# design 1

### Cell classes on the final placement, design 1

(2 px per um)
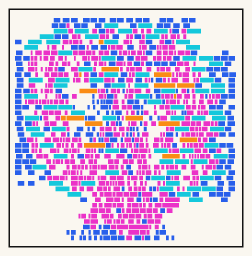

--- src/rtl/regarb_pkg.sv ---
// Shared types and helpers for the register-file writeback arbiter.
// Latency: n/a (package).
// Backpressure: n/a (package).
//
// Contents:
//   ADDR_W_DFLT / DATA_W_DFLT  default register address / data widths
//   wb_req_t                   one writeback request {valid, addr, data}
//   rr_next(idx, n)            (idx + 1) mod n, without a divider
package regarb_pkg;

    localparam int ADDR_W_DFLT = 5;
    localparam int DATA_W_DFLT = 32;

    typedef struct packed {
        logic                   valid;
        logic [ADDR_W_DFLT-1:0] addr;
        logic [DATA_W_DFLT-1:0] data;
    } wb_req_t;

    // Increment-and-wrap; idx is always in 0..n-1, so one compare replaces a modulo.
    function automatic int rr_next(input int idx, input int n);
        return (idx + 1 >= n) ? 0 : idx + 1;
    endfunction

endpackage

--- src/rtl/regarb_pick2.sv ---
// Picks up to two writeback requests per cycle: aged first (lowest index), then round-robin.
// Latency: purely combinational, no state.
// Backpressure: none of its own; a same-address second candidate is simply not picked.
//
// Ports:
//   valid   [NREQ]          request valid bits
//   addr    [NREQ*ADDR_W]   destination register per request (slice i)
//   rr_ptr  [IDX_W]         index where the round-robin scan starts
//   aged    [NREQ]          requesters that must be considered ahead of the scan
//   a_vld/a_idx             first pick (write port 0)
//   b_vld/b_idx             second pick (write port 1), never the same address as A
module regarb_pick2
    import regarb_pkg::*;
#(
    parameter int NREQ   = 3,
    parameter int ADDR_W = ADDR_W_DFLT,
    parameter int IDX_W  = 2
) (
    input  logic [NREQ-1:0]        valid,
    input  logic [NREQ*ADDR_W-1:0] addr,
    input  logic [IDX_W-1:0]       rr_ptr,
    input  logic [NREQ-1:0]        aged,
    output logic                   a_vld,
    output logic [IDX_W-1:0]       a_idx,
    output logic                   b_vld,
    output logic [IDX_W-1:0]       b_idx
);

    localparam int NORD = 2 * NREQ;

    logic [ADDR_W-1:0] addr_arr [NREQ];
    logic [IDX_W-1:0]  ord      [NORD];
    logic              ord_ok   [NORD];
    logic [ADDR_W-1:0] a_addr;
    logic [IDX_W-1:0]  cand;
    int                pos;

    for (genvar g = 0; g < NREQ; g++) begin : g_unpack
        assign addr_arr[g] = addr[g*ADDR_W +: ADDR_W];
    end

    always_comb begin
        a_vld  = 1'b0;
        a_idx  = '0;
        b_vld  = 1'b0;
        b_idx  = '0;
        a_addr = '0;
        cand   = '0;
        pos    = int'(rr_ptr);
        for (int p = 0; p < NORD; p++) begin
            ord[p]    = '0;
            ord_ok[p] = 1'b0;
        end

        // Candidate order: slots 0..NREQ-1 hold aged requesters by index,
        // slots NREQ.. hold the rest in round-robin order from rr_ptr.
        for (int i = 0; i < NREQ; i++) begin
            ord[i]    = IDX_W'(i);
            ord_ok[i] = valid[i] && aged[i];
        end
        for (int k = 0; k < NREQ; k++) begin
            cand           = IDX_W'(pos);
            ord[NREQ+k]    = cand;
            ord_ok[NREQ+k] = valid[cand] && !aged[cand];
            pos            = rr_next(pos, NREQ);
        end

        // First eligible wins port 0; the next one with a different address
        // wins port 1. A same-address candidate is passed over and stays pending.
        for (int p = 0; p < NORD; p++) begin
            if (ord_ok[p]) begin
                if (!a_vld) begin
                    a_vld  = 1'b1;
                    a_idx  = ord[p];
                    a_addr = addr_arr[ord[p]];
                end else if (!b_vld && (addr_arr[ord[p]] != a_addr)) begin
                    b_vld = 1'b1;
                    b_idx = ord[p];
                end
            end
        end
    end

endmodule

--- src/rtl/regfile_wb_arbiter.sv ---
// Shares the two register-file write ports among NREQ writeback requesters, round-robin fair.
// Latency: grant (req_ready) in cycle N, registered write/wa/wd on the ports in cycle N+1.
// Backpressure: valid/ready per requester; stall, rst or a same-address conflict hold requests pending.
//
// Optional feature macro: REGARB_AGE_EN -- per-requester wait counters saturating at
// MAX_WAIT; a requester at MAX_WAIT is considered ahead of the round-robin scan.
// Without it the arbiter is pure round-robin and MAX_WAIT is ignored.
//
// Ports:
//   clk, rst               clock, synchronous active-high reset
//   stall                  no grants while high
//   req_valid/addr/data    per-requester request (addr/data packed, slice i = requester i)
//   req_ready              combinational grant; transfer on valid && ready
//   wa0/wd0, wa1/wd1       registered write address/data for ports 0/1 (hold when unused)
//   write[1:0]             registered write enables, port 1 / port 0
//   gnt_cnt                registered number of grants made last cycle
module regfile_wb_arbiter
    import regarb_pkg::*;
#(
    parameter int NREQ     = 3,
    parameter int ADDR_W   = ADDR_W_DFLT,
    parameter int DATA_W   = DATA_W_DFLT,
    parameter int MAX_WAIT = 8
) (
    input  logic                   clk,
    input  logic                   rst,
    input  logic                   stall,
    input  logic [NREQ-1:0]        req_valid,
    input  logic [NREQ*ADDR_W-1:0] req_addr,
    input  logic [NREQ*DATA_W-1:0] req_data,
    output logic [NREQ-1:0]        req_ready,
    output logic [ADDR_W-1:0]      wa0,
    output logic [ADDR_W-1:0]      wa1,
    output logic [DATA_W-1:0]      wd0,
    output logic [DATA_W-1:0]      wd1,
    output logic [1:0]             write,
    output logic [1:0]             gnt_cnt
);

    localparam int IDX_W = $clog2(NREQ);

    logic [IDX_W-1:0]  rr_ptr;
    logic [NREQ-1:0]   aged;
    logic              a_vld, b_vld;
    logic [IDX_W-1:0]  a_idx, b_idx;
    logic              grant_en, a_gnt, b_gnt;
    logic [ADDR_W-1:0] addr_arr [NREQ];
    logic [DATA_W-1:0] data_arr [NREQ];

    for (genvar g = 0; g < NREQ; g++) begin : g_unpack
        assign addr_arr[g] = req_addr[g*ADDR_W +: ADDR_W];
        assign data_arr[g] = req_data[g*DATA_W +: DATA_W];
    end

    regarb_pick2 #(
        .NREQ   (NREQ),
        .ADDR_W (ADDR_W),
        .IDX_W  (IDX_W)
    ) u_pick (
        .valid  (req_valid),
        .addr   (req_addr),
        .rr_ptr (rr_ptr),
        .aged   (aged),
        .a_vld  (a_vld),
        .a_idx  (a_idx),
        .b_vld  (b_vld),
        .b_idx  (b_idx)
    );

    // Reset masks grants combinationally so nothing is in flight into the
    // cycle after reset.
    assign grant_en = !rst && !stall;
    assign a_gnt    = grant_en && a_vld;
    assign b_gnt    = grant_en && b_vld;

    always_comb begin
        req_ready = '0;
        if (a_gnt) req_ready[a_idx] = 1'b1;
        if (b_gnt) req_ready[b_idx] = 1'b1;
    end

    always_ff @(posedge clk) begin
        if (rst) begin
            write   <= '0;
            gnt_cnt <= '0;
            wa0     <= '0;
            wd0     <= '0;
            wa1     <= '0;
            wd1     <= '0;
            rr_ptr  <= '0;
        end else begin
            write   <= {b_gnt, a_gnt};
            gnt_cnt <= 2'(a_gnt) + 2'(b_gnt);
            if (a_gnt) begin
                wa0 <= addr_arr[a_idx];
                wd0 <= data_arr[a_idx];
            end
            if (b_gnt) begin
                wa1 <= addr_arr[b_idx];
                wd1 <= data_arr[b_idx];
            end
            // B is only ever granted alongside A, so B is the last index granted.
            if (b_gnt) begin
                rr_ptr <= IDX_W'(rr_next(int'(b_idx), NREQ));
            end else if (a_gnt) begin
                rr_ptr <= IDX_W'(rr_next(int'(a_idx), NREQ));
            end
        end
    end

`ifdef REGARB_AGE_EN
    localparam int CNT_W = $clog2(MAX_WAIT + 1);

    logic [CNT_W-1:0] wait_cnt [NREQ];

    // Counts cycles spent valid but not granted (stall included); a drop or
    // a grant restarts the count.
    always_ff @(posedge clk) begin
        for (int i = 0; i < NREQ; i++) begin
            if (rst || !req_valid[i] || req_ready[i]) begin
                wait_cnt[i] <= '0;
            end else if (wait_cnt[i] != CNT_W'(MAX_WAIT)) begin
                wait_cnt[i] <= wait_cnt[i] + CNT_W'(1);
            end
        end
    end

    always_comb begin
        aged = '0;
        for (int i = 0; i < NREQ; i++) begin
            aged[i] = (wait_cnt[i] == CNT_W'(MAX_WAIT));
        end
    end
`else
    logic [31:0] unused_max_wait;

    assign aged            = '0;
    assign unused_max_wait = MAX_WAIT;
`endif

endmodule

--- config.mk ---
export PLATFORM = sky130hd
export DESIGN_NAME = regfile_wb_arbiter
export DESIGN_NICKNAME = d
export VERILOG_FILES = /design/src/rtl/regarb_pkg.sv /design/src/rtl/regarb_pick2.sv /design/src/rtl/regfile_wb_arbiter.sv
export SDC_FILE = /design/constraint.sdc
export NUM_CORES = 1
export LEC_CHECK = 0
export CORE_AREA = 2 2 114 116
export CTS_CLUSTER_DIAMETER = 120
export DETAILED_ROUTE_END_ITERATION = 7
export DIE_AREA = 0 0 116 118
export GPL_TIMING_DRIVEN = 0
export PLACE_DENSITY = 0.91
export SKIP_LAST_GASP = 1
export SLEW_MARGIN = 30
export SYNTH_ARGS = -nofsm -noshare
export SYNTH_HDL_FRONTEND = slang
export SYNTH_SLANG_ARGS = --single-unit
--- constraint.sdc ---
create_clock -name clk -period 5.2 [get_ports clk]
set_clock_uncertainty 0.05 [all_clocks]
set_input_delay 1.3 -clock clk [delete_from_list [all_inputs] [get_ports clk]]
set_output_delay 1.3 -clock clk [all_outputs]
set_load 0.05 [all_outputs]
# design 2

`src/rtl/serial_sub4_pkg.sv`:
```
// Shared constants for the bit-serial subtractor: FSM encoding and default counter width.
// Imported by the top level; holds no logic of its own.
package serial_sub4_pkg;

  localparam logic [1:0] IDLE  = 2'd0;
  localparam logic [1:0] SHIFT = 2'd1;
  localparam logic [1:0] DONE  = 2'd2;

  typedef enum logic [1:0] {
    S_IDLE  = IDLE,
    S_SHIFT = SHIFT,
    S_DONE  = DONE
  } state_e;

  localparam int WIDTH_DEF = 4;
  localparam int CW        = $clog2(WIDTH_DEF);

endpackage

```
`src/rtl/serial_sub4_full_sub1.sv`:
```
// One-bit full subtractor, purely combinational (zero latency, no flow control).
// d = x - y - bin, bout set when the subtraction borrows.
module full_sub1 (
  input  logic x,
  input  logic y,
  input  logic bin,
  output logic d,
  output logic bout
);

  assign d    = x ^ y ^ bin;
  assign bout = (~x & y) | (~(x ^ y) & bin);

endmodule

```
`src/rtl/serial_sub4.sv`:
```
// Bit-serial a - b - b_in, LSB first; done pulses WIDTH+1 cycles after the accepted start.
// No backpressure: start is only sampled in IDLE, requests while busy are dropped.
module serial_sub4
  import serial_sub4_pkg::*;
#(
  parameter int WIDTH = 4
) (
  input  logic             clk,
  input  logic             reset,
  input  logic             start,
  input  logic [WIDTH-1:0] a,
  input  logic [WIDTH-1:0] b,
  input  logic             b_in,
  output logic             busy,
  output logic             done,
  output logic [WIDTH-1:0] diff,
  output logic             b_out
);

  localparam int CNTW = $clog2(WIDTH);

  state_e            state_q, state_d;
  logic [WIDTH-1:0]  a_sr_q, a_sr_d;
  logic [WIDTH-1:0]  b_sr_q, b_sr_d;
  logic [WIDTH-1:0]  res_sr_q, res_sr_d;
  logic [WIDTH-1:0]  diff_q, diff_d;
  logic              brw_q, brw_d;
  logic              b_out_q, b_out_d;
  logic [CNTW-1:0]   cnt_q, cnt_d;
  logic              d_bit;
  logic              bout_bit;

  full_sub1 u_full_sub1 (
    .x    (a_sr_q[0]),
    .y    (b_sr_q[0]),
    .bin  (brw_q),
    .d    (d_bit),
    .bout (bout_bit)
  );

  always_comb begin
    state_d  = state_q;
    a_sr_d   = a_sr_q;
    b_sr_d   = b_sr_q;
    res_sr_d = res_sr_q;
    diff_d   = diff_q;
    brw_d    = brw_q;
    b_out_d  = b_out_q;
    cnt_d    = cnt_q;
    case (state_q)
      S_IDLE: begin
        if (start) begin
          a_sr_d  = a;
          b_sr_d  = b;
          brw_d   = b_in;
          cnt_d   = '0;
          state_d = S_SHIFT;
        end
      end
      S_SHIFT: begin
        res_sr_d = {d_bit, res_sr_q[WIDTH-1:1]};
        a_sr_d   = a_sr_q >> 1;
        b_sr_d   = b_sr_q >> 1;
        brw_d    = bout_bit;
        cnt_d    = cnt_q + 1'b1;
        // Capture the result on the final bit so diff/b_out are valid while done is high.
        if (cnt_q == CNTW'(WIDTH - 1)) begin
          diff_d  = res_sr_d;
          b_out_d = bout_bit;
          state_d = S_DONE;
        end
      end
      S_DONE:  state_d = S_IDLE;
      default: state_d = S_IDLE;
    endcase
  end

  always_ff @(posedge clk) begin
    if (reset) begin
      state_q  <= S_IDLE;
      a_sr_q   <= '0;
      b_sr_q   <= '0;
      res_sr_q <= '0;
      diff_q   <= '0;
      brw_q    <= 1'b0;
      b_out_q  <= 1'b0;
      cnt_q    <= '0;
    end else begin
      state_q  <= state_d;
      a_sr_q   <= a_sr_d;
      b_sr_q   <= b_sr_d;
      res_sr_q <= res_sr_d;
      diff_q   <= diff_d;
      brw_q    <= brw_d;
      b_out_q  <= b_out_d;
      cnt_q    <= cnt_d;
    end
  end

  assign busy  = (state_q != S_IDLE);
  assign done  = (state_q == S_DONE);
  assign diff  = diff_q;
  assign b_out = b_out_q;

endmodule

```
`config.mk`:
```
export PLATFORM = sky130hd
export DESIGN_NAME = serial_sub4
export DESIGN_NICKNAME = d
export VERILOG_FILES = /design/src/rtl/serial_sub4_pkg.sv /design/src/rtl/serial_sub4_full_sub1.sv /design/src/rtl/serial_sub4.sv
export SDC_FILE = /design/constraint.sdc
export NUM_CORES = 1
export LEC_CHECK = 0
export ABC_AREA = 1
export CORE_AREA = 2 2 63 53
export DETAILED_ROUTE_END_ITERATION = 10
export DIE_AREA = 0 0 65 55
export PLACE_DENSITY = 0.59
export SYNTH_ARGS = -nofsm -noshare
export SYNTH_HDL_FRONTEND = slang
export SYNTH_SLANG_ARGS = --single-unit
```
`constraint.sdc`:
```
create_clock -name clk -period 1.2 [get_ports clk]
set_input_delay 0.24 -clock clk [delete_from_list [all_inputs] [get_ports clk]]
set_output_delay 0.24 -clock clk [all_outputs]
set_load 0.1 [all_outputs]
```
# design 3

--- config.mk ---
export PLATFORM = sky130hd
export DESIGN_NAME = rgb_axis_packer
export DESIGN_NICKNAME = d
export VERILOG_FILES = /design/src/rtl/rgb_axis_packer_pkg.sv /design/src/rtl/rgb_axis_fifo.sv /design/src/rtl/rgb_axis_packer.sv
export SDC_FILE = /design/constraint.sdc
export NUM_CORES = 1
export LEC_CHECK = 0
export ABC_AREA = 1
export CELL_PAD_IN_SITES_DETAIL_PLACEMENT = 1
export CELL_PAD_IN_SITES_GLOBAL_PLACEMENT = 1
export CORE_ASPECT_RATIO = 2
export CORE_UTILIZATION = 44
export CTS_CLUSTER_SIZE = 14
export DETAILED_ROUTE_END_ITERATION = 16
export PLACE_DENSITY = 0.86
export SYNTH_ARGS = -nofsm -noshare
export SYNTH_HDL_FRONTEND = slang
export SYNTH_SLANG_ARGS = --single-unit
export TNS_END_PERCENT = 100
--- constraint.sdc ---
create_clock -name pixclk -period 2.4 [get_ports pixclk]
set_input_delay 0.48 -clock pixclk [delete_from_list [all_inputs] [get_ports pixclk]]
set_output_delay 0.48 -clock pixclk [all_outputs]
set_load 0.005 [all_outputs]
--- src/rtl/rgb_axis_packer_pkg.sv ---
// Shared types for the RGB-to-AXI-Stream packer: FSM states, widths and the buffered beat layout.
package generic_pack;

  localparam int AXIS_DATA_W = 32;
  localparam int PIXEL_W     = 8;

  typedef enum logic [1:0] {
    WAIT_SOF = 2'd0,
    STREAM   = 2'd1,
    DROP     = 2'd2
  } packer_state_t;

  typedef struct packed {
    logic                   tuser;
    logic                   tlast;
    logic [AXIS_DATA_W-1:0] tdata;
  } axis_beat_t;

  localparam int BEAT_W = $bits(axis_beat_t);

endpackage

--- src/rtl/rgb_axis_fifo.sv ---
// Single-clock first-word-fall-through FIFO with synchronous reset.
// Pointers carry one extra wrap bit so full and empty are told apart by the MSB.
module rgb_axis_fifo #(
  parameter int DEPTH = 16,
  parameter int WIDTH = 34
) (
  input  logic             clk,
  input  logic             rst,
  input  logic             wr_en,
  input  logic [WIDTH-1:0] wr_data,
  input  logic             rd_en,
  output logic [WIDTH-1:0] rd_data,
  output logic             full,
  output logic             empty
);

  localparam int AW = $clog2(DEPTH);
  localparam int PW = AW + 1;

  logic [PW-1:0]    wr_ptr_q, wr_ptr_d;
  logic [PW-1:0]    rd_ptr_q, rd_ptr_d;
  logic [WIDTH-1:0] mem_q [DEPTH];
  logic             wr_fire, rd_fire;

  assign empty   = (wr_ptr_q == rd_ptr_q);
  assign full    = (wr_ptr_q[AW] != rd_ptr_q[AW]) &&
                   (wr_ptr_q[AW-1:0] == rd_ptr_q[AW-1:0]);
  assign rd_fire = rd_en && !empty;
  // A write into a full FIFO lands in the slot being popped on the same edge.
  assign wr_fire = wr_en && (!full || rd_fire);
  assign rd_data = mem_q[rd_ptr_q[AW-1:0]];

  always_comb begin
    wr_ptr_d = wr_ptr_q + {{(PW-1){1'b0}}, wr_fire};
    rd_ptr_d = rd_ptr_q + {{(PW-1){1'b0}}, rd_fire};
  end

  always_ff @(posedge clk) begin
    if (rst) begin
      wr_ptr_q <= '0;
      rd_ptr_q <= '0;
    end else begin
      wr_ptr_q <= wr_ptr_d;
      rd_ptr_q <= rd_ptr_d;
    end
  end

  always_ff @(posedge clk) begin
    if (!rst && wr_fire) mem_q[wr_ptr_q[AW-1:0]] <= wr_data;
  end

endmodule

--- src/rtl/rgb_axis_packer.sv ---
// Packs a qualified RGB pixel stream into 32-bit AXI-Stream beats through an FWFT buffer.
// Define RGB_AXIS_PACKER_STATS_EN to build the pixel/drop statistics counters.
//
// state    | meaning
// WAIT_SOF | after reset; discard pixels until the first start-of-frame
// STREAM   | write every pixel into the buffer
// DROP     | buffer overflowed; discard pixels until a start-of-frame fits
module rgb_axis_packer
  import generic_pack::*;
#(
  parameter int         FIFO_DEPTH  = 16,
  parameter logic [7:0] ALPHA_VALUE = 8'h00
) (
  input  logic                   pixclk,
  input  logic                   reset,
  input  logic                   valid,
  input  logic                   iSof,
  input  logic                   iEol,
  input  logic [PIXEL_W-1:0]     iRed,
  input  logic [PIXEL_W-1:0]     iGreen,
  input  logic [PIXEL_W-1:0]     iBlue,
  input  logic                   m_axis_mm2s_tready,
  output logic                   m_axis_mm2s_tvalid,
  output logic [AXIS_DATA_W-1:0] m_axis_mm2s_tdata,
  output logic                   m_axis_mm2s_tuser,
  output logic                   m_axis_mm2s_tlast,
  output logic                   overflow,
  output logic [31:0]            pixel_count,
  output logic [15:0]            drop_count
);

  packer_state_t state_q, state_d;
  logic          overflow_q, overflow_d;
  logic          wr_en, drop, pop, full, empty;
  axis_beat_t    wr_beat, head;

  assign wr_beat.tuser = iSof;
  assign wr_beat.tlast = iEol;
  assign wr_beat.tdata = {ALPHA_VALUE, iRed, iGreen, iBlue};
  assign pop           = !empty && m_axis_mm2s_tready;

  rgb_axis_fifo #(
    .DEPTH (FIFO_DEPTH),
    .WIDTH (BEAT_W)
  ) u_fifo (
    .clk     (pixclk),
    .rst     (reset),
    .wr_en   (wr_en),
    .wr_data (wr_beat),
    .rd_en   (pop),
    .rd_data (head),
    .full    (full),
    .empty   (empty)
  );

  always_comb begin
    state_d    = state_q;
    overflow_d = overflow_q;
    wr_en      = 1'b0;
    drop       = 1'b0;
    if (valid) begin
      unique case (state_q)
        WAIT_SOF: begin
          if (iSof) begin
            wr_en   = 1'b1;
            state_d = STREAM;
          end
        end
        STREAM: begin
          if (!full || pop) begin
            wr_en = 1'b1;
          end else begin
            drop       = 1'b1;
            overflow_d = 1'b1;
            state_d    = DROP;
          end
        end
        DROP: begin
          if (iSof && !full) begin
            wr_en   = 1'b1;
            state_d = STREAM;
          end else begin
            drop = 1'b1;
          end
        end
        default: state_d = WAIT_SOF;
      endcase
    end
  end

  always_ff @(posedge pixclk) begin
    if (reset) begin
      state_q    <= WAIT_SOF;
      overflow_q <= 1'b0;
    end else begin
      state_q    <= state_d;
      overflow_q <= overflow_d;
    end
  end

  // Buffer RAM is not reset, so the data outputs are forced to zero while empty.
  assign m_axis_mm2s_tvalid = !empty;
  assign m_axis_mm2s_tdata  = empty ? '0   : head.tdata;
  assign m_axis_mm2s_tuser  = empty ? 1'b0 : head.tuser;
  assign m_axis_mm2s_tlast  = empty ? 1'b0 : head.tlast;
  assign overflow           = overflow_q;

`ifdef RGB_AXIS_PACKER_STATS_EN
  logic [31:0] pixel_count_q, pixel_count_d;
  logic [15:0] drop_count_q, drop_count_d;

  always_comb begin
    pixel_count_d = pixel_count_q + {31'd0, wr_en};
    drop_count_d  = drop_count_q;
    if (drop && (drop_count_q != 16'hFFFF)) drop_count_d = drop_count_q + 16'd1;
  end

  always_ff @(posedge pixclk) begin
    if (reset) begin
      pixel_count_q <= '0;
      drop_count_q  <= '0;
    end else begin
      pixel_count_q <= pixel_count_d;
      drop_count_q  <= drop_count_d;
    end
  end

  assign pixel_count = pixel_count_q;
  assign drop_count  = drop_count_q;
`else
  logic unused_drop;
  assign unused_drop = drop;
  assign pixel_count = '0;
  assign drop_count  = '0;
`endif

endmodule

### Ports around the boundary, design 3

(1.5 px per um) Pins as bars across the die edge, other pins in grey.
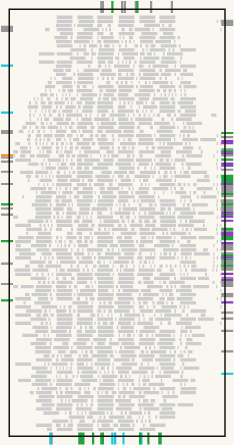
Cyan marks iGreen, pins 8, direction input, edge 5 bottom, 2 left, 1 right. Purple marks drop_count, pins 16, direction output, edge right. Green marks m_axis_mm2s_tdata, pins 32, direction output, edge 16 right, 11 bottom, 3 left, 2 top. Orange marks m_axis_mm2s_tvalid, pins 1, direction output, edge left.
All pins by edge: 69 right, 19 left, 17 bottom, 9 top.

==> impl_metrics.env, design 3 <==
# yosys + openroad results
export IMPL_port_buffers=57
export IMPL_reg2reg_from="u_fifo.rd_ptr_q[0]"
export IMPL_buffers_excl_clock=236
export IMPL_nWellTaps=520
export IMPL_ys_seq_frac=0.731
export IMPL_ant_nets=0
export IMPL_final_setup_worst_slack_ns=-0.633
export IMPL_final_comb_area_um2=4730
export IMPL_pin_count=114
export IMPL_ys_cells=1365
export IMPL_routed_via_density=6.44
export IMPL_violations="negative setup slack"
export IMPL_use_met3=0.0607
export IMPL_setup_viol=27
export IMPL_initial_core_util=0.448
export IMPL_slew_violations=0
export IMPL_clock_sinks=429
export IMPL_htreeDepth=2
export IMPL_area_growth_pct=29.6
export IMPL_fillers=3673
export IMPL_wl_met1_mm=22.5
export IMPL_clkPwrFrac=0.332
export IMPL_worst_setup_path_start_kind="register"
export IMPL_power_group_top="sequential cells"
export IMPL_status="finished with violations"
export IMPL_comb_power_uw=4080
export IMPL_avgSynthCellArea_um2=12.8
export IMPL_grt_max_degree=39
export IMPL_timing_rr_end="u_fifo.rd_ptr_q[3]"
export IMPL_synthXorXnorAreaFrac=0.00201
export IMPL_synth_flops=429
-- design 3: through the flow --
stage / cell area (um^2) / instances / setup slack, ns / TNS (ns)
floorplan: 17700 / 1420 / -0.242 / -37.73
global placement: 19700 / 1970 / -0.236 / -2.58
detailed placement: 19700 / 1970 / -0.285 / -7.24
CTS: 22100 / 2088 / -0.518 / -11.25
global route: 22600 / 2096 / -0.652 / -14.52
finish: 22600 / 2096 / -0.633 / -12.95
-- design 3: registers in the layout, summed over array words and instances (netlist names) --
signal and count:
u_fifo.wr_ptr_q 5, u_fifo.mem_q 416, u_fifo.rd_ptr_q 5, overflow 1
state_q 2
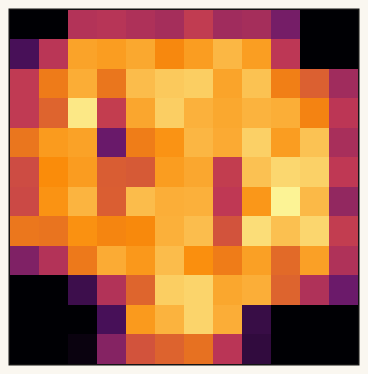
*Local utilization, design 1*
(3 px per um) The die is cut into 12 by 12 equal tiles; black is low, pale yellow is high, 0 to 100% covered.
The fullest tile reaches 98%. 42% of the tiles are over 75% full. The mean over all tiles is 58%. 13% of the tiles are nearly empty. The emptiest ninth of the die: bottom left.

Notes on 'Cell classes on the final placement' of design 1 above:
Orange marks clock drivers and dummy loads, cells 16. Cyan marks flip-flops, cells 80. Blue marks other buffers and delay cells, cells 275. Magenta marks all other logic, cells 558.

==> impl_metrics.env, design 1 <==
# yosys + openroad results
export IMPL_ys_seq_frac=0.279
export IMPL_fin_crit_ns=5.21
export IMPL_maxCapViolCount=0
export IMPL_design_seq_count=80
export IMPL_synth_edff_count=0
export IMPL_die_h_um=118
export IMPL_async_flop_share=0
export IMPL_ant_nets=0
export IMPL_wl_per_cell_um=20.8
export IMPL_p_leak_uw=0.00311
export IMPL_startpoint="req_valid[0]"
export IMPL_setup_viol=1
export IMPL_layout_top_cells="clkdlybuf4s50_1, nand2_1, dfxtp_1"
export IMPL_final_setup_worst_slack_ns=-0.00526
export IMPL_comb_multi_input_count=548
export IMPL_status="finished with violations"
export IMPL_openroad_warnings=29
export IMPL_grt_max_degree=20
export IMPL_drt_wl_total_mm=22.9
export IMPL_timing_rr_end="rr_ptr[1]"
export IMPL_cts_setup_buffers=2
export IMPL_r2r_setup_slack_ns=1.52
export IMPL_rows=41
export IMPL_simple_gate_share=0.232
export IMPL_port_buffers=180
export IMPL_ys_flop_type="dfxtp_1"
export IMPL_top_cell="nand2_1"
export IMPL_clk_pin_slew_ns=0.07
export IMPL_min_to="wa0[1]"
export IMPL_htreeDepth=3
export IMPL_final_comb_area_um2=3690
export IMPL_grtUsageTotal=0.321
export IMPL_nWellTaps=172
export IMPL_dp_hpwl_mm=16.3
export IMPL_violations="negative setup slack"
export IMPL_area_growth_pct=42.6
export IMPL_grt_pass1_wl_mm=35.1
design 1: report_power, final:
| part | switching, uW | internal [uW] |
|---|---|---|
| Clock | 266 | 470 |
| Sequential | 43.4 | 690 |
| Combinational | 785 | 468 |
| Total | 1090 | 1630 |
design 1: layer usage:
layer / vias to the layer above / part of all wire / track usage
li1: 3120 / - / -
met1: 3271 / 0.38 / 0.415
met2: 590 / 0.45 / 0.501
met3: 93 / 0.13 / 0.0793
met4: 0 / 0.043 / 0.145
met5: - / 0 / 0
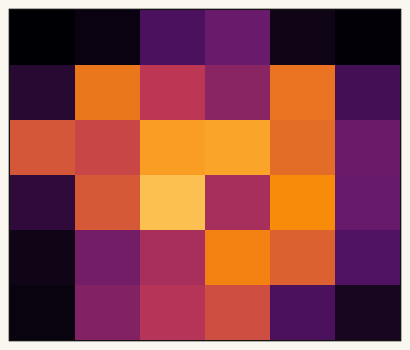
*Local utilization, design 2*
(6 px per um) The die is cut into 6 by 6 equal tiles; black is low, pale yellow is high, 0 to 100% covered.
The mean over all tiles is 39%. 5.6% of the tiles are nearly empty. 8.3% of the tiles are over 75% full. The fullest tile reaches 86%. The emptiest ninth of the die: bottom left. The densest ninth of the die: middle.

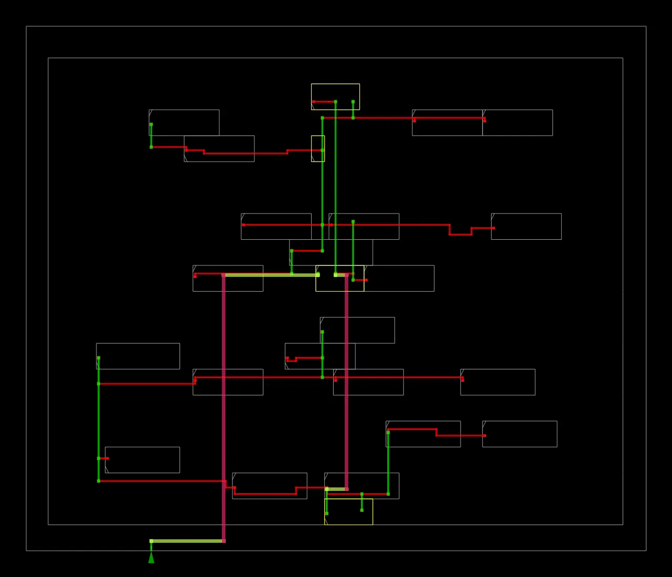
*Clock wiring as the flow saved it, design 2*
clk latency late pin: 0.26 ns
TritonCTS Sinks: 21
Worst Skew: 0.00172 ns

==> impl_metrics.env, design 2 <==
# yosys + openroad results
export IMPL_status="finished with violations"
export IMPL_violations="negative setup slack"
export IMPL_cts_root_buf="clkbuf_8"
export IMPL_switching_share=0.269
export IMPL_final_setup_worst_slack_ns=-0.0907
export IMPL_topCellsByArea="dfxtp_1, nand2_1, nor2_1"
export IMPL_fin_util=0.486
export IMPL_port_buffers=18
export IMPL_min_to="cnt_q[1]"
export IMPL_numPlacedInstances=199
export IMPL_n_antenna_cell=0
export IMPL_cp_arrival_ns=1.05
export IMPL_setup_viol=2
export IMPL_holdPathStages=2
export IMPL_use_met2=0.151
export IMPL_overflow=0
export IMPL_routed_via_density=4.14
export IMPL_dr_wl_met2_um=746
export IMPL_startpoint="state_q[1]"
export IMPL_layout_cells_most_common="nand2_1"
export IMPL_grt_pass1_wl_mm=3.10
export IMPL_synth_cells=137
export IMPL_initial_core_util=0.321
## design 2: Yosys cell counts
cell	instances
fa_1	1
o21ai_0	8
ha_1	1
buf_2	2
a21oi_2	1
nor2_4	1
nand3_1	3
inv_1	19
nand2_1	34
inv_2	3
dfxtp_1	21
nor2_1	30
o21ai_4	1
or2_0	1
buf_6	1
nand2_2	2
a21oi_1	8
## design 2: tightest hold or removal path: cells and delay by family (launching register included)
family,cells,cell delay (ns)
AOI/OAI and AO/OA,1,0.05
DFF,1,0.32
and+or+nand+nor,1,0.06

==> layout pictures side by side <==
Wiring by layer.
picture 1
(4 px per um)
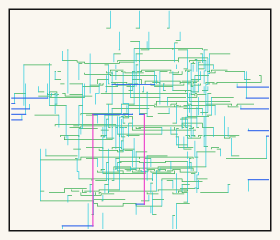
picture 2
(1 px per um)
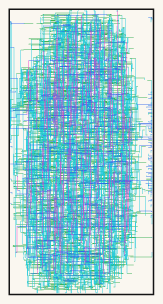
picture 3
(2 px per um)
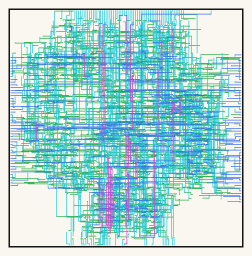
- least wire: picture 1
- most wire: picture 2
| picture | from |
|---|---|
| picture 2 | design 3 |
| picture 1 | design 2 |
| picture 3 | design 1 |

Key to picture 3:
Cyan marks met2, wire length 10300 um. Green marks met1, wire length 8670 um. Blue marks met3, wire length 2930 um. Magenta marks met4, wire length 995 um.


# design 4

### Ports around the boundary, design 4

(6 px per um) Pins as bars across the die edge, other pins in grey.
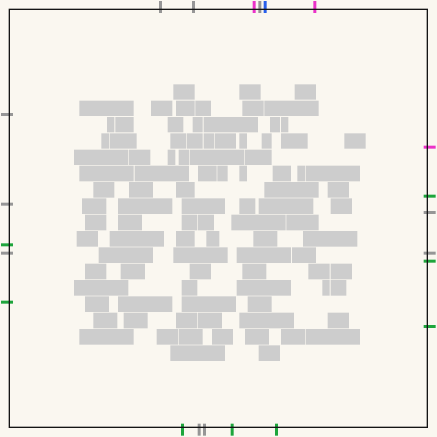

[src/rtl/sipo_frame_rx_controller.sv]
// -----------------------------------------------------------------------------
// sipo_frame_rx_controller
//
// Receives fixed-length frames of FRAME_BYTES bytes from a qualified serial
// bit stream. Bits are assembled LSB-first into bytes. Each completed byte is
// handed to a downstream consumer through a single-entry valid/ready buffer.
//
// Handshake (valid/ready): a byte transfers on every rising edge where
// Byte_Valid_Out=1 and Byte_Ready_In=1. While Byte_Valid_Out=1 and
// Byte_Ready_In=0, Byte_Data_Out and Byte_Last_Out hold steady. Byte_Ready_In
// has no effect while Byte_Valid_Out=0.
//
// Ports:
//   Clk_In          clock, rising edge
//   Reset_In        asynchronous, active-high reset
//   Serial_Data_In  serial bit, sampled when Bit_Valid_In=1 in SHIFT
//   Bit_Valid_In    qualifies Serial_Data_In
//   Frame_Start_In  pulse: start, or restart, a frame
//   Byte_Ready_In   consumer accepts Byte_Data_Out
//   Byte_Data_Out   completed byte, first received bit at bit 0
//   Byte_Valid_Out  output buffer holds an unconsumed byte
//   Byte_Last_Out   output byte is the last byte of its frame
//   Frame_Done_Out  one-cycle pulse, final byte of the frame assembled
//   Overrun_Out     sticky, a completed byte was dropped
//   Busy_Out        FSM is in SHIFT
//   Bit_Count_Out   bits collected in the current byte
// -----------------------------------------------------------------------------
module sipo_frame_rx_controller #(
  parameter int FRAME_BYTES = 4
) (
  input  logic       Clk_In,
  input  logic       Reset_In,
  input  logic       Serial_Data_In,
  input  logic       Bit_Valid_In,
  input  logic       Frame_Start_In,
  input  logic       Byte_Ready_In,
  output logic [7:0] Byte_Data_Out,
  output logic       Byte_Valid_Out,
  output logic       Byte_Last_Out,
  output logic       Frame_Done_Out,
  output logic       Overrun_Out,
  output logic       Busy_Out,
  output logic [2:0] Bit_Count_Out
);

  localparam int BC_W = (FRAME_BYTES > 1) ? $clog2(FRAME_BYTES) : 1;
  localparam logic [BC_W-1:0] LAST_IDX = BC_W'(FRAME_BYTES - 1);

  typedef enum logic {
    ST_IDLE  = 1'b0,
    ST_SHIFT = 1'b1
  } state_t;

  state_t          state_q, state_d;
  logic [7:0]      sr_q, sr_d;
  logic [2:0]      bit_cnt_q, bit_cnt_d;
  logic [BC_W-1:0] byte_cnt_q, byte_cnt_d;
  logic [7:0]      out_data_q, out_data_d;
  logic            out_valid_q, out_valid_d;
  logic            out_last_q, out_last_d;
  logic            done_q, done_d;
  logic            overrun_q, overrun_d;

  logic [7:0]      shifted;
  logic            is_last_byte;
  logic            buf_free;

  // New bit enters at the top and walks toward bit 0, so after eight shifts
  // the first bit received sits at bit 0.
  assign shifted      = {Serial_Data_In, sr_q[7:1]};
  assign is_last_byte = (byte_cnt_q == LAST_IDX);
  // A buffer being drained this very cycle can be refilled without a bubble.
  assign buf_free     = !out_valid_q || Byte_Ready_In;

  always_ff @(posedge Clk_In or posedge Reset_In) begin
    if (Reset_In) begin
      state_q     <= ST_IDLE;
      sr_q        <= 8'h00;
      bit_cnt_q   <= 3'd0;
      byte_cnt_q  <= '0;
      out_data_q  <= 8'h00;
      out_valid_q <= 1'b0;
      out_last_q  <= 1'b0;
      done_q      <= 1'b0;
      overrun_q   <= 1'b0;
    end else begin
      state_q     <= state_d;
      sr_q        <= sr_d;
      bit_cnt_q   <= bit_cnt_d;
      byte_cnt_q  <= byte_cnt_d;
      out_data_q  <= out_data_d;
      out_valid_q <= out_valid_d;
      out_last_q  <= out_last_d;
      done_q      <= done_d;
      overrun_q   <= overrun_d;
    end
  end

  always_comb begin
    state_d     = state_q;
    sr_d        = sr_q;
    bit_cnt_d   = bit_cnt_q;
    byte_cnt_d  = byte_cnt_q;
    out_data_d  = out_data_q;
    out_valid_d = out_valid_q;
    out_last_d  = out_last_q;
    done_d      = 1'b0;
    overrun_d   = overrun_q;

    // The output buffer drains regardless of FSM state.
    if (out_valid_q && Byte_Ready_In) begin
      out_valid_d = 1'b0;
    end

    case (state_q)
      ST_IDLE: begin
        if (Frame_Start_In) begin
          state_d    = ST_SHIFT;
          bit_cnt_d  = 3'd0;
          byte_cnt_d = '0;
          overrun_d  = 1'b0;
        end
      end

      ST_SHIFT: begin
        if (Frame_Start_In) begin
          // Restart: drop the partial byte, keep any byte already buffered.
          bit_cnt_d  = 3'd0;
          byte_cnt_d = '0;
          overrun_d  = 1'b0;
        end else if (Bit_Valid_In) begin
          sr_d      = shifted;
          bit_cnt_d = bit_cnt_q + 3'd1;
          if (bit_cnt_q == 3'd7) begin
            byte_cnt_d = is_last_byte ? '0 : byte_cnt_q + BC_W'(1);
            if (buf_free) begin
              out_data_d  = shifted;
              out_valid_d = 1'b1;
              out_last_d  = is_last_byte;
            end else begin
              overrun_d = 1'b1;
            end
            if (is_last_byte) begin
              done_d  = 1'b1;
              state_d = ST_IDLE;
            end
          end
        end
      end

      default: state_d = ST_IDLE;
    endcase
  end

  assign Byte_Data_Out  = out_data_q;
  assign Byte_Valid_Out = out_valid_q;
  assign Byte_Last_Out  = out_last_q;
  assign Frame_Done_Out = done_q;
  assign Overrun_Out    = overrun_q;
  assign Busy_Out       = (state_q == ST_SHIFT);
  assign Bit_Count_Out  = bit_cnt_q;

endmodule
[config.mk]
export PLATFORM = sky130hd
export DESIGN_NAME = sipo_frame_rx_controller
export DESIGN_NICKNAME = d
export VERILOG_FILES = /design/src/rtl/sipo_frame_rx_controller.sv
export SDC_FILE = /design/constraint.sdc
export NUM_CORES = 1
export LEC_CHECK = 0
export CAP_MARGIN = 20
export CELL_PAD_IN_SITES_DETAIL_PLACEMENT = 0
export CELL_PAD_IN_SITES_GLOBAL_PLACEMENT = 1
export CORE_MARGIN = 10
export CORE_UTILIZATION = 42
export CTS_BUF_LIST = sky130_fd_sc_hd__clkbuf_4
export DETAILED_ROUTE_END_ITERATION = 12
export MAX_ROUTING_LAYER = met4
export PLACE_DENSITY_LB_ADDON = 0.1
export SYNTH_ARGS = -nofsm -noshare
export SYNTH_HDL_FRONTEND = slang
export SYNTH_SLANG_ARGS = --single-unit
[constraint.sdc]
create_clock -name Clk_In -period 2.05 [get_ports Clk_In]
set_input_delay 0.41 -clock Clk_In [delete_from_list [all_inputs] [get_ports Clk_In]]
set_output_delay 0.41 -clock Clk_In [all_outputs]
set_load 0.01 [all_outputs]
# design 5

**config.mk**
```make
export PLATFORM = sky130hd
export DESIGN_NAME = cache_mem_arbiter
export DESIGN_NICKNAME = d
export VERILOG_FILES = /design/src/rtl/cache_mem_arbiter.sv
export SDC_FILE = /design/constraint.sdc
export NUM_CORES = 1
export LEC_CHECK = 0
export CORE_MARGIN = 2
export CORE_UTILIZATION = 34
export CTS_CLUSTER_SIZE = 12
export DETAILED_ROUTE_END_ITERATION = 10
export GPL_ROUTABILITY_DRIVEN = 0
export GPL_TIMING_DRIVEN = 0
export HOLD_SLACK_MARGIN = 0.05
export PLACE_DENSITY = 0.88
export SLEW_MARGIN = 20
export SYNTH_ARGS = -nofsm -noshare
export SYNTH_HDL_FRONTEND = slang
export SYNTH_SLANG_ARGS = --single-unit
```
**constraint.sdc**
```tcl
create_clock -name clk -period 2.1 [get_ports clk]
set_input_delay 0.21 -clock clk [delete_from_list [all_inputs] [get_ports clk]]
set_output_delay 0.21 -clock clk [all_outputs]
set_load 0.1 [all_outputs]
```
**src/rtl/cache_mem_arbiter.sv**
```systemverilog
// ============================================================================
// cache_mem_arbiter : shares one single-beat memory bus between I$ fills and
//                     D$ fills / write-throughs, fixed priority + I starvation.
// Revision 1.0
// ============================================================================
`default_nettype none

module cache_mem_arbiter #(
  parameter int ADDR_W       = 32,
  parameter int STARVE_LIMIT = 4
) (
  input  logic              clk,
  input  logic              rst_n,
  input  logic [ADDR_W-1:0] i_mem_addr,
  input  logic              i_mem_rd,
  output logic [31:0]       i_mem_rdata,
  output logic              i_mem_valid,
  input  logic [ADDR_W-1:0] d_mem_addr,
  input  logic              d_mem_rd,
  input  logic              d_mem_wr,
  input  logic [31:0]       d_mem_wdata,
  input  logic [3:0]        d_mem_wstrb,
  output logic [31:0]       d_mem_rdata,
  output logic              d_mem_valid,
  output logic              d_mem_wr_done,
  output logic              bus_req,
  output logic              bus_we,
  output logic [ADDR_W-1:0] bus_addr,
  output logic [31:0]       bus_wdata,
  output logic [3:0]        bus_wstrb,
  input  logic [31:0]       bus_rdata,
  input  logic              bus_rvalid,
  input  logic              bus_bvalid,
  output logic [1:0]        owner
);

  // State encoding doubles as the owner code.
  typedef enum logic [1:0] {
    S_IDLE = 2'd0,
    S_I_RD = 2'd1,
    S_D_RD = 2'd2,
    S_D_WR = 2'd3
  } state_t;

  localparam logic [3:0] C_LIMIT = 4'(STARVE_LIMIT);

  state_t              state_q, state_d;
  logic [3:0]          starve_q, starve_d;
  logic [ADDR_W-1:0]   addr_q, addr_d;
  logic [31:0]         wdata_q, wdata_d;
  logic [3:0]          wstrb_q, wstrb_d;
  logic                we_q, we_d;
  logic                req_q, req_d;
  logic                unused_addr_lsbs;

  assign unused_addr_lsbs = ^{i_mem_addr[1:0], d_mem_addr[1:0]};

  always_ff @(posedge clk or negedge rst_n) begin
    if (!rst_n) begin
      state_q  <= S_IDLE;
      starve_q <= '0;
      addr_q   <= '0;
      wdata_q  <= '0;
      wstrb_q  <= '0;
      we_q     <= 1'b0;
      req_q    <= 1'b0;
    end else begin
      state_q  <= state_d;
      starve_q <= starve_d;
      addr_q   <= addr_d;
      wdata_q  <= wdata_d;
      wstrb_q  <= wstrb_d;
      we_q     <= we_d;
      req_q    <= req_d;
    end
  end

  always_comb begin
    state_d       = state_q;
    starve_d      = starve_q;
    addr_d        = addr_q;
    wdata_d       = wdata_q;
    wstrb_d       = wstrb_q;
    we_d          = we_q;
    req_d         = req_q;
    i_mem_valid   = 1'b0;
    d_mem_valid   = 1'b0;
    d_mem_wr_done = 1'b0;

    case (state_q)
      S_IDLE: begin
        if (i_mem_rd && (starve_q == C_LIMIT)) begin
          state_d  = S_I_RD;
          addr_d   = {i_mem_addr[ADDR_W-1:2], 2'b00};
          wdata_d  = '0;
          wstrb_d  = '0;
          we_d     = 1'b0;
          req_d    = 1'b1;
          starve_d = '0;
        end else if (d_mem_wr || d_mem_rd) begin
          // Write beats read when both D requests are up.
          state_d = d_mem_wr ? S_D_WR : S_D_RD;
          addr_d  = {d_mem_addr[ADDR_W-1:2], 2'b00};
          wdata_d = d_mem_wr ? d_mem_wdata : 32'h0;
          wstrb_d = d_mem_wr ? d_mem_wstrb : 4'h0;
          we_d    = d_mem_wr;
          req_d   = 1'b1;
          if (i_mem_rd && (starve_q < C_LIMIT)) begin
            starve_d = starve_q + 4'd1;
          end
        end else if (i_mem_rd) begin
          state_d  = S_I_RD;
          addr_d   = {i_mem_addr[ADDR_W-1:2], 2'b00};
          wdata_d  = '0;
          wstrb_d  = '0;
          we_d     = 1'b0;
          req_d    = 1'b1;
          starve_d = '0;
        end
        if (!i_mem_rd) begin
          starve_d = '0;
        end
      end
      S_I_RD: begin
        if (bus_rvalid) begin
          i_mem_valid = 1'b1;
          state_d     = S_IDLE;
          req_d       = 1'b0;
        end
      end
      S_D_RD: begin
        if (bus_rvalid) begin
          d_mem_valid = 1'b1;
          state_d     = S_IDLE;
          req_d       = 1'b0;
        end
      end
      S_D_WR: begin
        if (bus_bvalid) begin
          d_mem_wr_done = 1'b1;
          state_d       = S_IDLE;
          req_d         = 1'b0;
          we_d          = 1'b0;
        end
      end
      default: begin
        state_d = S_IDLE;
        req_d   = 1'b0;
        we_d    = 1'b0;
      end
    endcase
  end

  assign bus_req     = req_q;
  assign bus_we      = we_q;
  assign bus_addr    = addr_q;
  assign bus_wdata   = wdata_q;
  assign bus_wstrb   = wstrb_q;
  assign owner       = state_q;
  assign i_mem_rdata = bus_rdata;
  assign d_mem_rdata = bus_rdata;

endmodule

`default_nettype wire

```
# design 6

--- src/rtl/mem_access_unit_if.sv ---
// Data-bus (MIO) signal bundle between the memory-stage access unit and the bus.
// Latency: none, wiring only.
// Backpressure: bus_ready from the slave holds the master's request until it is accepted.
//
// Ports (master = access unit, slave = bus/memory side):
//   bus_req    transaction request
//   bus_we     write strobe
//   bus_be     byte enables, bit i covers bits [8i+7:8i]
//   bus_addr   word-aligned address
//   bus_wdata  lane-replicated store data
//   bus_rdata  read data returned by the bus
//   bus_ready  bus completes the current access
interface mem_access_unit_if;
  logic        bus_req;
  logic        bus_we;
  logic [3:0]  bus_be;
  logic [31:0] bus_addr;
  logic [31:0] bus_wdata;
  logic [31:0] bus_rdata;
  logic        bus_ready;

  modport master (
    output bus_req, bus_we, bus_be, bus_addr, bus_wdata,
    input  bus_rdata, bus_ready
  );

  modport slave (
    input  bus_req, bus_we, bus_be, bus_addr, bus_wdata,
    output bus_rdata, bus_ready
  );
endinterface

--- src/rtl/mem_access_unit.sv ---
// Memory-stage access controller: sized loads/stores -> word-aligned bus accesses with byte enables.
// Latency: 2 stall cycles minimum, mem_done in the 3rd cycle; +1 cycle per cycle bus_ready is low.
// Backpressure: holds the bus request until bus_ready (or timeout), stalling the pipeline meanwhile.
//
// Ports:
//   clk, rst          clock (rising edge), asynchronous active-low reset
//   cpu_en            global enable; low freezes FSM, timeout counter and all registers
//   mem_valid/write/size/unsigned/addr/wdata   MEM-stage operation
//   mem_stall         freeze IF..MEM (combinational)
//   mem_done          one-cycle completion pulse; mem_rdata is valid with it
//   mem_align_err     misaligned-access pulse (only with MEM_ALIGN_CHECK_EN, else 0)
//   bus_timeout       sticky flag: an access was aborted for lack of bus_ready
//   bus               mem_access_unit_if master modport
//
// Optional: define MEM_ALIGN_CHECK_EN to reject misaligned half/word accesses without a bus
// transaction. Undefined, the low address bits are ignored and the containing unit is accessed.
module mem_access_unit #(
  parameter int TIMEOUT_CYCLES = 255,
  parameter int TO_W           = 8
) (
  input  logic        clk,
  input  logic        rst,
  input  logic        cpu_en,
  input  logic        mem_valid,
  input  logic        mem_write,
  input  logic [1:0]  mem_size,
  input  logic        mem_unsigned,
  input  logic [31:0] mem_addr,
  input  logic [31:0] mem_wdata,
  output logic        mem_stall,
  output logic        mem_done,
  output logic [31:0] mem_rdata,
  output logic        mem_align_err,
  output logic        bus_timeout,
  mem_access_unit_if.master bus
);

  typedef enum logic [1:0] {IDLE, ACCESS, DONE} stateE;

  // Counter value at which one more missing bus_ready aborts the access.
  localparam logic [TO_W-1:0] TO_LAST = TO_W'(TIMEOUT_CYCLES - 1);

  stateE           state, nextState;
  logic [TO_W-1:0] toCnt;
  logic [1:0]      opLane;
  logic [1:0]      opSize;
  logic            opUnsigned;
  logic            opWrite;
  logic            busReq, busWe;
  logic [3:0]      busBe;
  logic [31:0]     busAddr, busWdata;
  logic [31:0]     rdataReg;
  logic            timeoutFlag;
  logic [3:0]      beIn;
  logic [31:0]     wdataIn;
  logic [7:0]      byteSel;
  logic [15:0]     halfSel;
  logic [31:0]     loadFmt;
  logic            toHit;
  logic            misalign;

`ifdef MEM_ALIGN_CHECK_EN
  logic alignErr;

  assign misalign = ((mem_size == 2'b01) && mem_addr[0]) ||
                    (mem_size[1] && (mem_addr[1:0] != 2'b00));

  // Raised together with the IDLE->DONE shortcut, so it is high exactly in DONE.
  always_ff @(posedge clk or negedge rst) begin
    if (!rst) begin
      alignErr <= 1'b0;
    end else if (cpu_en) begin
      if (state == IDLE && mem_valid) alignErr <= misalign;
      else if (state == DONE)         alignErr <= 1'b0;
    end
  end

  assign mem_align_err = alignErr;
`else
  assign misalign      = 1'b0;
  assign mem_align_err = 1'b0;
`endif

  // Byte enables and lane-replicated store data from the incoming request.
  always_comb begin
    beIn    = 4'b1111;
    wdataIn = mem_wdata;
    case (mem_size)
      2'b00: begin
        beIn    = 4'b0001 << mem_addr[1:0];
        wdataIn = {4{mem_wdata[7:0]}};
      end
      2'b01: begin
        beIn    = mem_addr[1] ? 4'b1100 : 4'b0011;
        wdataIn = {2{mem_wdata[15:0]}};
      end
      default: ;
    endcase
  end

  // Load formatting works off the latched operation, not the live MEM-stage inputs.
  assign byteSel = bus.bus_rdata[{opLane, 3'b000} +: 8];
  assign halfSel = bus.bus_rdata[{opLane[1], 4'b0000} +: 16];

  always_comb begin
    loadFmt = bus.bus_rdata;
    case (opSize)
      2'b00:   loadFmt = {{24{byteSel[7] & ~opUnsigned}}, byteSel};
      2'b01:   loadFmt = {{16{halfSel[15] & ~opUnsigned}}, halfSel};
      default: ;
    endcase
  end

  assign toHit = (toCnt == TO_LAST);

  // FSM: state register
  always_ff @(posedge clk or negedge rst) begin
    if (!rst)        state <= IDLE;
    else if (cpu_en) state <= nextState;
  end

  // FSM: next state
  always_comb begin
    nextState = state;
    case (state)
      IDLE:    if (mem_valid) nextState = misalign ? DONE : ACCESS;
      ACCESS:  if (bus.bus_ready || toHit) nextState = DONE;
      DONE:    nextState = IDLE;
      default: nextState = IDLE;
    endcase
  end

  // FSM: outputs. Stall drops in DONE so the pipeline advances exactly once per access.
  always_comb begin
    mem_stall = rst && (((state == IDLE) && mem_valid) || (state == ACCESS));
    mem_done  = (state == DONE);
  end

  // Latched operation, bus registers, load result and timeout bookkeeping.
  always_ff @(posedge clk or negedge rst) begin
    if (!rst) begin
      toCnt       <= '0;
      opLane      <= 2'b00;
      opSize      <= 2'b00;
      opUnsigned  <= 1'b0;
      opWrite     <= 1'b0;
      busReq      <= 1'b0;
      busWe       <= 1'b0;
      busBe       <= 4'b0000;
      busAddr     <= 32'h0;
      busWdata    <= 32'h0;
      rdataReg    <= 32'h0;
      timeoutFlag <= 1'b0;
    end else if (cpu_en) begin
      case (state)
        IDLE: if (mem_valid) begin
          opLane     <= mem_addr[1:0];
          opSize     <= mem_size;
          opUnsigned <= mem_unsigned;
          opWrite    <= mem_write;
          rdataReg   <= 32'h0;
          if (!misalign) begin
            busReq   <= 1'b1;
            busWe    <= mem_write;
            busBe    <= beIn;
            busAddr  <= {mem_addr[31:2], 2'b00};
            busWdata <= wdataIn;
          end
        end
        ACCESS: begin
          if (bus.bus_ready) begin
            rdataReg <= opWrite ? 32'h0 : loadFmt;
            busReq   <= 1'b0;
            busWe    <= 1'b0;
            busBe    <= 4'b0000;
          end else if (toHit) begin
            timeoutFlag <= 1'b1;
            rdataReg    <= 32'h0;
            busReq      <= 1'b0;
            busWe       <= 1'b0;
            busBe       <= 4'b0000;
          end else begin
            toCnt <= toCnt + 1'b1;
          end
        end
        DONE:    toCnt <= '0;
        default: ;
      endcase
    end
  end

  assign bus.bus_req   = busReq;
  assign bus.bus_we    = busWe;
  assign bus.bus_be    = busBe;
  assign bus.bus_addr  = busAddr;
  assign bus.bus_wdata = busWdata;
  assign mem_rdata     = rdataReg;
  assign bus_timeout   = timeoutFlag;

endmodule

--- src/flat_wrapper.sv ---
// flat-port wrapper written by rule: the top's interface ports become plain ports
module mem_access_unit_flat 
#(
  parameter int TIMEOUT_CYCLES = 255,
  parameter int TO_W           = 8
)
  (clk, rst, cpu_en, mem_valid, mem_write, mem_size, mem_unsigned, mem_addr, mem_wdata, mem_stall, mem_done, mem_rdata, mem_align_err, bus_timeout, bus_bus_req, bus_bus_we, bus_bus_be, bus_bus_addr, bus_bus_wdata, bus_bus_rdata, bus_bus_ready);
  mem_access_unit_if bus_i ();
  input  logic clk;
  input  logic rst;
  input  logic cpu_en;
  input  logic mem_valid;
  input  logic mem_write;
  input  logic [1:0] mem_size;
  input  logic mem_unsigned;
  input  logic [31:0] mem_addr;
  input  logic [31:0] mem_wdata;
  output logic mem_stall;
  output logic mem_done;
  output logic [31:0] mem_rdata;
  output logic mem_align_err;
  output logic bus_timeout;
  output wire logic [$bits(bus_i.bus_req)-1:0] bus_bus_req;
  output wire logic [$bits(bus_i.bus_we)-1:0] bus_bus_we;
  output wire logic [$bits(bus_i.bus_be)-1:0] bus_bus_be;
  output wire logic [$bits(bus_i.bus_addr)-1:0] bus_bus_addr;
  output wire logic [$bits(bus_i.bus_wdata)-1:0] bus_bus_wdata;
  input wire logic [$bits(bus_i.bus_rdata)-1:0] bus_bus_rdata;
  input wire logic [$bits(bus_i.bus_ready)-1:0] bus_bus_ready;
  assign bus_bus_req = bus_i.bus_req;
  assign bus_bus_we = bus_i.bus_we;
  assign bus_bus_be = bus_i.bus_be;
  assign bus_bus_addr = bus_i.bus_addr;
  assign bus_bus_wdata = bus_i.bus_wdata;
  assign bus_i.bus_rdata = bus_bus_rdata;
  assign bus_i.bus_ready = bus_bus_ready;
  mem_access_unit #(.TIMEOUT_CYCLES(TIMEOUT_CYCLES), .TO_W(TO_W)) u_core (.clk(clk), .rst(rst), .cpu_en(cpu_en), .mem_valid(mem_valid), .mem_write(mem_write), .mem_size(mem_size), .mem_unsigned(mem_unsigned), .mem_addr(mem_addr), .mem_wdata(mem_wdata), .mem_stall(mem_stall), .mem_done(mem_done), .mem_rdata(mem_rdata), .mem_align_err(mem_align_err), .bus_timeout(bus_timeout), .bus(bus_i));
endmodule
--- config.mk ---
export PLATFORM = sky130hd
export DESIGN_NAME = mem_access_unit_flat
export DESIGN_NICKNAME = d
export VERILOG_FILES = /design/src/rtl/mem_access_unit_if.sv /design/src/rtl/mem_access_unit.sv /design/src/flat_wrapper.sv
export SDC_FILE = /design/constraint.sdc
export NUM_CORES = 1
export LEC_CHECK = 0
export CORE_MARGIN = 5
export CORE_UTILIZATION = 44
export DETAILED_ROUTE_END_ITERATION = 10
export MAX_ROUTING_LAYER = met4
export PLACE_DENSITY = 0.81
export SYNTH_ARGS = -nofsm -noshare
export SYNTH_HDL_FRONTEND = slang
export SYNTH_SLANG_ARGS = --single-unit
--- constraint.sdc ---
create_clock -name clk -period 2.4 [get_ports clk]
set_input_delay 0.48 -clock clk [delete_from_list [all_inputs] [get_ports clk]]
set_output_delay 0.48 -clock clk [all_outputs]
set_load 0.005 [all_outputs]
### Wiring by layer, design 5

(2 px per um)
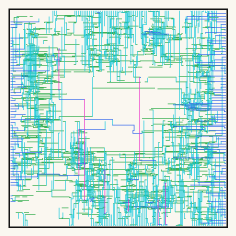
Blue marks met3, wire length 1090 um. Magenta marks met4, wire length 195 um. Cyan marks met2, wire length 6220 um. Green marks met1, wire length 4520 um.

==> impl_metrics.env, design 5 <==
# yosys + openroad results
export IMPL_rsz0062_at_grt="no"
export IMPL_crit_path_end_kind="output port"
export IMPL_hold_viol_final=0
export IMPL_firstDrtPassIters=6
export IMPL_clk_share=0.0305
export IMPL_syn_area_um2=3690
export IMPL_synth_top_area_share=0.501
export IMPL_topCellsByArea="dfrtp_1, buf_4, a22o_1"
export IMPL_grt_pass1_wl_mm=17.9
export IMPL_clockBufferDepth=2
export IMPL_rows=38
export IMPL_crit_chain="clkdlybuf4s50_1"
export IMPL_wl_per_cell_um=15.7
export IMPL_path_depth=1
export IMPL_aoi_share=0.194
export IMPL_sh_seq_area=0.283
export IMPL_ant_nets=0
export IMPL_area_growth_pct=77.4
export IMPL_comb_multi_input_count=199
export IMPL_ys_chip_area_um2=3690
export IMPL_drt_wl_total_mm=12.0
export IMPL_r2r_setup_slack_ns=0.25
export IMPL_top_usage_layer="met2"
export IMPL_openroad_warnings=35
export IMPL_dr_wl_met2_mm=6.22
export IMPL_clockBufferCount=9
export IMPL_layout_top_cells="clkdlybuf4s50_1, buf_4, dfrtp_1"
export IMPL_status="finished, final reports clean"
export IMPL_stdcell_count=764
export IMPL_whs_ns=0.365
export IMPL_grtUsageTotal=0.197
export IMPL_die_w_um=108
export IMPL_slew_headroom=0.311
export IMPL_synthAdderAreaFrac=0.0237
export IMPL_insertion_delay_ns=0.36
export IMPL_clock_sinks=74
export IMPL_slew_violations=0
export IMPL_use_met2=0.363
export IMPL_max_stage_delay_ns=1.14
export IMPL_synth_edff_count=0
-- design 5: per-stage QoR --
stage                      util  setup TNS, ns
after floorplan               -              0
after global placement    0.586        -124.56
after detailed placement  0.588         -0.282
after CTS                 0.604              0
after global routing      0.613              0
final                     0.613              0
-- design 5: worst max-delay path by stage --
stage / endpoint / slack (ns)
2_1_floorplan: bus_req / 0.1
3_5_place_dp: d_mem_wr_done / -0.13
3_3_place_gp: owner[1] / -1.94
6_report: bus_addr[6] / 0.04
5_1_grt: bus_addr[26] / 0.002
4_1_cts: bus_wdata[21] / 0.001
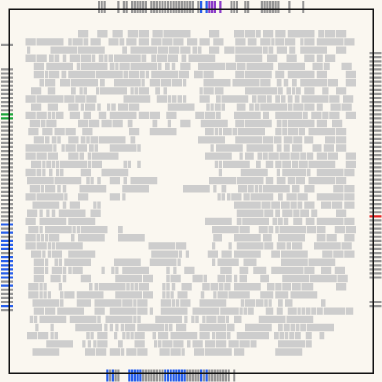
*Ports around the boundary, design 6*
(3 px per um) Pins as bars across the die edge, other pins in grey.
Green marks mem_size, pins 2, direction input, edge left. Red marks bus_bus_we, pins 1, direction output, edge right. Purple marks bus_bus_be, pins 4, direction output, edge top. Blue marks mem_addr, pins 32, direction input, edge 17 bottom, 13 left, 2 top.

==> impl_metrics.env, design 6 <==
# yosys + openroad results
export IMPL_clk_share=0.0709
export IMPL_nNetsFinal=866
export IMPL_comb_area_frac=0.280
export IMPL_status="finished, final reports clean"
export IMPL_first_iter_violations=546
export IMPL_use_met1=0.279
export IMPL_num_nonclk_inverters=5
export IMPL_pin_count=211
export IMPL_timing_rr_end="u_core.mem_rdata[4]"
export IMPL_layout_top_cells="clkdlybuf4s50_1, nand2_1, dfrtp_1"
export IMPL_design_seq_count=117
export IMPL_worst_path_max_fanout=2
export IMPL_firstDrtPassIters=5
-- design 6: sequential cells by signal (all words and copies together), names as in the netlist --
register              count
u_core.opLane             2
u_core.bus.bus_addr      30
u_core.opSize             2
u_core.bus.bus_be         4
u_core.bus.bus_req        1
u_core.bus.bus_we         1
u_core.toCnt              8
u_core.opUnsigned         1
u_core.state              2
u_core.bus.bus_wdata     32
u_core.opWrite            1
u_core.mem_rdata         32
u_core.bus_timeout        1
-- design 6: repair_timing --
item | 4_1_cts | 5_1_grt
setup endpoints to repair | 0 | 17
gates resized | 0 | 1
hold buffers | 0 | 0
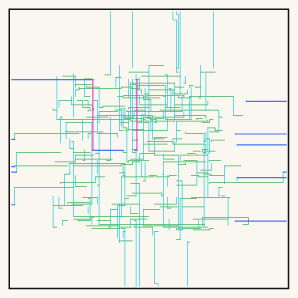
*Wiring by layer, design 4*
(4 px per um)
Cyan marks met2, wire length 846 um. Blue marks met3, wire length 91.9 um. Magenta marks met4, wire length 35.4 um. Green marks met1, wire length 921 um.

## Picture notes: 'Ports around the boundary' of design 4
Blue marks Bit_Valid_In, pins 1, direction input, edge top. Green marks Byte_Data_Out, pins 8, direction output, edge 3 right, 3 bottom, 2 left. Magenta marks Bit_Count_Out, pins 3, direction output, edge 2 top, 1 right.
All pins by edge: 6 right, 6 top, 5 bottom, 5 left.

==> impl_metrics.env, design 4 <==
# yosys + openroad results
export IMPL_top_cell="dfrtp_1"
export IMPL_maxCapViolCount=0
export IMPL_status="finished, final reports clean"
export IMPL_buffers_excl_clock=25
export IMPL_stdcell_area_um2=1310
export IMPL_routed_via_density=5.06
export IMPL_sh_seq_area=0.478
export IMPL_rsz0062_at_grt="no"
export IMPL_worst_setup_path_start_kind="register"
export IMPL_topCellsByArea="dfrtp_1, mux2_2, ha_1"
export IMPL_crit_path_end="Busy_Out"
export IMPL_design_seq_count=25
export IMPL_cp_arrival_ns=1.39
export IMPL_use_met3=0.0243
export IMPL_buf_share=0.184
export IMPL_timing_rr_end="Byte_Last_Out"
export IMPL_firstDrtPassIters=4
export IMPL_muxShareOfSynthArea=0.189
export IMPL_die_w_um=69.4
export IMPL_startpoint="Busy_Out"
export IMPL_slew_violations=0
export IMPL_wl_per_cell_um=15.2
export IMPL_crit_family="buffers and inverters"
export IMPL_drcViolationCount=0
export IMPL_async_flop_share=1.00
export IMPL_dr_wl_met2_um=846
## design 4: cells in the final DEF (no fill, tap or decap), drive strengths merged
cell           synthesis  routed
a21o                   2       2
a21oi                  2       2
a41oi                  1       1
and3                   1       1
and3b                  1       1
buf                    2       4
clkbuf                 0       4
clkdlybuf4s50          0      21
dfrtp                 25      25
ha                     3       3
inv                    1       1
mux2                  16      16
mux2i                  1       1
nand2                  3       3
nand3                  4       4
nand3b                 1       1
nor2                   4       4
nor2b                  1       1
xor2                   2       2

# design 7

### Cell classes on the final placement, design 7

(1 px per um)
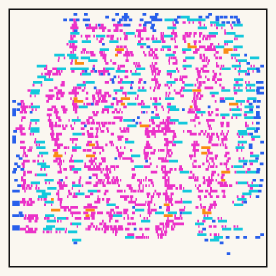

==> src/rtl/muldiv_unit.sv <==
// Iterative MULT/MULTU/DIV/DIVU unit: one shift-add or restoring-divide step per cycle,
// sign fix-up in a final cycle, results land in HI/LO with a one-cycle done pulse.
module muldiv_unit #(
   parameter int WIDTH = 32
) (
   input  logic             clk,
   input  logic             reset_n,
   input  logic             start,
   input  logic [1:0]       op,
   input  logic [WIDTH-1:0] src_a,
   input  logic [WIDTH-1:0] src_b,
   input  logic             flush,
   output logic             busy,
   output logic             done,
   output logic [WIDTH-1:0] hi,
   output logic [WIDTH-1:0] lo,
   output logic             div_by_zero
);
   localparam int CW = $clog2(WIDTH);

   typedef enum logic [1:0] {IDLE, RUN, FIX} state_t;

   state_t             state_q, state_d;
   logic [CW-1:0]      cnt_q, cnt_d;
   logic               div_q, div_d;
   logic               neg_q, neg_d;
   logic               rneg_q, rneg_d;
   logic [WIDTH-1:0]   b_q, b_d;
   logic [2*WIDTH-1:0] acc_q, acc_d;
   logic [WIDTH-1:0]   hi_q, hi_d, lo_q, lo_d;
   logic               done_q, done_d;
   logic               dz_q, dz_d;

   logic               sign_a, sign_b;
   logic [WIDTH-1:0]   a_mag, b_mag;
   logic [WIDTH:0]     sum, rem_sh, diff;
   logic [2*WIDTH-1:0] mul_nxt, div_nxt, prod_fix;
   logic [WIDTH-1:0]   quo_fix, rem_fix;
   logic               dz;

   always_comb begin
      sign_a = ~op[0] & src_a[WIDTH-1];
      sign_b = ~op[0] & src_b[WIDTH-1];
      a_mag  = sign_a ? -src_a : src_a;
      b_mag  = sign_b ? -src_b : src_b;

      // Multiply: add multiplier into the upper half when the low bit is set, then shift right.
      sum     = {1'b0, acc_q[2*WIDTH-1:WIDTH]} + {1'b0, b_q};
      mul_nxt = acc_q[0] ? {sum, acc_q[WIDTH-1:1]} : {1'b0, acc_q[2*WIDTH-1:1]};

      // Divide: upper half is the partial remainder, lower half shifts dividend out and quotient in.
      rem_sh  = {acc_q[2*WIDTH-1:WIDTH], acc_q[WIDTH-1]};
      diff    = rem_sh - {1'b0, b_q};
      div_nxt = diff[WIDTH] ? {rem_sh[WIDTH-1:0], acc_q[WIDTH-2:0], 1'b0}
                            : {diff[WIDTH-1:0], acc_q[WIDTH-2:0], 1'b1};

      prod_fix = neg_q  ? -acc_q : acc_q;
      quo_fix  = neg_q  ? -acc_q[WIDTH-1:0] : acc_q[WIDTH-1:0];
      rem_fix  = rneg_q ? -acc_q[2*WIDTH-1:WIDTH] : acc_q[2*WIDTH-1:WIDTH];
      // A zero divisor leaves the dividend magnitude as remainder, so sign fix-up restores src_a.
      dz       = div_q && (b_q == '0);

      state_d = state_q;
      cnt_d   = cnt_q;
      div_d   = div_q;
      neg_d   = neg_q;
      rneg_d  = rneg_q;
      b_d     = b_q;
      acc_d   = acc_q;
      hi_d    = hi_q;
      lo_d    = lo_q;
      done_d  = 1'b0;
      dz_d    = 1'b0;

      case (state_q)
         IDLE: begin
            if (start && !flush) begin
               state_d = RUN;
               cnt_d   = CW'(WIDTH-1);
               div_d   = op[1];
               neg_d   = sign_a ^ sign_b;
               rneg_d  = sign_a;
               b_d     = b_mag;
               acc_d   = {{WIDTH{1'b0}}, a_mag};
            end
         end
         RUN: begin
            if (flush) begin
               state_d = IDLE;
            end else begin
               acc_d = div_q ? div_nxt : mul_nxt;
               cnt_d = cnt_q - 1'b1;
               if (cnt_q == '0) state_d = FIX;
            end
         end
         FIX: begin
            state_d = IDLE;
            if (!flush) begin
               done_d = 1'b1;
               dz_d   = dz;
               if (div_q) begin
                  hi_d = rem_fix;
                  lo_d = dz ? {WIDTH{1'b1}} : quo_fix;
               end else begin
                  hi_d = prod_fix[2*WIDTH-1:WIDTH];
                  lo_d = prod_fix[WIDTH-1:0];
               end
            end
         end
         default: state_d = IDLE;
      endcase
   end

   always_ff @(posedge clk or negedge reset_n) begin
      if (!reset_n) begin
         state_q <= IDLE;
         cnt_q   <= '0;
         div_q   <= 1'b0;
         neg_q   <= 1'b0;
         rneg_q  <= 1'b0;
         b_q     <= '0;
         acc_q   <= '0;
         hi_q    <= '0;
         lo_q    <= '0;
         done_q  <= 1'b0;
         dz_q    <= 1'b0;
      end else begin
         state_q <= state_d;
         cnt_q   <= cnt_d;
         div_q   <= div_d;
         neg_q   <= neg_d;
         rneg_q  <= rneg_d;
         b_q     <= b_d;
         acc_q   <= acc_d;
         hi_q    <= hi_d;
         lo_q    <= lo_d;
         done_q  <= done_d;
         dz_q    <= dz_d;
      end
   end

   assign busy        = (state_q != IDLE);
   assign done        = done_q;
   assign hi          = hi_q;
   assign lo          = lo_q;
   assign div_by_zero = dz_q;
endmodule

==> config.mk <==
export PLATFORM = sky130hd
export DESIGN_NAME = muldiv_unit
export DESIGN_NICKNAME = d
export VERILOG_FILES = /design/src/rtl/muldiv_unit.sv
export SDC_FILE = /design/constraint.sdc
export NUM_CORES = 1
export LEC_CHECK = 0
export CELL_PAD_IN_SITES_DETAIL_PLACEMENT = 0
export CELL_PAD_IN_SITES_GLOBAL_PLACEMENT = 1
export CORE_MARGIN = 2
export CORE_UTILIZATION = 23
export CTS_CLUSTER_SIZE = 25
export DETAILED_ROUTE_END_ITERATION = 6
export GPL_ROUTABILITY_DRIVEN = 0
export PLACE_DENSITY_LB_ADDON = 0.1
export SKIP_LAST_GASP = 1
export SLEW_MARGIN = 25
export SYNTH_ARGS = -nofsm -noshare
export SYNTH_HDL_FRONTEND = slang
export SYNTH_SLANG_ARGS = --single-unit
==> constraint.sdc <==
create_clock -name clk -period 5.84 [get_ports clk]
set_clock_uncertainty 0.2 [all_clocks]
set_input_delay 0.584 -clock clk [delete_from_list [all_inputs] [get_ports clk]]
set_output_delay 0.584 -clock clk [all_outputs]
set_load 0.005 [all_outputs]
# design 8

`config.mk`:
```
export PLATFORM = sky130hd
export DESIGN_NAME = bmp_stream_parser
export DESIGN_NICKNAME = d
export VERILOG_FILES = /design/src/rtl/bmp_stream_parser.sv
export SDC_FILE = /design/constraint.sdc
export NUM_CORES = 1
export LEC_CHECK = 0
export ABC_AREA = 1
export CAP_MARGIN = 20
export CELL_PAD_IN_SITES_DETAIL_PLACEMENT = 1
export CELL_PAD_IN_SITES_GLOBAL_PLACEMENT = 1
export CORE_MARGIN = 2
export CORE_UTILIZATION = 35
export DETAILED_ROUTE_END_ITERATION = 7
export GPL_ROUTABILITY_DRIVEN = 0
export PLACE_DENSITY = 0.64
export SLEW_MARGIN = 0
export SYNTH_ARGS = -nofsm -noshare
export SYNTH_HDL_FRONTEND = slang
export SYNTH_SLANG_ARGS = --single-unit
export TNS_END_PERCENT = 100
```
`constraint.sdc`:
```
create_clock -name clk -period 9.15 [get_ports clk]
set_clock_uncertainty 0.2 [all_clocks]
set_input_delay 1.83 -clock clk [delete_from_list [all_inputs] [get_ports clk]]
set_output_delay 1.83 -clock clk [all_outputs]
set_load 0.02 [all_outputs]
```
`src/rtl/bmp_stream_parser.sv`:
```
//==============================================================================
// Module      : bmp_stream_parser
// Description : Parses a 24-bit uncompressed BMP byte stream and emits
//               framebuffer pixel writes (bottom-up rows mapped to top-down y).
// Revision    : 1.0 - initial release
//==============================================================================
`default_nettype none

module bmp_stream_parser #(
  parameter int H_MAX      = 640,
  parameter int V_MAX      = 480,
  parameter int ADDR_WIDTH = 19
) (
  input  logic                  clk,
  input  logic                  rstn,
  input  logic                  in_valid,
  input  logic [7:0]            in_byte,
  output logic                  pix_valid,
  output logic [ADDR_WIDTH-1:0] pix_addr,
  output logic [23:0]           pix_data,
  output logic                  hdr_ok,
  output logic [11:0]           img_width,
  output logic [11:0]           img_height,
  output logic                  done,
  output logic                  error,
  output logic [2:0]            err_code
);

  localparam logic [31:0]           c_h_max   = 32'(H_MAX);
  localparam logic [31:0]           c_v_max   = 32'(V_MAX);
  localparam logic [ADDR_WIDTH-1:0] c_h_max_a = ADDR_WIDTH'(H_MAX);

  typedef enum logic [2:0] {
    S_HDR  = 3'd0,
    S_SKIP = 3'd1,
    S_PIX  = 3'd2,
    S_DONE = 3'd3,
    S_ERR  = 3'd4
  } state_t;

  state_t r_state;
  state_t w_next;

  logic [31:0]           r_idx;
  logic [15:0]           r_sig;
  logic [31:0]           r_offset;
  logic [31:0]           r_width32;
  logic [31:0]           r_height32;
  logic [15:0]           r_bpp;
  logic [31:0]           r_comp;
  logic [1:0]            r_phase;
  logic [1:0]            r_pad;
  logic [11:0]           r_x;
  logic [11:0]           r_y;
  logic [ADDR_WIDTH-1:0] r_row_base;
  logic [7:0]            r_b;
  logic [7:0]            r_g;

  logic [2:0]            w_chk_code;
  logic                  w_hdr_end;
  logic                  w_skip_end;
  logic                  w_pix_byte;
  logic                  w_pix_r;
  logic                  w_row_end;
  logic                  w_last;
  logic [ADDR_WIDTH-1:0] w_base_init;

  // Header checks in priority order; 0 means the header is acceptable.
  always_comb begin
    w_chk_code = 3'd0;
    if (r_sig != 16'h4D42)
      w_chk_code = 3'd1;
    else if (r_bpp != 16'd24)
      w_chk_code = 3'd2;
    else if (r_comp != 32'd0)
      w_chk_code = 3'd3;
    else if (r_width32 == 32'd0 || r_width32 > c_h_max ||
             r_height32 == 32'd0 || r_height32[31] || r_height32 > c_v_max)
      w_chk_code = 3'd4;
    else if (r_offset < 32'd54)
      w_chk_code = 3'd5;
  end

  assign w_hdr_end   = in_valid && (r_state == S_HDR) && (r_idx == 32'd53);
  assign w_skip_end  = in_valid && (r_state == S_SKIP) && (r_idx == r_offset - 32'd1);
  assign w_pix_byte  = in_valid && (r_state == S_PIX) && (r_pad == 2'd0);
  assign w_pix_r     = w_pix_byte && (r_phase == 2'd2);
  assign w_row_end   = (r_x == img_width - 12'd1);
  assign w_last      = w_row_end && (r_y == 12'd0);
  assign w_base_init = ADDR_WIDTH'(r_height32[11:0] - 12'd1) * c_h_max_a;

  always_ff @(posedge clk or negedge rstn) begin
    if (!rstn)
      r_state <= S_HDR;
    else
      r_state <= w_next;
  end

  always_comb begin
    w_next = r_state;
    case (r_state)
      S_HDR: begin
        if (w_hdr_end) begin
          if (w_chk_code != 3'd0)
            w_next = S_ERR;
          else if (r_offset == 32'd54)
            w_next = S_PIX;
          else
            w_next = S_SKIP;
        end
      end
      S_SKIP:  if (w_skip_end) w_next = S_PIX;
      S_PIX:   if (w_pix_r && w_last) w_next = S_DONE;
      default: w_next = r_state;
    endcase
  end

  always_ff @(posedge clk or negedge rstn) begin
    if (!rstn) begin
      r_idx      <= 32'd0;
      r_sig      <= 16'd0;
      r_offset   <= 32'd0;
      r_width32  <= 32'd0;
      r_height32 <= 32'd0;
      r_bpp      <= 16'd0;
      r_comp     <= 32'd0;
      r_phase    <= 2'd0;
      r_pad      <= 2'd0;
      r_x        <= 12'd0;
      r_y        <= 12'd0;
      r_row_base <= '0;
      r_b        <= 8'd0;
      r_g        <= 8'd0;
      pix_valid  <= 1'b0;
      pix_addr   <= '0;
      pix_data   <= 24'd0;
      hdr_ok     <= 1'b0;
      img_width  <= 12'd0;
      img_height <= 12'd0;
      done       <= 1'b0;
      error      <= 1'b0;
      err_code   <= 3'd0;
    end else begin
      pix_valid <= 1'b0;

      if (in_valid && r_idx != 32'hFFFF_FFFF)
        r_idx <= r_idx + 32'd1;

      // Little-endian fields shift in from the top so the first byte ends lowest.
      if (in_valid && r_state == S_HDR) begin
        if (r_idx <= 32'd1)
          r_sig <= {in_byte, r_sig[15:8]};
        if (r_idx >= 32'd10 && r_idx <= 32'd13)
          r_offset <= {in_byte, r_offset[31:8]};
        if (r_idx >= 32'd18 && r_idx <= 32'd21)
          r_width32 <= {in_byte, r_width32[31:8]};
        if (r_idx >= 32'd22 && r_idx <= 32'd25)
          r_height32 <= {in_byte, r_height32[31:8]};
        if (r_idx >= 32'd28 && r_idx <= 32'd29)
          r_bpp <= {in_byte, r_bpp[15:8]};
        if (r_idx >= 32'd30 && r_idx <= 32'd33)
          r_comp <= {in_byte, r_comp[31:8]};
      end

      if (w_hdr_end) begin
        if (w_chk_code != 3'd0) begin
          error    <= 1'b1;
          err_code <= w_chk_code;
        end else begin
          hdr_ok     <= 1'b1;
          img_width  <= r_width32[11:0];
          img_height <= r_height32[11:0];
          r_x        <= 12'd0;
          r_y        <= r_height32[11:0] - 12'd1;
          r_row_base <= w_base_init;
          r_phase    <= 2'd0;
          r_pad      <= 2'd0;
        end
      end

      if (in_valid && r_state == S_PIX) begin
        if (r_pad != 2'd0) begin
          r_pad <= r_pad - 2'd1;
        end else begin
          case (r_phase)
            2'd0: begin
              r_b     <= in_byte;
              r_phase <= 2'd1;
            end
            2'd1: begin
              r_g     <= in_byte;
              r_phase <= 2'd2;
            end
            default: begin
              pix_valid <= 1'b1;
              pix_addr  <= r_row_base + ADDR_WIDTH'(r_x);
              pix_data  <= {in_byte, r_g, r_b};
              r_phase   <= 2'd0;
              if (w_row_end) begin
                if (r_y == 12'd0) begin
                  done <= 1'b1;
                end else begin
                  // Rows are stored bottom-up; padding count equals width mod 4.
                  r_x        <= 12'd0;
                  r_y        <= r_y - 12'd1;
                  r_row_base <= r_row_base - c_h_max_a;
                  r_pad      <= img_width[1:0];
                end
              end else begin
                r_x <= r_x + 12'd1;
              end
            end
          endcase
        end
      end
    end
  end

endmodule

`default_nettype wire

```
# design 9

<file path="config.mk">
export PLATFORM = sky130hd
export DESIGN_NAME = alu_issue_ctrl_flat
export DESIGN_NICKNAME = d
export VERILOG_FILES = /design/src/rtl/alu_issue_pkg.sv /design/src/rtl/alu_issue_if.sv /design/src/rtl/alu_issue_regfile.sv /design/src/rtl/alu_issue_ctrl.sv /design/src/flat_wrapper.sv
export SDC_FILE = /design/constraint.sdc
export NUM_CORES = 1
export LEC_CHECK = 0
export CORE_ASPECT_RATIO = 0.75
export CORE_MARGIN = 2
export CORE_UTILIZATION = 41
export CTS_CLUSTER_DIAMETER = 120
export DETAILED_ROUTE_END_ITERATION = 7
export SETUP_SLACK_MARGIN = 0.4
export SLEW_MARGIN = 40
export SYNTH_ARGS = -nofsm -noshare
export SYNTH_HDL_FRONTEND = slang
export SYNTH_SLANG_ARGS = --single-unit
</file>
<file path="constraint.sdc">
create_clock -name clk -period 1.65 [get_ports clk]
set_input_delay 0.2475 -clock clk [delete_from_list [all_inputs] [get_ports clk]]
set_output_delay 0.2475 -clock clk [all_outputs]
set_load 0.03 [all_outputs]
</file>
<file path="src/rtl/alu_issue_pkg.sv">
// Shared types and opcode mapping for the ALU issue controller.
// Optional feature macro: ALU_ISSUE_FLAGS_EN (zero/negative flags on writeback).
package alu_issue_pkg;

  localparam int unsigned RAW = 3;

  typedef enum logic [1:0] {
    IDLE,
    DECODE,
    EXEC,
    WB
  } state_t;

  typedef struct packed {
    logic [2:0]     op;
    logic [RAW-1:0] rd;
    logic [RAW-1:0] rs;
  } instr_t;

  localparam logic [4:0] ALU_AND = 5'b00000;
  localparam logic [4:0] ALU_OR  = 5'b00001;
  localparam logic [4:0] ALU_NOT = 5'b00010;
  localparam logic [4:0] ALU_XOR = 5'b00011;
  localparam logic [4:0] ALU_ADD = 5'b00100;
  localparam logic [4:0] ALU_SUB = 5'b00101;
  localparam logic [4:0] ALU_LSL = 5'b10000;
  localparam logic [4:0] ALU_LSR = 5'b10001;

  function automatic logic [4:0] op_to_alu(input logic [2:0] op);
    logic [4:0] code;
    case (op)
      3'b000:  code = ALU_AND;
      3'b001:  code = ALU_OR;
      3'b010:  code = ALU_NOT;
      3'b011:  code = ALU_XOR;
      3'b100:  code = ALU_ADD;
      3'b101:  code = ALU_SUB;
      3'b110:  code = ALU_LSL;
      default: code = ALU_LSR;
    endcase
    return code;
  endfunction

endpackage

</file>
<file path="src/rtl/alu_issue_if.sv">
// Instruction handshake between fetch (master) and the issue controller (slave).
// Optional feature macro of this block: ALU_ISSUE_FLAGS_EN (not used here).
interface alu_issue_if;
  import alu_issue_pkg::*;

  logic   instr_valid;
  logic   instr_ready;
  instr_t instr;

  modport master (output instr_valid, output instr, input instr_ready);
  modport slave  (input instr_valid, input instr, output instr_ready);

endinterface

</file>
<file path="src/rtl/alu_issue_regfile.sv">
// Register file: two async operand reads, one host read, per-entry writeback-over-host write.
// Optional feature macro of this block: ALU_ISSUE_FLAGS_EN (not used here).
module alu_issue_regfile #(
  parameter  int unsigned NREGS = 8,
  parameter  int unsigned DW    = 8,
  localparam int unsigned AW    = $clog2(NREGS)
) (
  input  logic          clk,
  input  logic          rst_n,
  input  logic [AW-1:0] rd_addr,
  input  logic [AW-1:0] rs_addr,
  output logic [DW-1:0] rd_data,
  output logic [DW-1:0] rs_data,
  input  logic          host_we,
  input  logic [AW-1:0] host_addr,
  input  logic [DW-1:0] host_wdata,
  output logic [DW-1:0] host_rdata,
  input  logic          wb_we,
  input  logic [AW-1:0] wb_addr,
  input  logic [DW-1:0] wb_data
);

  logic [DW-1:0] regs [NREGS];

  assign rd_data    = regs[rd_addr];
  assign rs_data    = regs[rs_addr];
  assign host_rdata = regs[host_addr];

  // Host and writeback may both land in one cycle; only a same-entry clash is arbitrated.
  always_ff @(posedge clk or negedge rst_n) begin
    if (!rst_n) begin
      for (int unsigned i = 0; i < NREGS; i++) regs[i] <= '0;
    end else begin
      for (int unsigned i = 0; i < NREGS; i++) begin
        if (wb_we && wb_addr == AW'(i))          regs[i] <= wb_data;
        else if (host_we && host_addr == AW'(i)) regs[i] <= host_wdata;
      end
    end
  end

endmodule

</file>
<file path="src/rtl/alu_issue_ctrl.sv">
// Issue controller: accepts instructions, reads operands, drives the external ALU, writes back.
// Optional feature macro: ALU_ISSUE_FLAGS_EN adds flag_z/flag_n updated on writeback.
module alu_issue_ctrl
  import alu_issue_pkg::*;
#(
  parameter  int unsigned NREGS = 8,
  parameter  int unsigned DW    = 8,
  localparam int unsigned AW    = $clog2(NREGS)
) (
  input  logic          clk,
  input  logic          rst_n,
  alu_issue_if.slave    instr_if,
  input  logic          host_we,
  input  logic [AW-1:0] host_addr,
  input  logic [DW-1:0] host_wdata,
  output logic [DW-1:0] host_rdata,
  output logic [4:0]    alu_op,
  output logic [DW-1:0] alu_a,
  output logic [DW-1:0] alu_b,
  input  logic [DW-1:0] alu_result,
  output logic          done
`ifdef ALU_ISSUE_FLAGS_EN
  ,
  output logic          flag_z,
  output logic          flag_n
`endif
);

  state_t        state, state_nxt;
  instr_t        cur;
  logic [DW-1:0] result_q;
  logic [DW-1:0] rd_data, rs_data;
  logic          ready, accept, wb_we;

  assign instr_if.instr_ready = ready;

  always_ff @(posedge clk or negedge rst_n) begin
    if (!rst_n) state <= IDLE;
    else        state <= state_nxt;
  end

  // A host write in IDLE takes the cycle, so acceptance waits for it.
  always_comb begin
    state_nxt = state;
    ready     = 1'b0;
    accept    = 1'b0;
    wb_we     = 1'b0;
    done      = 1'b0;
    case (state)
      IDLE: begin
        ready  = !host_we;
        accept = instr_if.instr_valid && !host_we;
        if (accept) state_nxt = DECODE;
      end
      DECODE: state_nxt = EXEC;
      EXEC:   state_nxt = WB;
      WB: begin
        wb_we     = 1'b1;
        done      = 1'b1;
        state_nxt = IDLE;
      end
      default: state_nxt = IDLE;
    endcase
  end

  always_ff @(posedge clk or negedge rst_n) begin
    if (!rst_n) begin
      cur      <= '0;
      result_q <= '0;
      alu_op   <= '0;
      alu_a    <= '0;
      alu_b    <= '0;
    end else begin
      if (accept) cur <= instr_if.instr;
      if (state == DECODE) begin
        alu_op <= op_to_alu(cur.op);
        alu_a  <= rd_data;
        alu_b  <= rs_data;
      end
      if (state == EXEC) result_q <= alu_result;
    end
  end

`ifdef ALU_ISSUE_FLAGS_EN
  always_ff @(posedge clk or negedge rst_n) begin
    if (!rst_n) begin
      flag_z <= 1'b0;
      flag_n <= 1'b0;
    end else if (wb_we) begin
      flag_z <= (result_q == '0);
      flag_n <= result_q[DW-1];
    end
  end
`endif

  alu_issue_regfile #(
    .NREGS (NREGS),
    .DW    (DW)
  ) u_regfile (
    .clk        (clk),
    .rst_n      (rst_n),
    .rd_addr    (cur.rd),
    .rs_addr    (cur.rs),
    .rd_data    (rd_data),
    .rs_data    (rs_data),
    .host_we    (host_we),
    .host_addr  (host_addr),
    .host_wdata (host_wdata),
    .host_rdata (host_rdata),
    .wb_we      (wb_we),
    .wb_addr    (cur.rd),
    .wb_data    (result_q)
  );

endmodule

</file>
<file path="src/flat_wrapper.sv">
// flat-port wrapper written by rule: the top's interface ports become plain ports
module alu_issue_ctrl_flat import alu_issue_pkg::*;
#(
  parameter  int unsigned NREGS = 8,
  parameter  int unsigned DW    = 8,
  localparam int unsigned AW    = $clog2(NREGS)
)
  (clk, rst_n, host_we, host_addr, host_wdata, host_rdata, alu_op, alu_a, alu_b, alu_result, done, instr_if_instr_valid, instr_if_instr, instr_if_instr_ready);
  alu_issue_if instr_if_i ();
  input  logic clk;
  input  logic rst_n;
  input  logic host_we;
  input  logic [AW-1:0] host_addr;
  input  logic [DW-1:0] host_wdata;
  output logic [DW-1:0] host_rdata;
  output logic [4:0] alu_op;
  output logic [DW-1:0] alu_a;
  output logic [DW-1:0] alu_b;
  input  logic [DW-1:0] alu_result;
  output logic done;
  input wire logic [$bits(instr_if_i.instr_valid)-1:0] instr_if_instr_valid;
  input wire logic [$bits(instr_if_i.instr)-1:0] instr_if_instr;
  output wire logic [$bits(instr_if_i.instr_ready)-1:0] instr_if_instr_ready;
  assign instr_if_i.instr_valid = instr_if_instr_valid;
  assign instr_if_i.instr = instr_if_instr;
  assign instr_if_instr_ready = instr_if_i.instr_ready;
  alu_issue_ctrl #(.NREGS(NREGS), .DW(DW)) u_core (.clk(clk), .rst_n(rst_n), .instr_if(instr_if_i), .host_we(host_we), .host_addr(host_addr), .host_wdata(host_wdata), .host_rdata(host_rdata), .alu_op(alu_op), .alu_a(alu_a), .alu_b(alu_b), .alu_result(alu_result), .done(done));
endmodule
</file>
# design 10

`src/rtl/truth_table_sweeper.sv`:
```
// -----------------------------------------------------------------------------
// truth_table_sweeper
//
// On-board self-check for a small combinational function. When started, it
// drives every input code 0..2^IN_W-1 on stim. Each code is held for
// SETTLE_CYC cycles, and then resp is compared against the EXPECTED truth
// table. Results are reported as pass/fail, the first failing code with the
// value received there, and the total number of mismatching codes.
//
// Configuration macro:
//   SWEEP_ALL_EN  when defined, a mismatch does not stop the sweep and every
//                 code is checked. When undefined, the sweep ends at the
//                 first mismatch.
//
// Ports:
//   clk       in   1       rising-edge clock
//   rst_n     in   1       asynchronous, active-low reset
//   start     in   1       begin a sweep (accepted only in IDLE or DONE)
//   stim      out  IN_W    registered code driven to the function under test
//   resp      in   OUT_W   function output, sampled in CHECK
//   busy      out  1       high while sweeping (SETTLE or CHECK)
//   done      out  1       high in DONE until the next accepted start/reset
//   pass      out  1       valid while done=1, 1 means every code matched
//   fail_idx  out  IN_W    first mismatching code, 0 if none
//   fail_got  out  OUT_W   resp value captured at fail_idx
//   err_cnt   out  IN_W+1  number of mismatching codes
// -----------------------------------------------------------------------------
module truth_table_sweeper #(
    parameter int                        IN_W       = 4,
    parameter int                        OUT_W      = 1,
    parameter logic [(OUT_W<<IN_W)-1:0]  EXPECTED   = 16'hAAEA,
    parameter int                        SETTLE_CYC = 2
) (
    input  logic             clk,
    input  logic             rst_n,
    input  logic             start,
    output logic [IN_W-1:0]  stim,
    input  logic [OUT_W-1:0] resp,
    output logic             busy,
    output logic             done,
    output logic             pass,
    output logic [IN_W-1:0]  fail_idx,
    output logic [OUT_W-1:0] fail_got,
    output logic [IN_W:0]    err_cnt
);

    localparam int                NUM_CODES = 1 << IN_W;
    localparam int                ERR_W     = IN_W + 1;
    localparam int                CNT_W     = (SETTLE_CYC > 1) ? $clog2(SETTLE_CYC) : 1;
    localparam logic [CNT_W-1:0]  CNT_LAST  = CNT_W'(SETTLE_CYC - 1);
    localparam logic [IN_W-1:0]   IDX_LAST  = {IN_W{1'b1}};

    typedef enum logic [1:0] {
        IDLE,
        SETTLE,
        CHECK,
        DONE
    } state_t;

    state_t             state_q,   state_d;
    logic [IN_W-1:0]    stim_q,    stim_d;
    logic [IN_W-1:0]    idx_q,     idx_d;
    logic [CNT_W-1:0]   cnt_q,     cnt_d;
    logic               done_q,    done_d;
    logic               pass_q,    pass_d;
    logic [IN_W-1:0]    failIdx_q, failIdx_d;
    logic [OUT_W-1:0]   failGot_q, failGot_d;
    logic [ERR_W-1:0]   errCnt_q,  errCnt_d;

    logic [OUT_W-1:0]   expTab [NUM_CODES];
    logic               respMismatch;
    logic               earlyExit;

    // Unpack the flat EXPECTED vector into one entry per code, so the table
    // can be indexed directly by the IN_W-bit code index.
    for (genvar k = 0; k < NUM_CODES; k++) begin : g_expTab
        assign expTab[k] = EXPECTED[k*OUT_W +: OUT_W];
    end

    // The comparison only means anything in CHECK. Outside CHECK it is
    // ignored by the next-state logic.
    assign respMismatch = (resp != expTab[idx_q]);

    // A mismatch ends the sweep unless the build asks for a full sweep.
`ifdef SWEEP_ALL_EN
    assign earlyExit = 1'b0;
`else
    assign earlyExit = respMismatch;
`endif

    // Next-state and result logic. Every register holds its value unless a
    // state explicitly updates it. A start seen in IDLE or DONE clears the
    // previous result and launches a sweep from code 0.
    always_comb begin
        state_d   = state_q;
        stim_d    = stim_q;
        idx_d     = idx_q;
        cnt_d     = cnt_q;
        done_d    = done_q;
        pass_d    = pass_q;
        failIdx_d = failIdx_q;
        failGot_d = failGot_q;
        errCnt_d  = errCnt_q;

        case (state_q)
            IDLE, DONE: begin
                if (start) begin
                    state_d   = SETTLE;
                    stim_d    = '0;
                    idx_d     = '0;
                    cnt_d     = '0;
                    done_d    = 1'b0;
                    pass_d    = 1'b0;
                    failIdx_d = '0;
                    failGot_d = '0;
                    errCnt_d  = '0;
                end
            end

            SETTLE: begin
                if (cnt_q == CNT_LAST) begin
                    state_d = CHECK;
                end else begin
                    cnt_d = cnt_q + CNT_W'(1);
                end
            end

            CHECK: begin
                if (respMismatch) begin
                    if (errCnt_q == '0) begin
                        failIdx_d = idx_q;
                        failGot_d = resp;
                    end
                    errCnt_d = errCnt_q + ERR_W'(1);
                end

                if (earlyExit) begin
                    state_d = DONE;
                    done_d  = 1'b1;
                    pass_d  = 1'b0;
                end else if (idx_q == IDX_LAST) begin
                    // The current code's outcome is folded in here, because
                    // errCnt_q does not include it yet.
                    state_d = DONE;
                    done_d  = 1'b1;
                    pass_d  = (errCnt_q == '0) && !respMismatch;
                end else begin
                    state_d = SETTLE;
                    idx_d   = idx_q + IN_W'(1);
                    stim_d  = idx_q + IN_W'(1);
                    cnt_d   = '0;
                end
            end

            default: begin
                state_d = IDLE;
            end
        endcase
    end

    // State and result registers. Reset returns to IDLE immediately, and no
    // partial sweep result survives it.
    always_ff @(posedge clk or negedge rst_n) begin
        if (!rst_n) begin
            state_q   <= IDLE;
            stim_q    <= '0;
            idx_q     <= '0;
            cnt_q     <= '0;
            done_q    <= 1'b0;
            pass_q    <= 1'b0;
            failIdx_q <= '0;
            failGot_q <= '0;
            errCnt_q  <= '0;
        end else begin
            state_q   <= state_d;
            stim_q    <= stim_d;
            idx_q     <= idx_d;
            cnt_q     <= cnt_d;
            done_q    <= done_d;
            pass_q    <= pass_d;
            failIdx_q <= failIdx_d;
            failGot_q <= failGot_d;
            errCnt_q  <= errCnt_d;
        end
    end

    assign busy     = (state_q == SETTLE) || (state_q == CHECK);
    assign stim     = stim_q;
    assign done     = done_q;
    assign pass     = pass_q;
    assign fail_idx = failIdx_q;
    assign fail_got = failGot_q;
    assign err_cnt  = errCnt_q;

endmodule
```
`config.mk`:
```
export PLATFORM = sky130hd
export DESIGN_NAME = truth_table_sweeper
export DESIGN_NICKNAME = d
export VERILOG_FILES = /design/src/rtl/truth_table_sweeper.sv
export SDC_FILE = /design/constraint.sdc
export NUM_CORES = 1
export LEC_CHECK = 0
export ABC_AREA = 1
export CORE_MARGIN = 4
export CORE_UTILIZATION = 49
export CTS_CLUSTER_DIAMETER = 100
export DETAILED_ROUTE_END_ITERATION = 8
export MAX_ROUTING_LAYER = met4
export PLACE_DENSITY = 0.73
export SYNTH_ARGS = -nofsm -noshare
export SYNTH_HDL_FRONTEND = slang
export SYNTH_SLANG_ARGS = --single-unit
```
`constraint.sdc`:
```
create_clock -name clk -period 3 [get_ports clk]
set_input_delay 0.75 -clock clk [delete_from_list [all_inputs] [get_ports clk]]
set_output_delay 0.75 -clock clk [all_outputs]
set_load 0.1 [all_outputs]
```
### Local utilization, design 10

(6 px per um) The die is cut into 11 by 11 equal tiles; black is low, pale yellow is high, 0 to 100% covered.
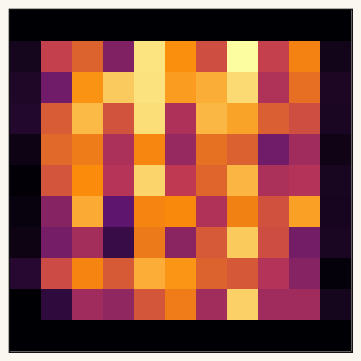
21% of the tiles are nearly empty. The mean over all tiles is 41%. The emptiest ninth of the die: bottom left. 17% of the tiles are over 75% full. The densest ninth of the die: middle. The fullest tile reaches 99%.

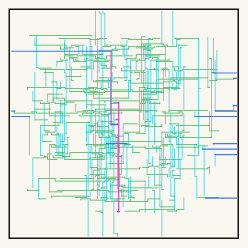
*Wiring by layer, design 10*
(4 px per um)
Blue marks met3, wire length 88.1 um. Green marks met1, wire length 1080 um. Cyan marks met2, wire length 1180 um. Magenta marks met4, wire length 45.6 um.

==> impl_metrics.env, design 10 <==
# yosys + openroad results
export IMPL_hold_viol_final=0
export IMPL_fillers=214
export IMPL_cts_tree="done"
export IMPL_wl_met1_mm=1.08
export IMPL_ys_warn_count=0
export IMPL_ys_seq_frac=0.406
export IMPL_reg2reg_from="state_q[0]"
export IMPL_antenna_found_initial=0
export IMPL_insertion_delay_ns=0.30
export IMPL_status="finished, final reports clean"
export IMPL_fin_util=0.616
export IMPL_p_leak_uw=0.000709
export IMPL_tns_ns=0
export IMPL_rsz0062_at_grt="no"
export IMPL_max_freq_mhz=451
export IMPL_maxCapViolCount=0
export IMPL_path_depth=4
export IMPL_ys_top_cells_by_count="nand2_1, dfrtp_1, inv_1, nand3_1, nor2_1"
export IMPL_top_area_cell="dfrtp_1"
export IMPL_grt_pass1_wl_mm=4.26
export IMPL_crit_path_end="busy"
export IMPL_top_usage_layer="met2"
export IMPL_synth_flops=19
export IMPL_ctsHoldBuffers=0
export IMPL_critical_path_buf_inv_count=3
export IMPL_holdPathStages=2
export IMPL_grt_pass1_vias=943
export IMPL_use_met1=0.215
export IMPL_fin_crit_ns=2.22
export IMPL_use_met3=0.0253
export IMPL_tightest_slew_ns=0.848
export IMPL_topCellsByArea="dfrtp_1, nand2_1, ha_1"
export IMPL_worst_setup_path_start_kind="register"
export IMPL_synthXorXnorAreaFrac=0.0224
export IMPL_synth_edff_count=0
export IMPL_combPwrFrac=0.637
[design 10: area by class of cell]
class / instances / share of cell area
well taps: 28 / 0.0255
repair buffers: 20 / 0.115
flip-flops and latches: 19 / 0.346
multi-input cells: 105 / 0.451
inverters: 16 / 0.0437
clock buffers: 4 / 0.0191
[design 10: metrics by stage]
stage,power [uW],std cells,area [um^2]
2_1_floorplan,1040,142,1170
3_3_place_gp,1180,188,1350
3_5_place_dp,1200,188,1350
4_1_cts,1330,192,1380
5_1_grt,1420,192,1380
6_report,1320,192,1380
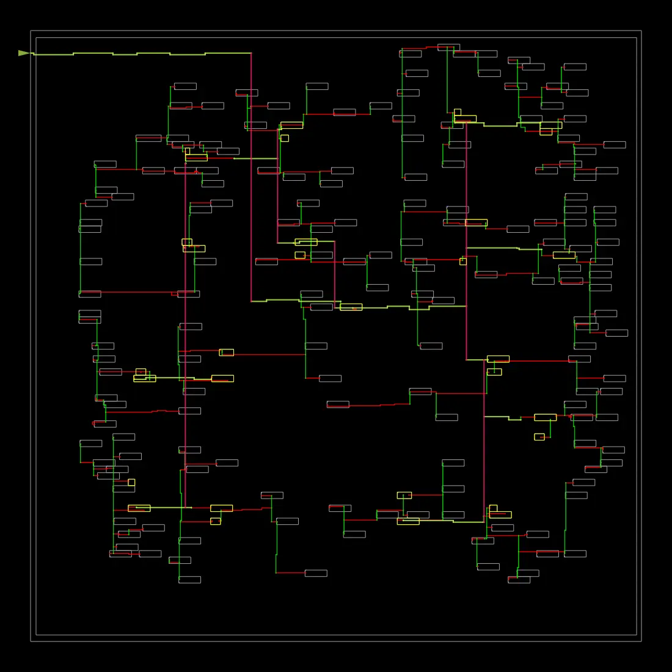
*Clock wiring as the flow saved it, design 7*
Num CTS Buffers: 17
flip-flops: 172
clk latency late pin: 0.51 ns
Layout clock buffers: 18
Clock group: 1220 uW

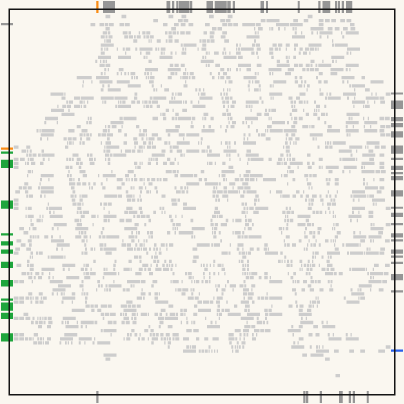
*Ports around the boundary, design 7*
(1.5 px per um) Pins as bars across the die edge, other pins in grey.
Orange marks op, pins 2, direction input, edge 1 left, 1 top. Green marks src_b, pins 32, direction input, edge left. Blue marks reset_n, pins 1, direction input, edge right.

Notes on 'Cell classes on the final placement' of design 7 above:
Orange marks clock drivers and dummy loads, cells 32. Cyan marks flip-flops, cells 172. Magenta marks all other logic, cells 1585. Blue marks other buffers and delay cells, cells 173.

==> impl_metrics.env, design 7 <==
# yosys + openroad results
export IMPL_top_cell="nand2_1"
export IMPL_routed_via_density=5.00
export IMPL_async_flop_share=1.00
export IMPL_power_internal_uw=3960
export IMPL_avgSynthCellArea_um2=7.78
export IMPL_first_iter_violations=977
export IMPL_comb_power_uw=4920
export IMPL_slew_violations=0
export IMPL_switching_share=0.519
export IMPL_synth_cells=1877
export IMPL_powerSeq_uw=2100
export IMPL_stdcell_count=2810
export IMPL_status="finished, final reports clean"
export IMPL_ys_top_cells_by_count="nand2_1, o21ai_0, dfrtp_1, nor2_1, a21oi_1"
export IMPL_muxShareOfSynthArea=0.0458
export IMPL_clk_share=0.0337
export IMPL_final_setup_worst_slack_ns=1.61
export IMPL_grt_pass1_vias=13700
export IMPL_largest_class="logic gates"
export IMPL_crit_path_end="acc_q[32]"
export IMPL_critical_path_buf_inv_count=2
export IMPL_power_frac_seq=0.255
export IMPL_power_density_nw_per_um2=472
export IMPL_tightest_slew_ns=0.955
export IMPL_ys_flop_type="dfrtp_1"
export IMPL_ys_chip_area_um2=14600
export IMPL_final_comb_area_um2=9620
export IMPL_fin_util=0.277
export IMPL_comb_multi_input_count=1521
-- design 7: layout by cell type, fill, tap and decap left out, types with 25 or more instances in the layout --
cell and count:
a21o_1 25, a21oi_1 137, buf_4 36, clkdlybuf4s50_1 135, dfrtp_1 171, ha_1 70
inv_1 61, mux2i_1 51, nand2_1 272, nand3_1 32, nor2_1 137, nor3_1 29
nor4_1 27, o21ai_0 183, o21ai_1 31, o31ai_1 34, xnor2_1 94, xor2_1 78
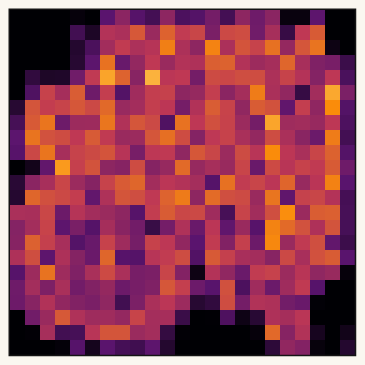
*Local utilization, design 8*
(1.5 px per um) The die is cut into 23 by 23 equal tiles; black is low, pale yellow is high, 0 to 100% covered.
The mean over all tiles is 38%. 11% of the tiles are nearly empty. The fullest tile reaches 83%. 1.3% of the tiles are over 75% full.

==> impl_metrics.env, design 8 <==
# yosys + openroad results
export IMPL_cp_arrival_ns=4.89
export IMPL_max_stage_delay_ns=0.62
export IMPL_synth_edff_count=0
export IMPL_ant_nets=0
export IMPL_drt_wl_total_mm=53.3
export IMPL_status="finished, final reports clean"
export IMPL_grt_pass1_wl_mm=86.2
export IMPL_insertion_delay_ns=0.57
export IMPL_layout_top_cells="nand2_1, dfrtp_1, inv_1"
export IMPL_use_met1=0.267
export IMPL_worst_path_most_repeated_cell="inv_2"
export IMPL_synthDistinctLibCells=54
export IMPL_critical_path_class="input pin to register"
export IMPL_synth_flops=332
export IMPL_critical_path_buf_inv_count=5
export IMPL_crit_path_end="r_x[11]"
export IMPL_ys_seq_frac=0.465
export IMPL_wl_met1_mm=24.7
export IMPL_tns_ns=0
export IMPL_top_area_cell="dfrtp_1"
export IMPL_worst_path_max_fanout=64
export IMPL_drcViolationCount=0
export IMPL_holdPathStages=1
export IMPL_n_antenna_cell=0
## design 8: final cells by class
cell class	instances	area (um^2)	area share
flip-flops and latches	332	8310	0.397
clock buffers	66	1330	0.0634
inverters	328	1240	0.0591
clock inverters	12	235	0.0112
multi-input cells	1516	8030	0.384
repair buffers	92	938	0.0449
well taps	672	841	0.0402
## design 8: where the power goes
part / switching [uW] / internal (uW) / leakage, uW
logic: 171 / 74.9 / 0.00572
registers: 46.5 / 1490 / 0.00416
clock network: 668 / 1190 / 0.000770
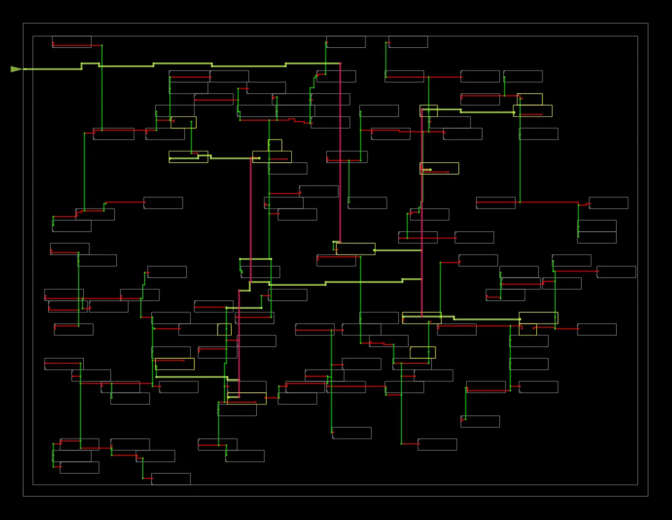
*Clock wiring as the flow saved it, design 9*
Worst Skew: 0.0160 ns
clk latency late pin: 0.38 ns
Clock group: 2320 uW

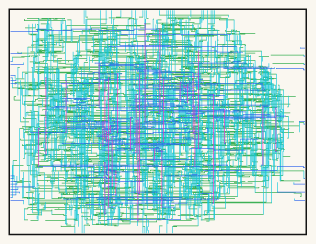
*Wiring by layer, design 9*
(2 px per um)
Green marks met1, wire length 10800 um. Blue marks met3, wire length 2550 um. Cyan marks met2, wire length 12000 um. Magenta marks met4, wire length 876 um.

==> impl_metrics.env, design 9 <==
# yosys + openroad results
export IMPL_reg2regPathDepth=8
export IMPL_overflow=0
export IMPL_clk_pin_slew_ns=0.09
export IMPL_cts_root_buf="clkbuf_16"
export IMPL_syn_nets=627
export IMPL_ant_nets=0
export IMPL_hold_viol_final=0
export IMPL_crit_chain="mux4_2 -> mux2_4 -> buf_6"
export IMPL_maxCapViolCount=0
export IMPL_layout_drive_gt1_share=0.538
export IMPL_ys_cells=591
export IMPL_die_area_um2=16500
export IMPL_power_group_top="combinational cells"
export IMPL_p_total_uw=20600
export IMPL_ctsResizeCount=336
export IMPL_p_leak_uw=0.00464
export IMPL_power_internal_uw=11700
export IMPL_setup_viol=8
export IMPL_topCellsByArea="dfrtp_1, mux2i_1, mux2_2"
export IMPL_powerSeq_uw=5360
export IMPL_ir_drop_mv=1.40
export IMPL_required_ns=1.40
export IMPL_drt_wl_total_mm=26.2
export IMPL_gp_congestion=0.896
export IMPL_flop_area_um2=2580
export IMPL_final_setup_worst_slack_ns=-0.316
export IMPL_violations="negative setup slack"
export IMPL_sh_seq_area=0.256
export IMPL_final_comb_area_um2=4310
export IMPL_min_period_over_period=1.19
export IMPL_simple_gate_share=0.124
export IMPL_nWellTaps=205
export IMPL_die_h_um=112
export IMPL_status="finished with violations"
export IMPL_n_antenna_cell=0
export IMPL_top_cell="mux2i_1"
[design 9: sequential cells by signal, summed over array words and instances (netlist names)]
name	flops
u_core.u_regfile.regs	64
u_core.cur	9
u_core.state	2
u_core.alu_a	8
u_core.result_q	8
u_core.alu_op	4
u_core.alu_b	8
[design 9: per-layer routing]
metal / vias up / share of wire / GRT usage
met4: 0 / 0.033 / 0.112
met2: 337 / 0.46 / 0.467
li1: 2572 / - / -
met5: - / 0 / 0
met3: 70 / 0.097 / 0.0787
met1: 3035 / 0.41 / 0.428

# design 11

### Clock wiring as the flow saved it, design 11

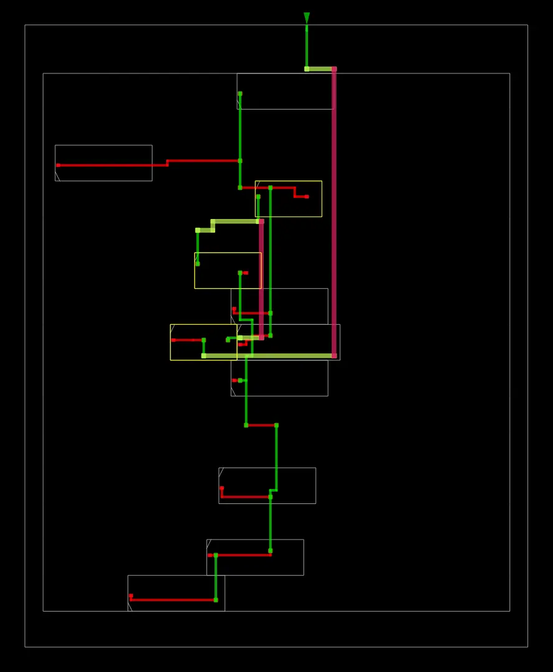
### Cell classes on the final placement, design 11

(6 px per um)
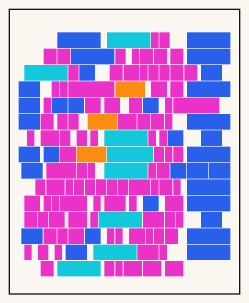
$ cat config.mk
export PLATFORM = sky130hd
export DESIGN_NAME = cpu_sequencer_flat
export DESIGN_NICKNAME = d
export VERILOG_FILES = /design/src/rtl/cpu_pkg.sv /design/src/rtl/cpu_sequencer_if.sv /design/src/rtl/cpu_sequencer_classifier.sv /design/src/rtl/cpu_sequencer.sv /design/src/flat_wrapper.sv
export SDC_FILE = /design/constraint.sdc
export NUM_CORES = 1
export LEC_CHECK = 0
export CORE_ASPECT_RATIO = 1.25
export CORE_MARGIN = 1
export CORE_UTILIZATION = 47
export CTS_BUF_LIST = sky130_fd_sc_hd__clkbuf_8
export DETAILED_ROUTE_END_ITERATION = 16
export GPL_ROUTABILITY_DRIVEN = 0
export PLACE_DENSITY = 0.88
export SKIP_CTS_REPAIR_TIMING = 1
export SLEW_MARGIN = 20
export SYNTH_ARGS = -nofsm -noshare
export SYNTH_HDL_FRONTEND = slang
export SYNTH_SLANG_ARGS = --single-unit
$ cat constraint.sdc
create_clock -name clk -period 2.15 [get_ports clk]
set_clock_uncertainty 0.15 [all_clocks]
set_input_delay 0.215 -clock clk [delete_from_list [all_inputs] [get_ports clk]]
set_output_delay 0.215 -clock clk [all_outputs]
set_load 0.05 [all_outputs]
$ cat src/rtl/cpu_pkg.sv
`default_nettype none
// ============================================================================
// Module  : cpu_pkg
// Brief   : RV32I opcodes, sequencer state codes and instruction classes.
// Revision: 1.0
// ============================================================================
package cpu_pkg;

    localparam logic [6:0] OP_R      = 7'b0110011;
    localparam logic [6:0] OP_IMM    = 7'b0010011;
    localparam logic [6:0] OP_LOAD   = 7'b0000011;
    localparam logic [6:0] OP_STORE  = 7'b0100011;
    localparam logic [6:0] OP_BRANCH = 7'b1100011;
    localparam logic [6:0] OP_JAL    = 7'b1101111;
    localparam logic [6:0] OP_JALR   = 7'b1100111;
    localparam logic [6:0] OP_LUI    = 7'b0110111;
    localparam logic [6:0] OP_AUIPC  = 7'b0010111;

    localparam logic [2:0] FETCH     = 3'd0;
    localparam logic [2:0] DECODE    = 3'd1;
    localparam logic [2:0] EXECUTE   = 3'd2;
    localparam logic [2:0] MEM       = 3'd3;
    localparam logic [2:0] WRITEBACK = 3'd4;
    localparam logic [2:0] TRAP      = 3'd5;

    typedef enum logic [3:0] {
        CLS_R     = 4'd0,
        CLS_I_ALU = 4'd1,
        CLS_LOAD  = 4'd2,
        CLS_STORE = 4'd3,
        CLS_BRANCH= 4'd4,
        CLS_JAL   = 4'd5,
        CLS_JALR  = 4'd6,
        CLS_LUI   = 4'd7,
        CLS_AUIPC = 4'd8
    } instr_class_e;

    function automatic logic is_jump(input instr_class_e c);
        return (c == CLS_JAL) || (c == CLS_JALR);
    endfunction

endpackage
`default_nettype wire

$ cat src/rtl/cpu_sequencer_if.sv
`default_nettype none
// ============================================================================
// Module  : cpu_sequencer_if
// Brief   : Instruction/data memory request-acknowledge handshakes.
// Revision: 1.0
// ============================================================================
interface cpu_sequencer_if;
    logic imem_req;
    logic imem_ack;
    logic dmem_req;
    logic dmem_we;
    logic dmem_ack;

    modport master (
        output imem_req, dmem_req, dmem_we,
        input  imem_ack, dmem_ack
    );

    modport slave (
        input  imem_req, dmem_req, dmem_we,
        output imem_ack, dmem_ack
    );
endinterface
`default_nettype wire

$ cat src/rtl/cpu_sequencer_classifier.sv
`default_nettype none
// ============================================================================
// Module  : opcode_classifier
// Brief   : Combinational RV32I opcode to instruction-class decode.
// Revision: 1.0
// ============================================================================
module opcode_classifier
    import cpu_pkg::*;
(
    input  wire logic [6:0]   i_opcode,
    output instr_class_e      o_class,
    output logic              o_illegal
);

    // Full 7-bit match, so any opcode with [1:0] != 2'b11 lands in default.
    always_comb begin
        o_class   = CLS_R;
        o_illegal = 1'b0;
        case (i_opcode)
            OP_R:      o_class = CLS_R;
            OP_IMM:    o_class = CLS_I_ALU;
            OP_LOAD:   o_class = CLS_LOAD;
            OP_STORE:  o_class = CLS_STORE;
            OP_BRANCH: o_class = CLS_BRANCH;
            OP_JAL:    o_class = CLS_JAL;
            OP_JALR:   o_class = CLS_JALR;
            OP_LUI:    o_class = CLS_LUI;
            OP_AUIPC:  o_class = CLS_AUIPC;
            default:   o_illegal = 1'b1;
        endcase
    end

endmodule
`default_nettype wire

$ cat src/rtl/cpu_sequencer.sv
`default_nettype none
// ============================================================================
// Module  : cpu_sequencer
// Brief   : Multi-cycle FETCH/DECODE/EXECUTE/MEM/WRITEBACK control sequencer
//           with memory handshakes. SEQ_INSTRET_EN adds a retired counter.
// Revision: 1.0
// ============================================================================
module cpu_sequencer
    import cpu_pkg::*;
#(
    parameter int WIDTH = 32
) (
    input  wire logic         clk,
    input  wire logic         rst,
    input  wire logic [6:0]   opcode,
    input  wire logic         branch_taken,
    input  wire logic         stall_in,
    cpu_sequencer_if.master   mem_bus,
    output logic              ir_load,
    output logic              reg_write,
    output logic              pc_write,
    output logic              pc_src,
    output logic              illegal,
    output logic [2:0]        state
`ifdef SEQ_INSTRET_EN
    ,
    output logic [WIDTH-1:0]  instret
`endif
);

    if (WIDTH < 1) begin : g_width_check
        $error("cpu_sequencer: WIDTH must be at least 1");
    end

    logic [2:0]   r_state_q,   w_state_d;
    instr_class_e r_class_q,   w_class_d;
    logic         r_illegal_q, w_illegal_d;

    instr_class_e w_cls;
    logic         w_cls_illegal;

    logic w_imem_req, w_dmem_req, w_dmem_we;
    logic w_ir_load, w_reg_write, w_pc_write, w_pc_src;

    opcode_classifier u_classifier (
        .i_opcode  (opcode),
        .o_class   (w_cls),
        .o_illegal (w_cls_illegal)
    );

    always_ff @(posedge clk) begin : p_state_reg
        if (rst) begin
            r_state_q   <= FETCH;
            r_class_q   <= CLS_R;
            r_illegal_q <= 1'b0;
        end else begin
            r_state_q   <= w_state_d;
            r_class_q   <= w_class_d;
            r_illegal_q <= w_illegal_d;
        end
    end

    always_comb begin : p_next_state
        w_state_d   = r_state_q;
        w_class_d   = r_class_q;
        w_illegal_d = r_illegal_q;
        case (r_state_q)
            FETCH: begin
                if (mem_bus.imem_ack) w_state_d = DECODE;
            end
            DECODE: begin
                if (!stall_in) begin
                    w_class_d = w_cls;
                    if (w_cls_illegal) begin
                        w_state_d   = TRAP;
                        w_illegal_d = 1'b1;
                    end else begin
                        w_state_d   = EXECUTE;
                    end
                end
            end
            EXECUTE: begin
                if (!stall_in) begin
                    case (r_class_q)
                        CLS_BRANCH:          w_state_d = FETCH;
                        CLS_LOAD, CLS_STORE: w_state_d = MEM;
                        default:             w_state_d = WRITEBACK;
                    endcase
                end
            end
            // MEM ignores stall_in so the data handshake always completes.
            MEM: begin
                if (mem_bus.dmem_ack)
                    w_state_d = (r_class_q == CLS_STORE) ? FETCH : WRITEBACK;
            end
            WRITEBACK: begin
                if (!stall_in) w_state_d = FETCH;
            end
            TRAP:    w_state_d = TRAP;
            default: w_state_d = FETCH;
        endcase
    end

    always_comb begin : p_outputs
        w_imem_req  = (r_state_q == FETCH);
        w_dmem_req  = (r_state_q == MEM);
        w_dmem_we   = (r_state_q == MEM) && (r_class_q == CLS_STORE);
        w_ir_load   = 1'b0;
        w_reg_write = 1'b0;
        w_pc_write  = 1'b0;
        w_pc_src    = 1'b0;
        case (r_state_q)
            FETCH: w_ir_load = mem_bus.imem_ack;
            EXECUTE: begin
                if (!stall_in && (r_class_q == CLS_BRANCH)) begin
                    w_pc_write = 1'b1;
                    w_pc_src   = branch_taken;
                end
            end
            MEM: begin
                if (mem_bus.dmem_ack && (r_class_q == CLS_STORE))
                    w_pc_write = 1'b1;
            end
            WRITEBACK: begin
                if (!stall_in) begin
                    w_reg_write = 1'b1;
                    w_pc_write  = 1'b1;
                    w_pc_src    = is_jump(r_class_q);
                end
            end
            default: ;
        endcase
    end

    // Reset masks outputs combinationally so requests drop in the rst cycle itself.
    assign mem_bus.imem_req = w_imem_req  & ~rst;
    assign mem_bus.dmem_req = w_dmem_req  & ~rst;
    assign mem_bus.dmem_we  = w_dmem_we   & ~rst;
    assign ir_load          = w_ir_load   & ~rst;
    assign reg_write        = w_reg_write & ~rst;
    assign pc_write         = w_pc_write  & ~rst;
    assign pc_src           = w_pc_src    & ~rst;
    assign illegal          = r_illegal_q & ~rst;
    assign state            = rst ? FETCH : r_state_q;

`ifdef SEQ_INSTRET_EN
    logic [WIDTH-1:0] r_instret_q, w_instret_d;

    always_comb begin
        w_instret_d = r_instret_q;
        if (w_pc_write) w_instret_d = r_instret_q + WIDTH'(1);
    end

    always_ff @(posedge clk) begin
        if (rst) r_instret_q <= '0;
        else     r_instret_q <= w_instret_d;
    end

    assign instret = rst ? '0 : r_instret_q;
`endif

endmodule
`default_nettype wire

$ cat src/flat_wrapper.sv
// flat-port wrapper written by rule: the top's interface ports become plain ports
module cpu_sequencer_flat import cpu_pkg::*;
#(
    parameter int WIDTH = 32
)
  (clk, rst, opcode, branch_taken, stall_in, ir_load, reg_write, pc_write, pc_src, illegal, state, mem_bus_imem_req, mem_bus_dmem_req, mem_bus_dmem_we, mem_bus_imem_ack, mem_bus_dmem_ack);
  cpu_sequencer_if mem_bus_i ();
  input  wire logic clk;
  input  wire logic rst;
  input  wire logic [6:0] opcode;
  input  wire logic branch_taken;
  input  wire logic stall_in;
  output logic ir_load;
  output logic reg_write;
  output logic pc_write;
  output logic pc_src;
  output logic illegal;
  output logic [2:0] state;
  output wire logic [$bits(mem_bus_i.imem_req)-1:0] mem_bus_imem_req;
  output wire logic [$bits(mem_bus_i.dmem_req)-1:0] mem_bus_dmem_req;
  output wire logic [$bits(mem_bus_i.dmem_we)-1:0] mem_bus_dmem_we;
  input wire logic [$bits(mem_bus_i.imem_ack)-1:0] mem_bus_imem_ack;
  input wire logic [$bits(mem_bus_i.dmem_ack)-1:0] mem_bus_dmem_ack;
  assign mem_bus_imem_req = mem_bus_i.imem_req;
  assign mem_bus_dmem_req = mem_bus_i.dmem_req;
  assign mem_bus_dmem_we = mem_bus_i.dmem_we;
  assign mem_bus_i.imem_ack = mem_bus_imem_ack;
  assign mem_bus_i.dmem_ack = mem_bus_dmem_ack;
  cpu_sequencer #(.WIDTH(WIDTH)) u_core (.clk(clk), .rst(rst), .opcode(opcode), .branch_taken(branch_taken), .stall_in(stall_in), .mem_bus(mem_bus_i), .ir_load(ir_load), .reg_write(reg_write), .pc_write(pc_write), .pc_src(pc_src), .illegal(illegal), .state(state));
endmodule
==> impl_metrics.env <==
# yosys + openroad results
export IMPL_switching_share=0.346
export IMPL_largest_class="logic gates"
export IMPL_status="finished, final reports clean"
export IMPL_synth_edff_count=0
export IMPL_ys_top_cells_by_count="nor2_1, nand2_1, o21ai_0, a21oi_1, nor2b_1"
export IMPL_rows=15
export IMPL_wl_met3_um=112
export IMPL_setup_viol=0
export IMPL_power_density_nw_per_um2=482
export IMPL_power_group_top="combinational cells"
export IMPL_drcViolationCount=0
export IMPL_top_cell="nor2_1"
export IMPL_grtUsageTotal=0.298
export IMPL_antenna_found_initial=0
export IMPL_flop_area_um2=161
export IMPL_power_internal_uw=389
export IMPL_comb_multi_input_count=95
About 'Clock wiring as the flow saved it' of design 11:
clk latency late pin: 0.23 ns
Layout clock buffers: 3
TritonCTS Sinks: 8
flip-flops: 8
Num CTS Buffers: 3

About 'Cell classes on the final placement' of design 11:
Blue marks other buffers and delay cells, cells 32. Orange marks cells driving clock nets, cells 3. Cyan marks flip-flops, cells 8. Magenta marks all other logic, cells 99.

==> critical path: stages (launching register included) <==
cell	delay, ns
dfxtp_1	0.46
nor2b_1	0.30
and4b_1	0.24
o21ai_0	0.09
a21oi_2	0.19
buf_12	0.15
==> sequential cells by signal, summed over array words and instances (netlist names) <==
signal / cells
u_core.r_state_q: 3
u_core.r_illegal_q: 1
u_core.r_class_q: 4
==> through the flow <==
step | std cells | power, uW
4_1_cts | 159 | 588
5_1_grt | 159 | 617
2_1_floorplan | 113 | 305
3_5_place_dp | 156 | 406
3_3_place_gp | 156 | 400
6_report | 159 | 595


==> screenshots <==
Wiring by layer.
shot_01.png
(1 px per um)
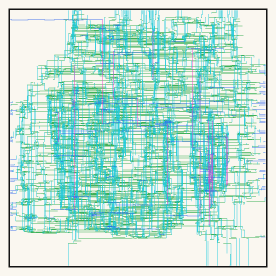
shot_02.png
(1 px per um)
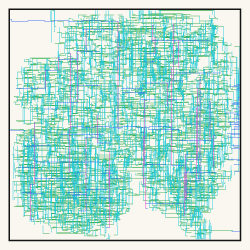
shot_03.png
(6 px per um)
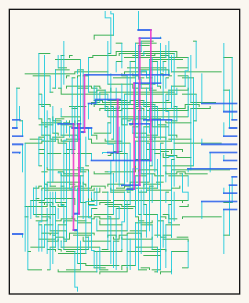
shot_04.png
(2 px per um)
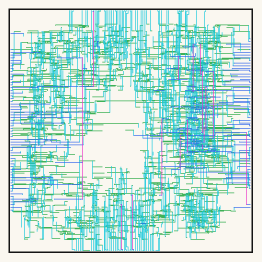
shot_04.png comes from design 6.
shot_03.png comes from design 11.
shot_02.png comes from design 8.
shot_01.png comes from design 7.
The one with the least wire is shot_03.png.
The one with the smallest die is shot_03.png.


==> layout pictures side by side <==
Local utilization.
image #1
(2 px per um) The die is cut into 15 by 11 equal tiles; black is low, pale yellow is high, 0 to 100% covered.
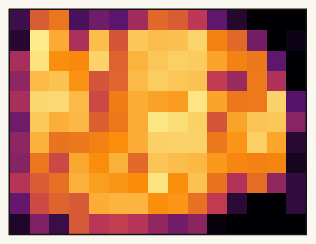
image #2
(6 px per um) The die is cut into 7 by 7 equal tiles; black is low, pale yellow is high, 0 to 100% covered.
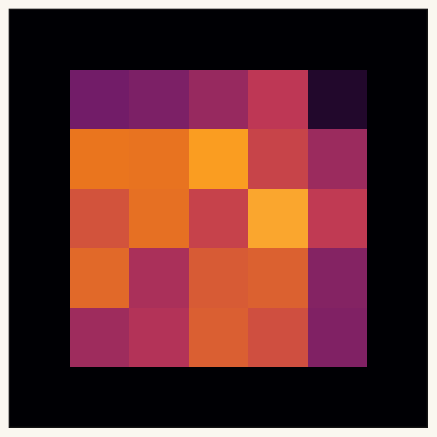
image #3
(8 px per um) The die is cut into 8 by 9 equal tiles; black is low, pale yellow is high, 0 to 100% covered.
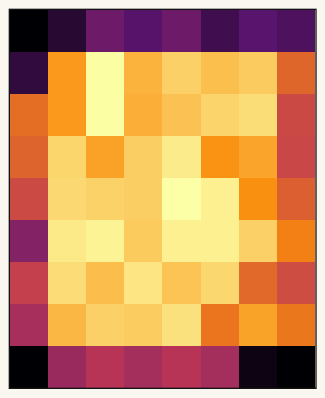
image #4
(1.5 px per um) The die is cut into 14 by 28 equal tiles; black is low, pale yellow is high, 0 to 100% covered.
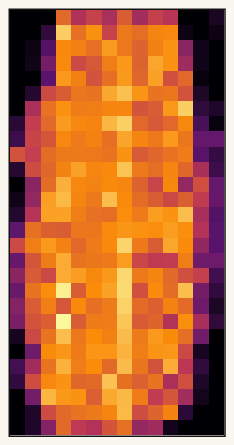
image #5
(3 px per um) The die is cut into 11 by 11 equal tiles; black is low, pale yellow is high, 0 to 100% covered.
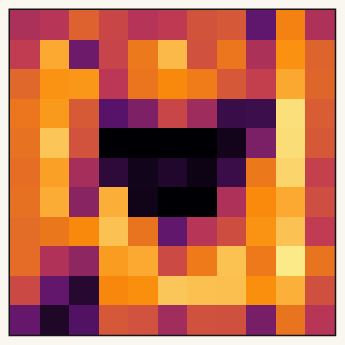
image #6
(1.5 px per um) The die is cut into 26 by 26 equal tiles; black is low, pale yellow is high, 0 to 100% covered.
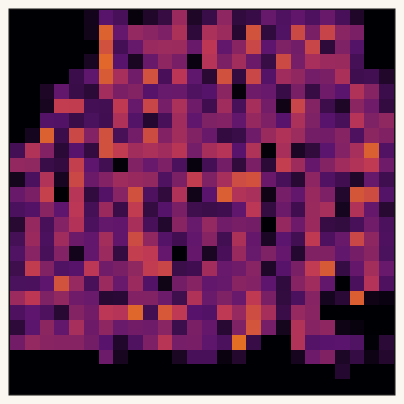
Design 3 is image #4.
Design 5 is image #5.
Design 7 is image #6.
Design 11 is image #3.
Design 9 is image #1.
Design 4 is image #2.
Of these, largest die: image #6

Power and IR drop assume default switching activity.
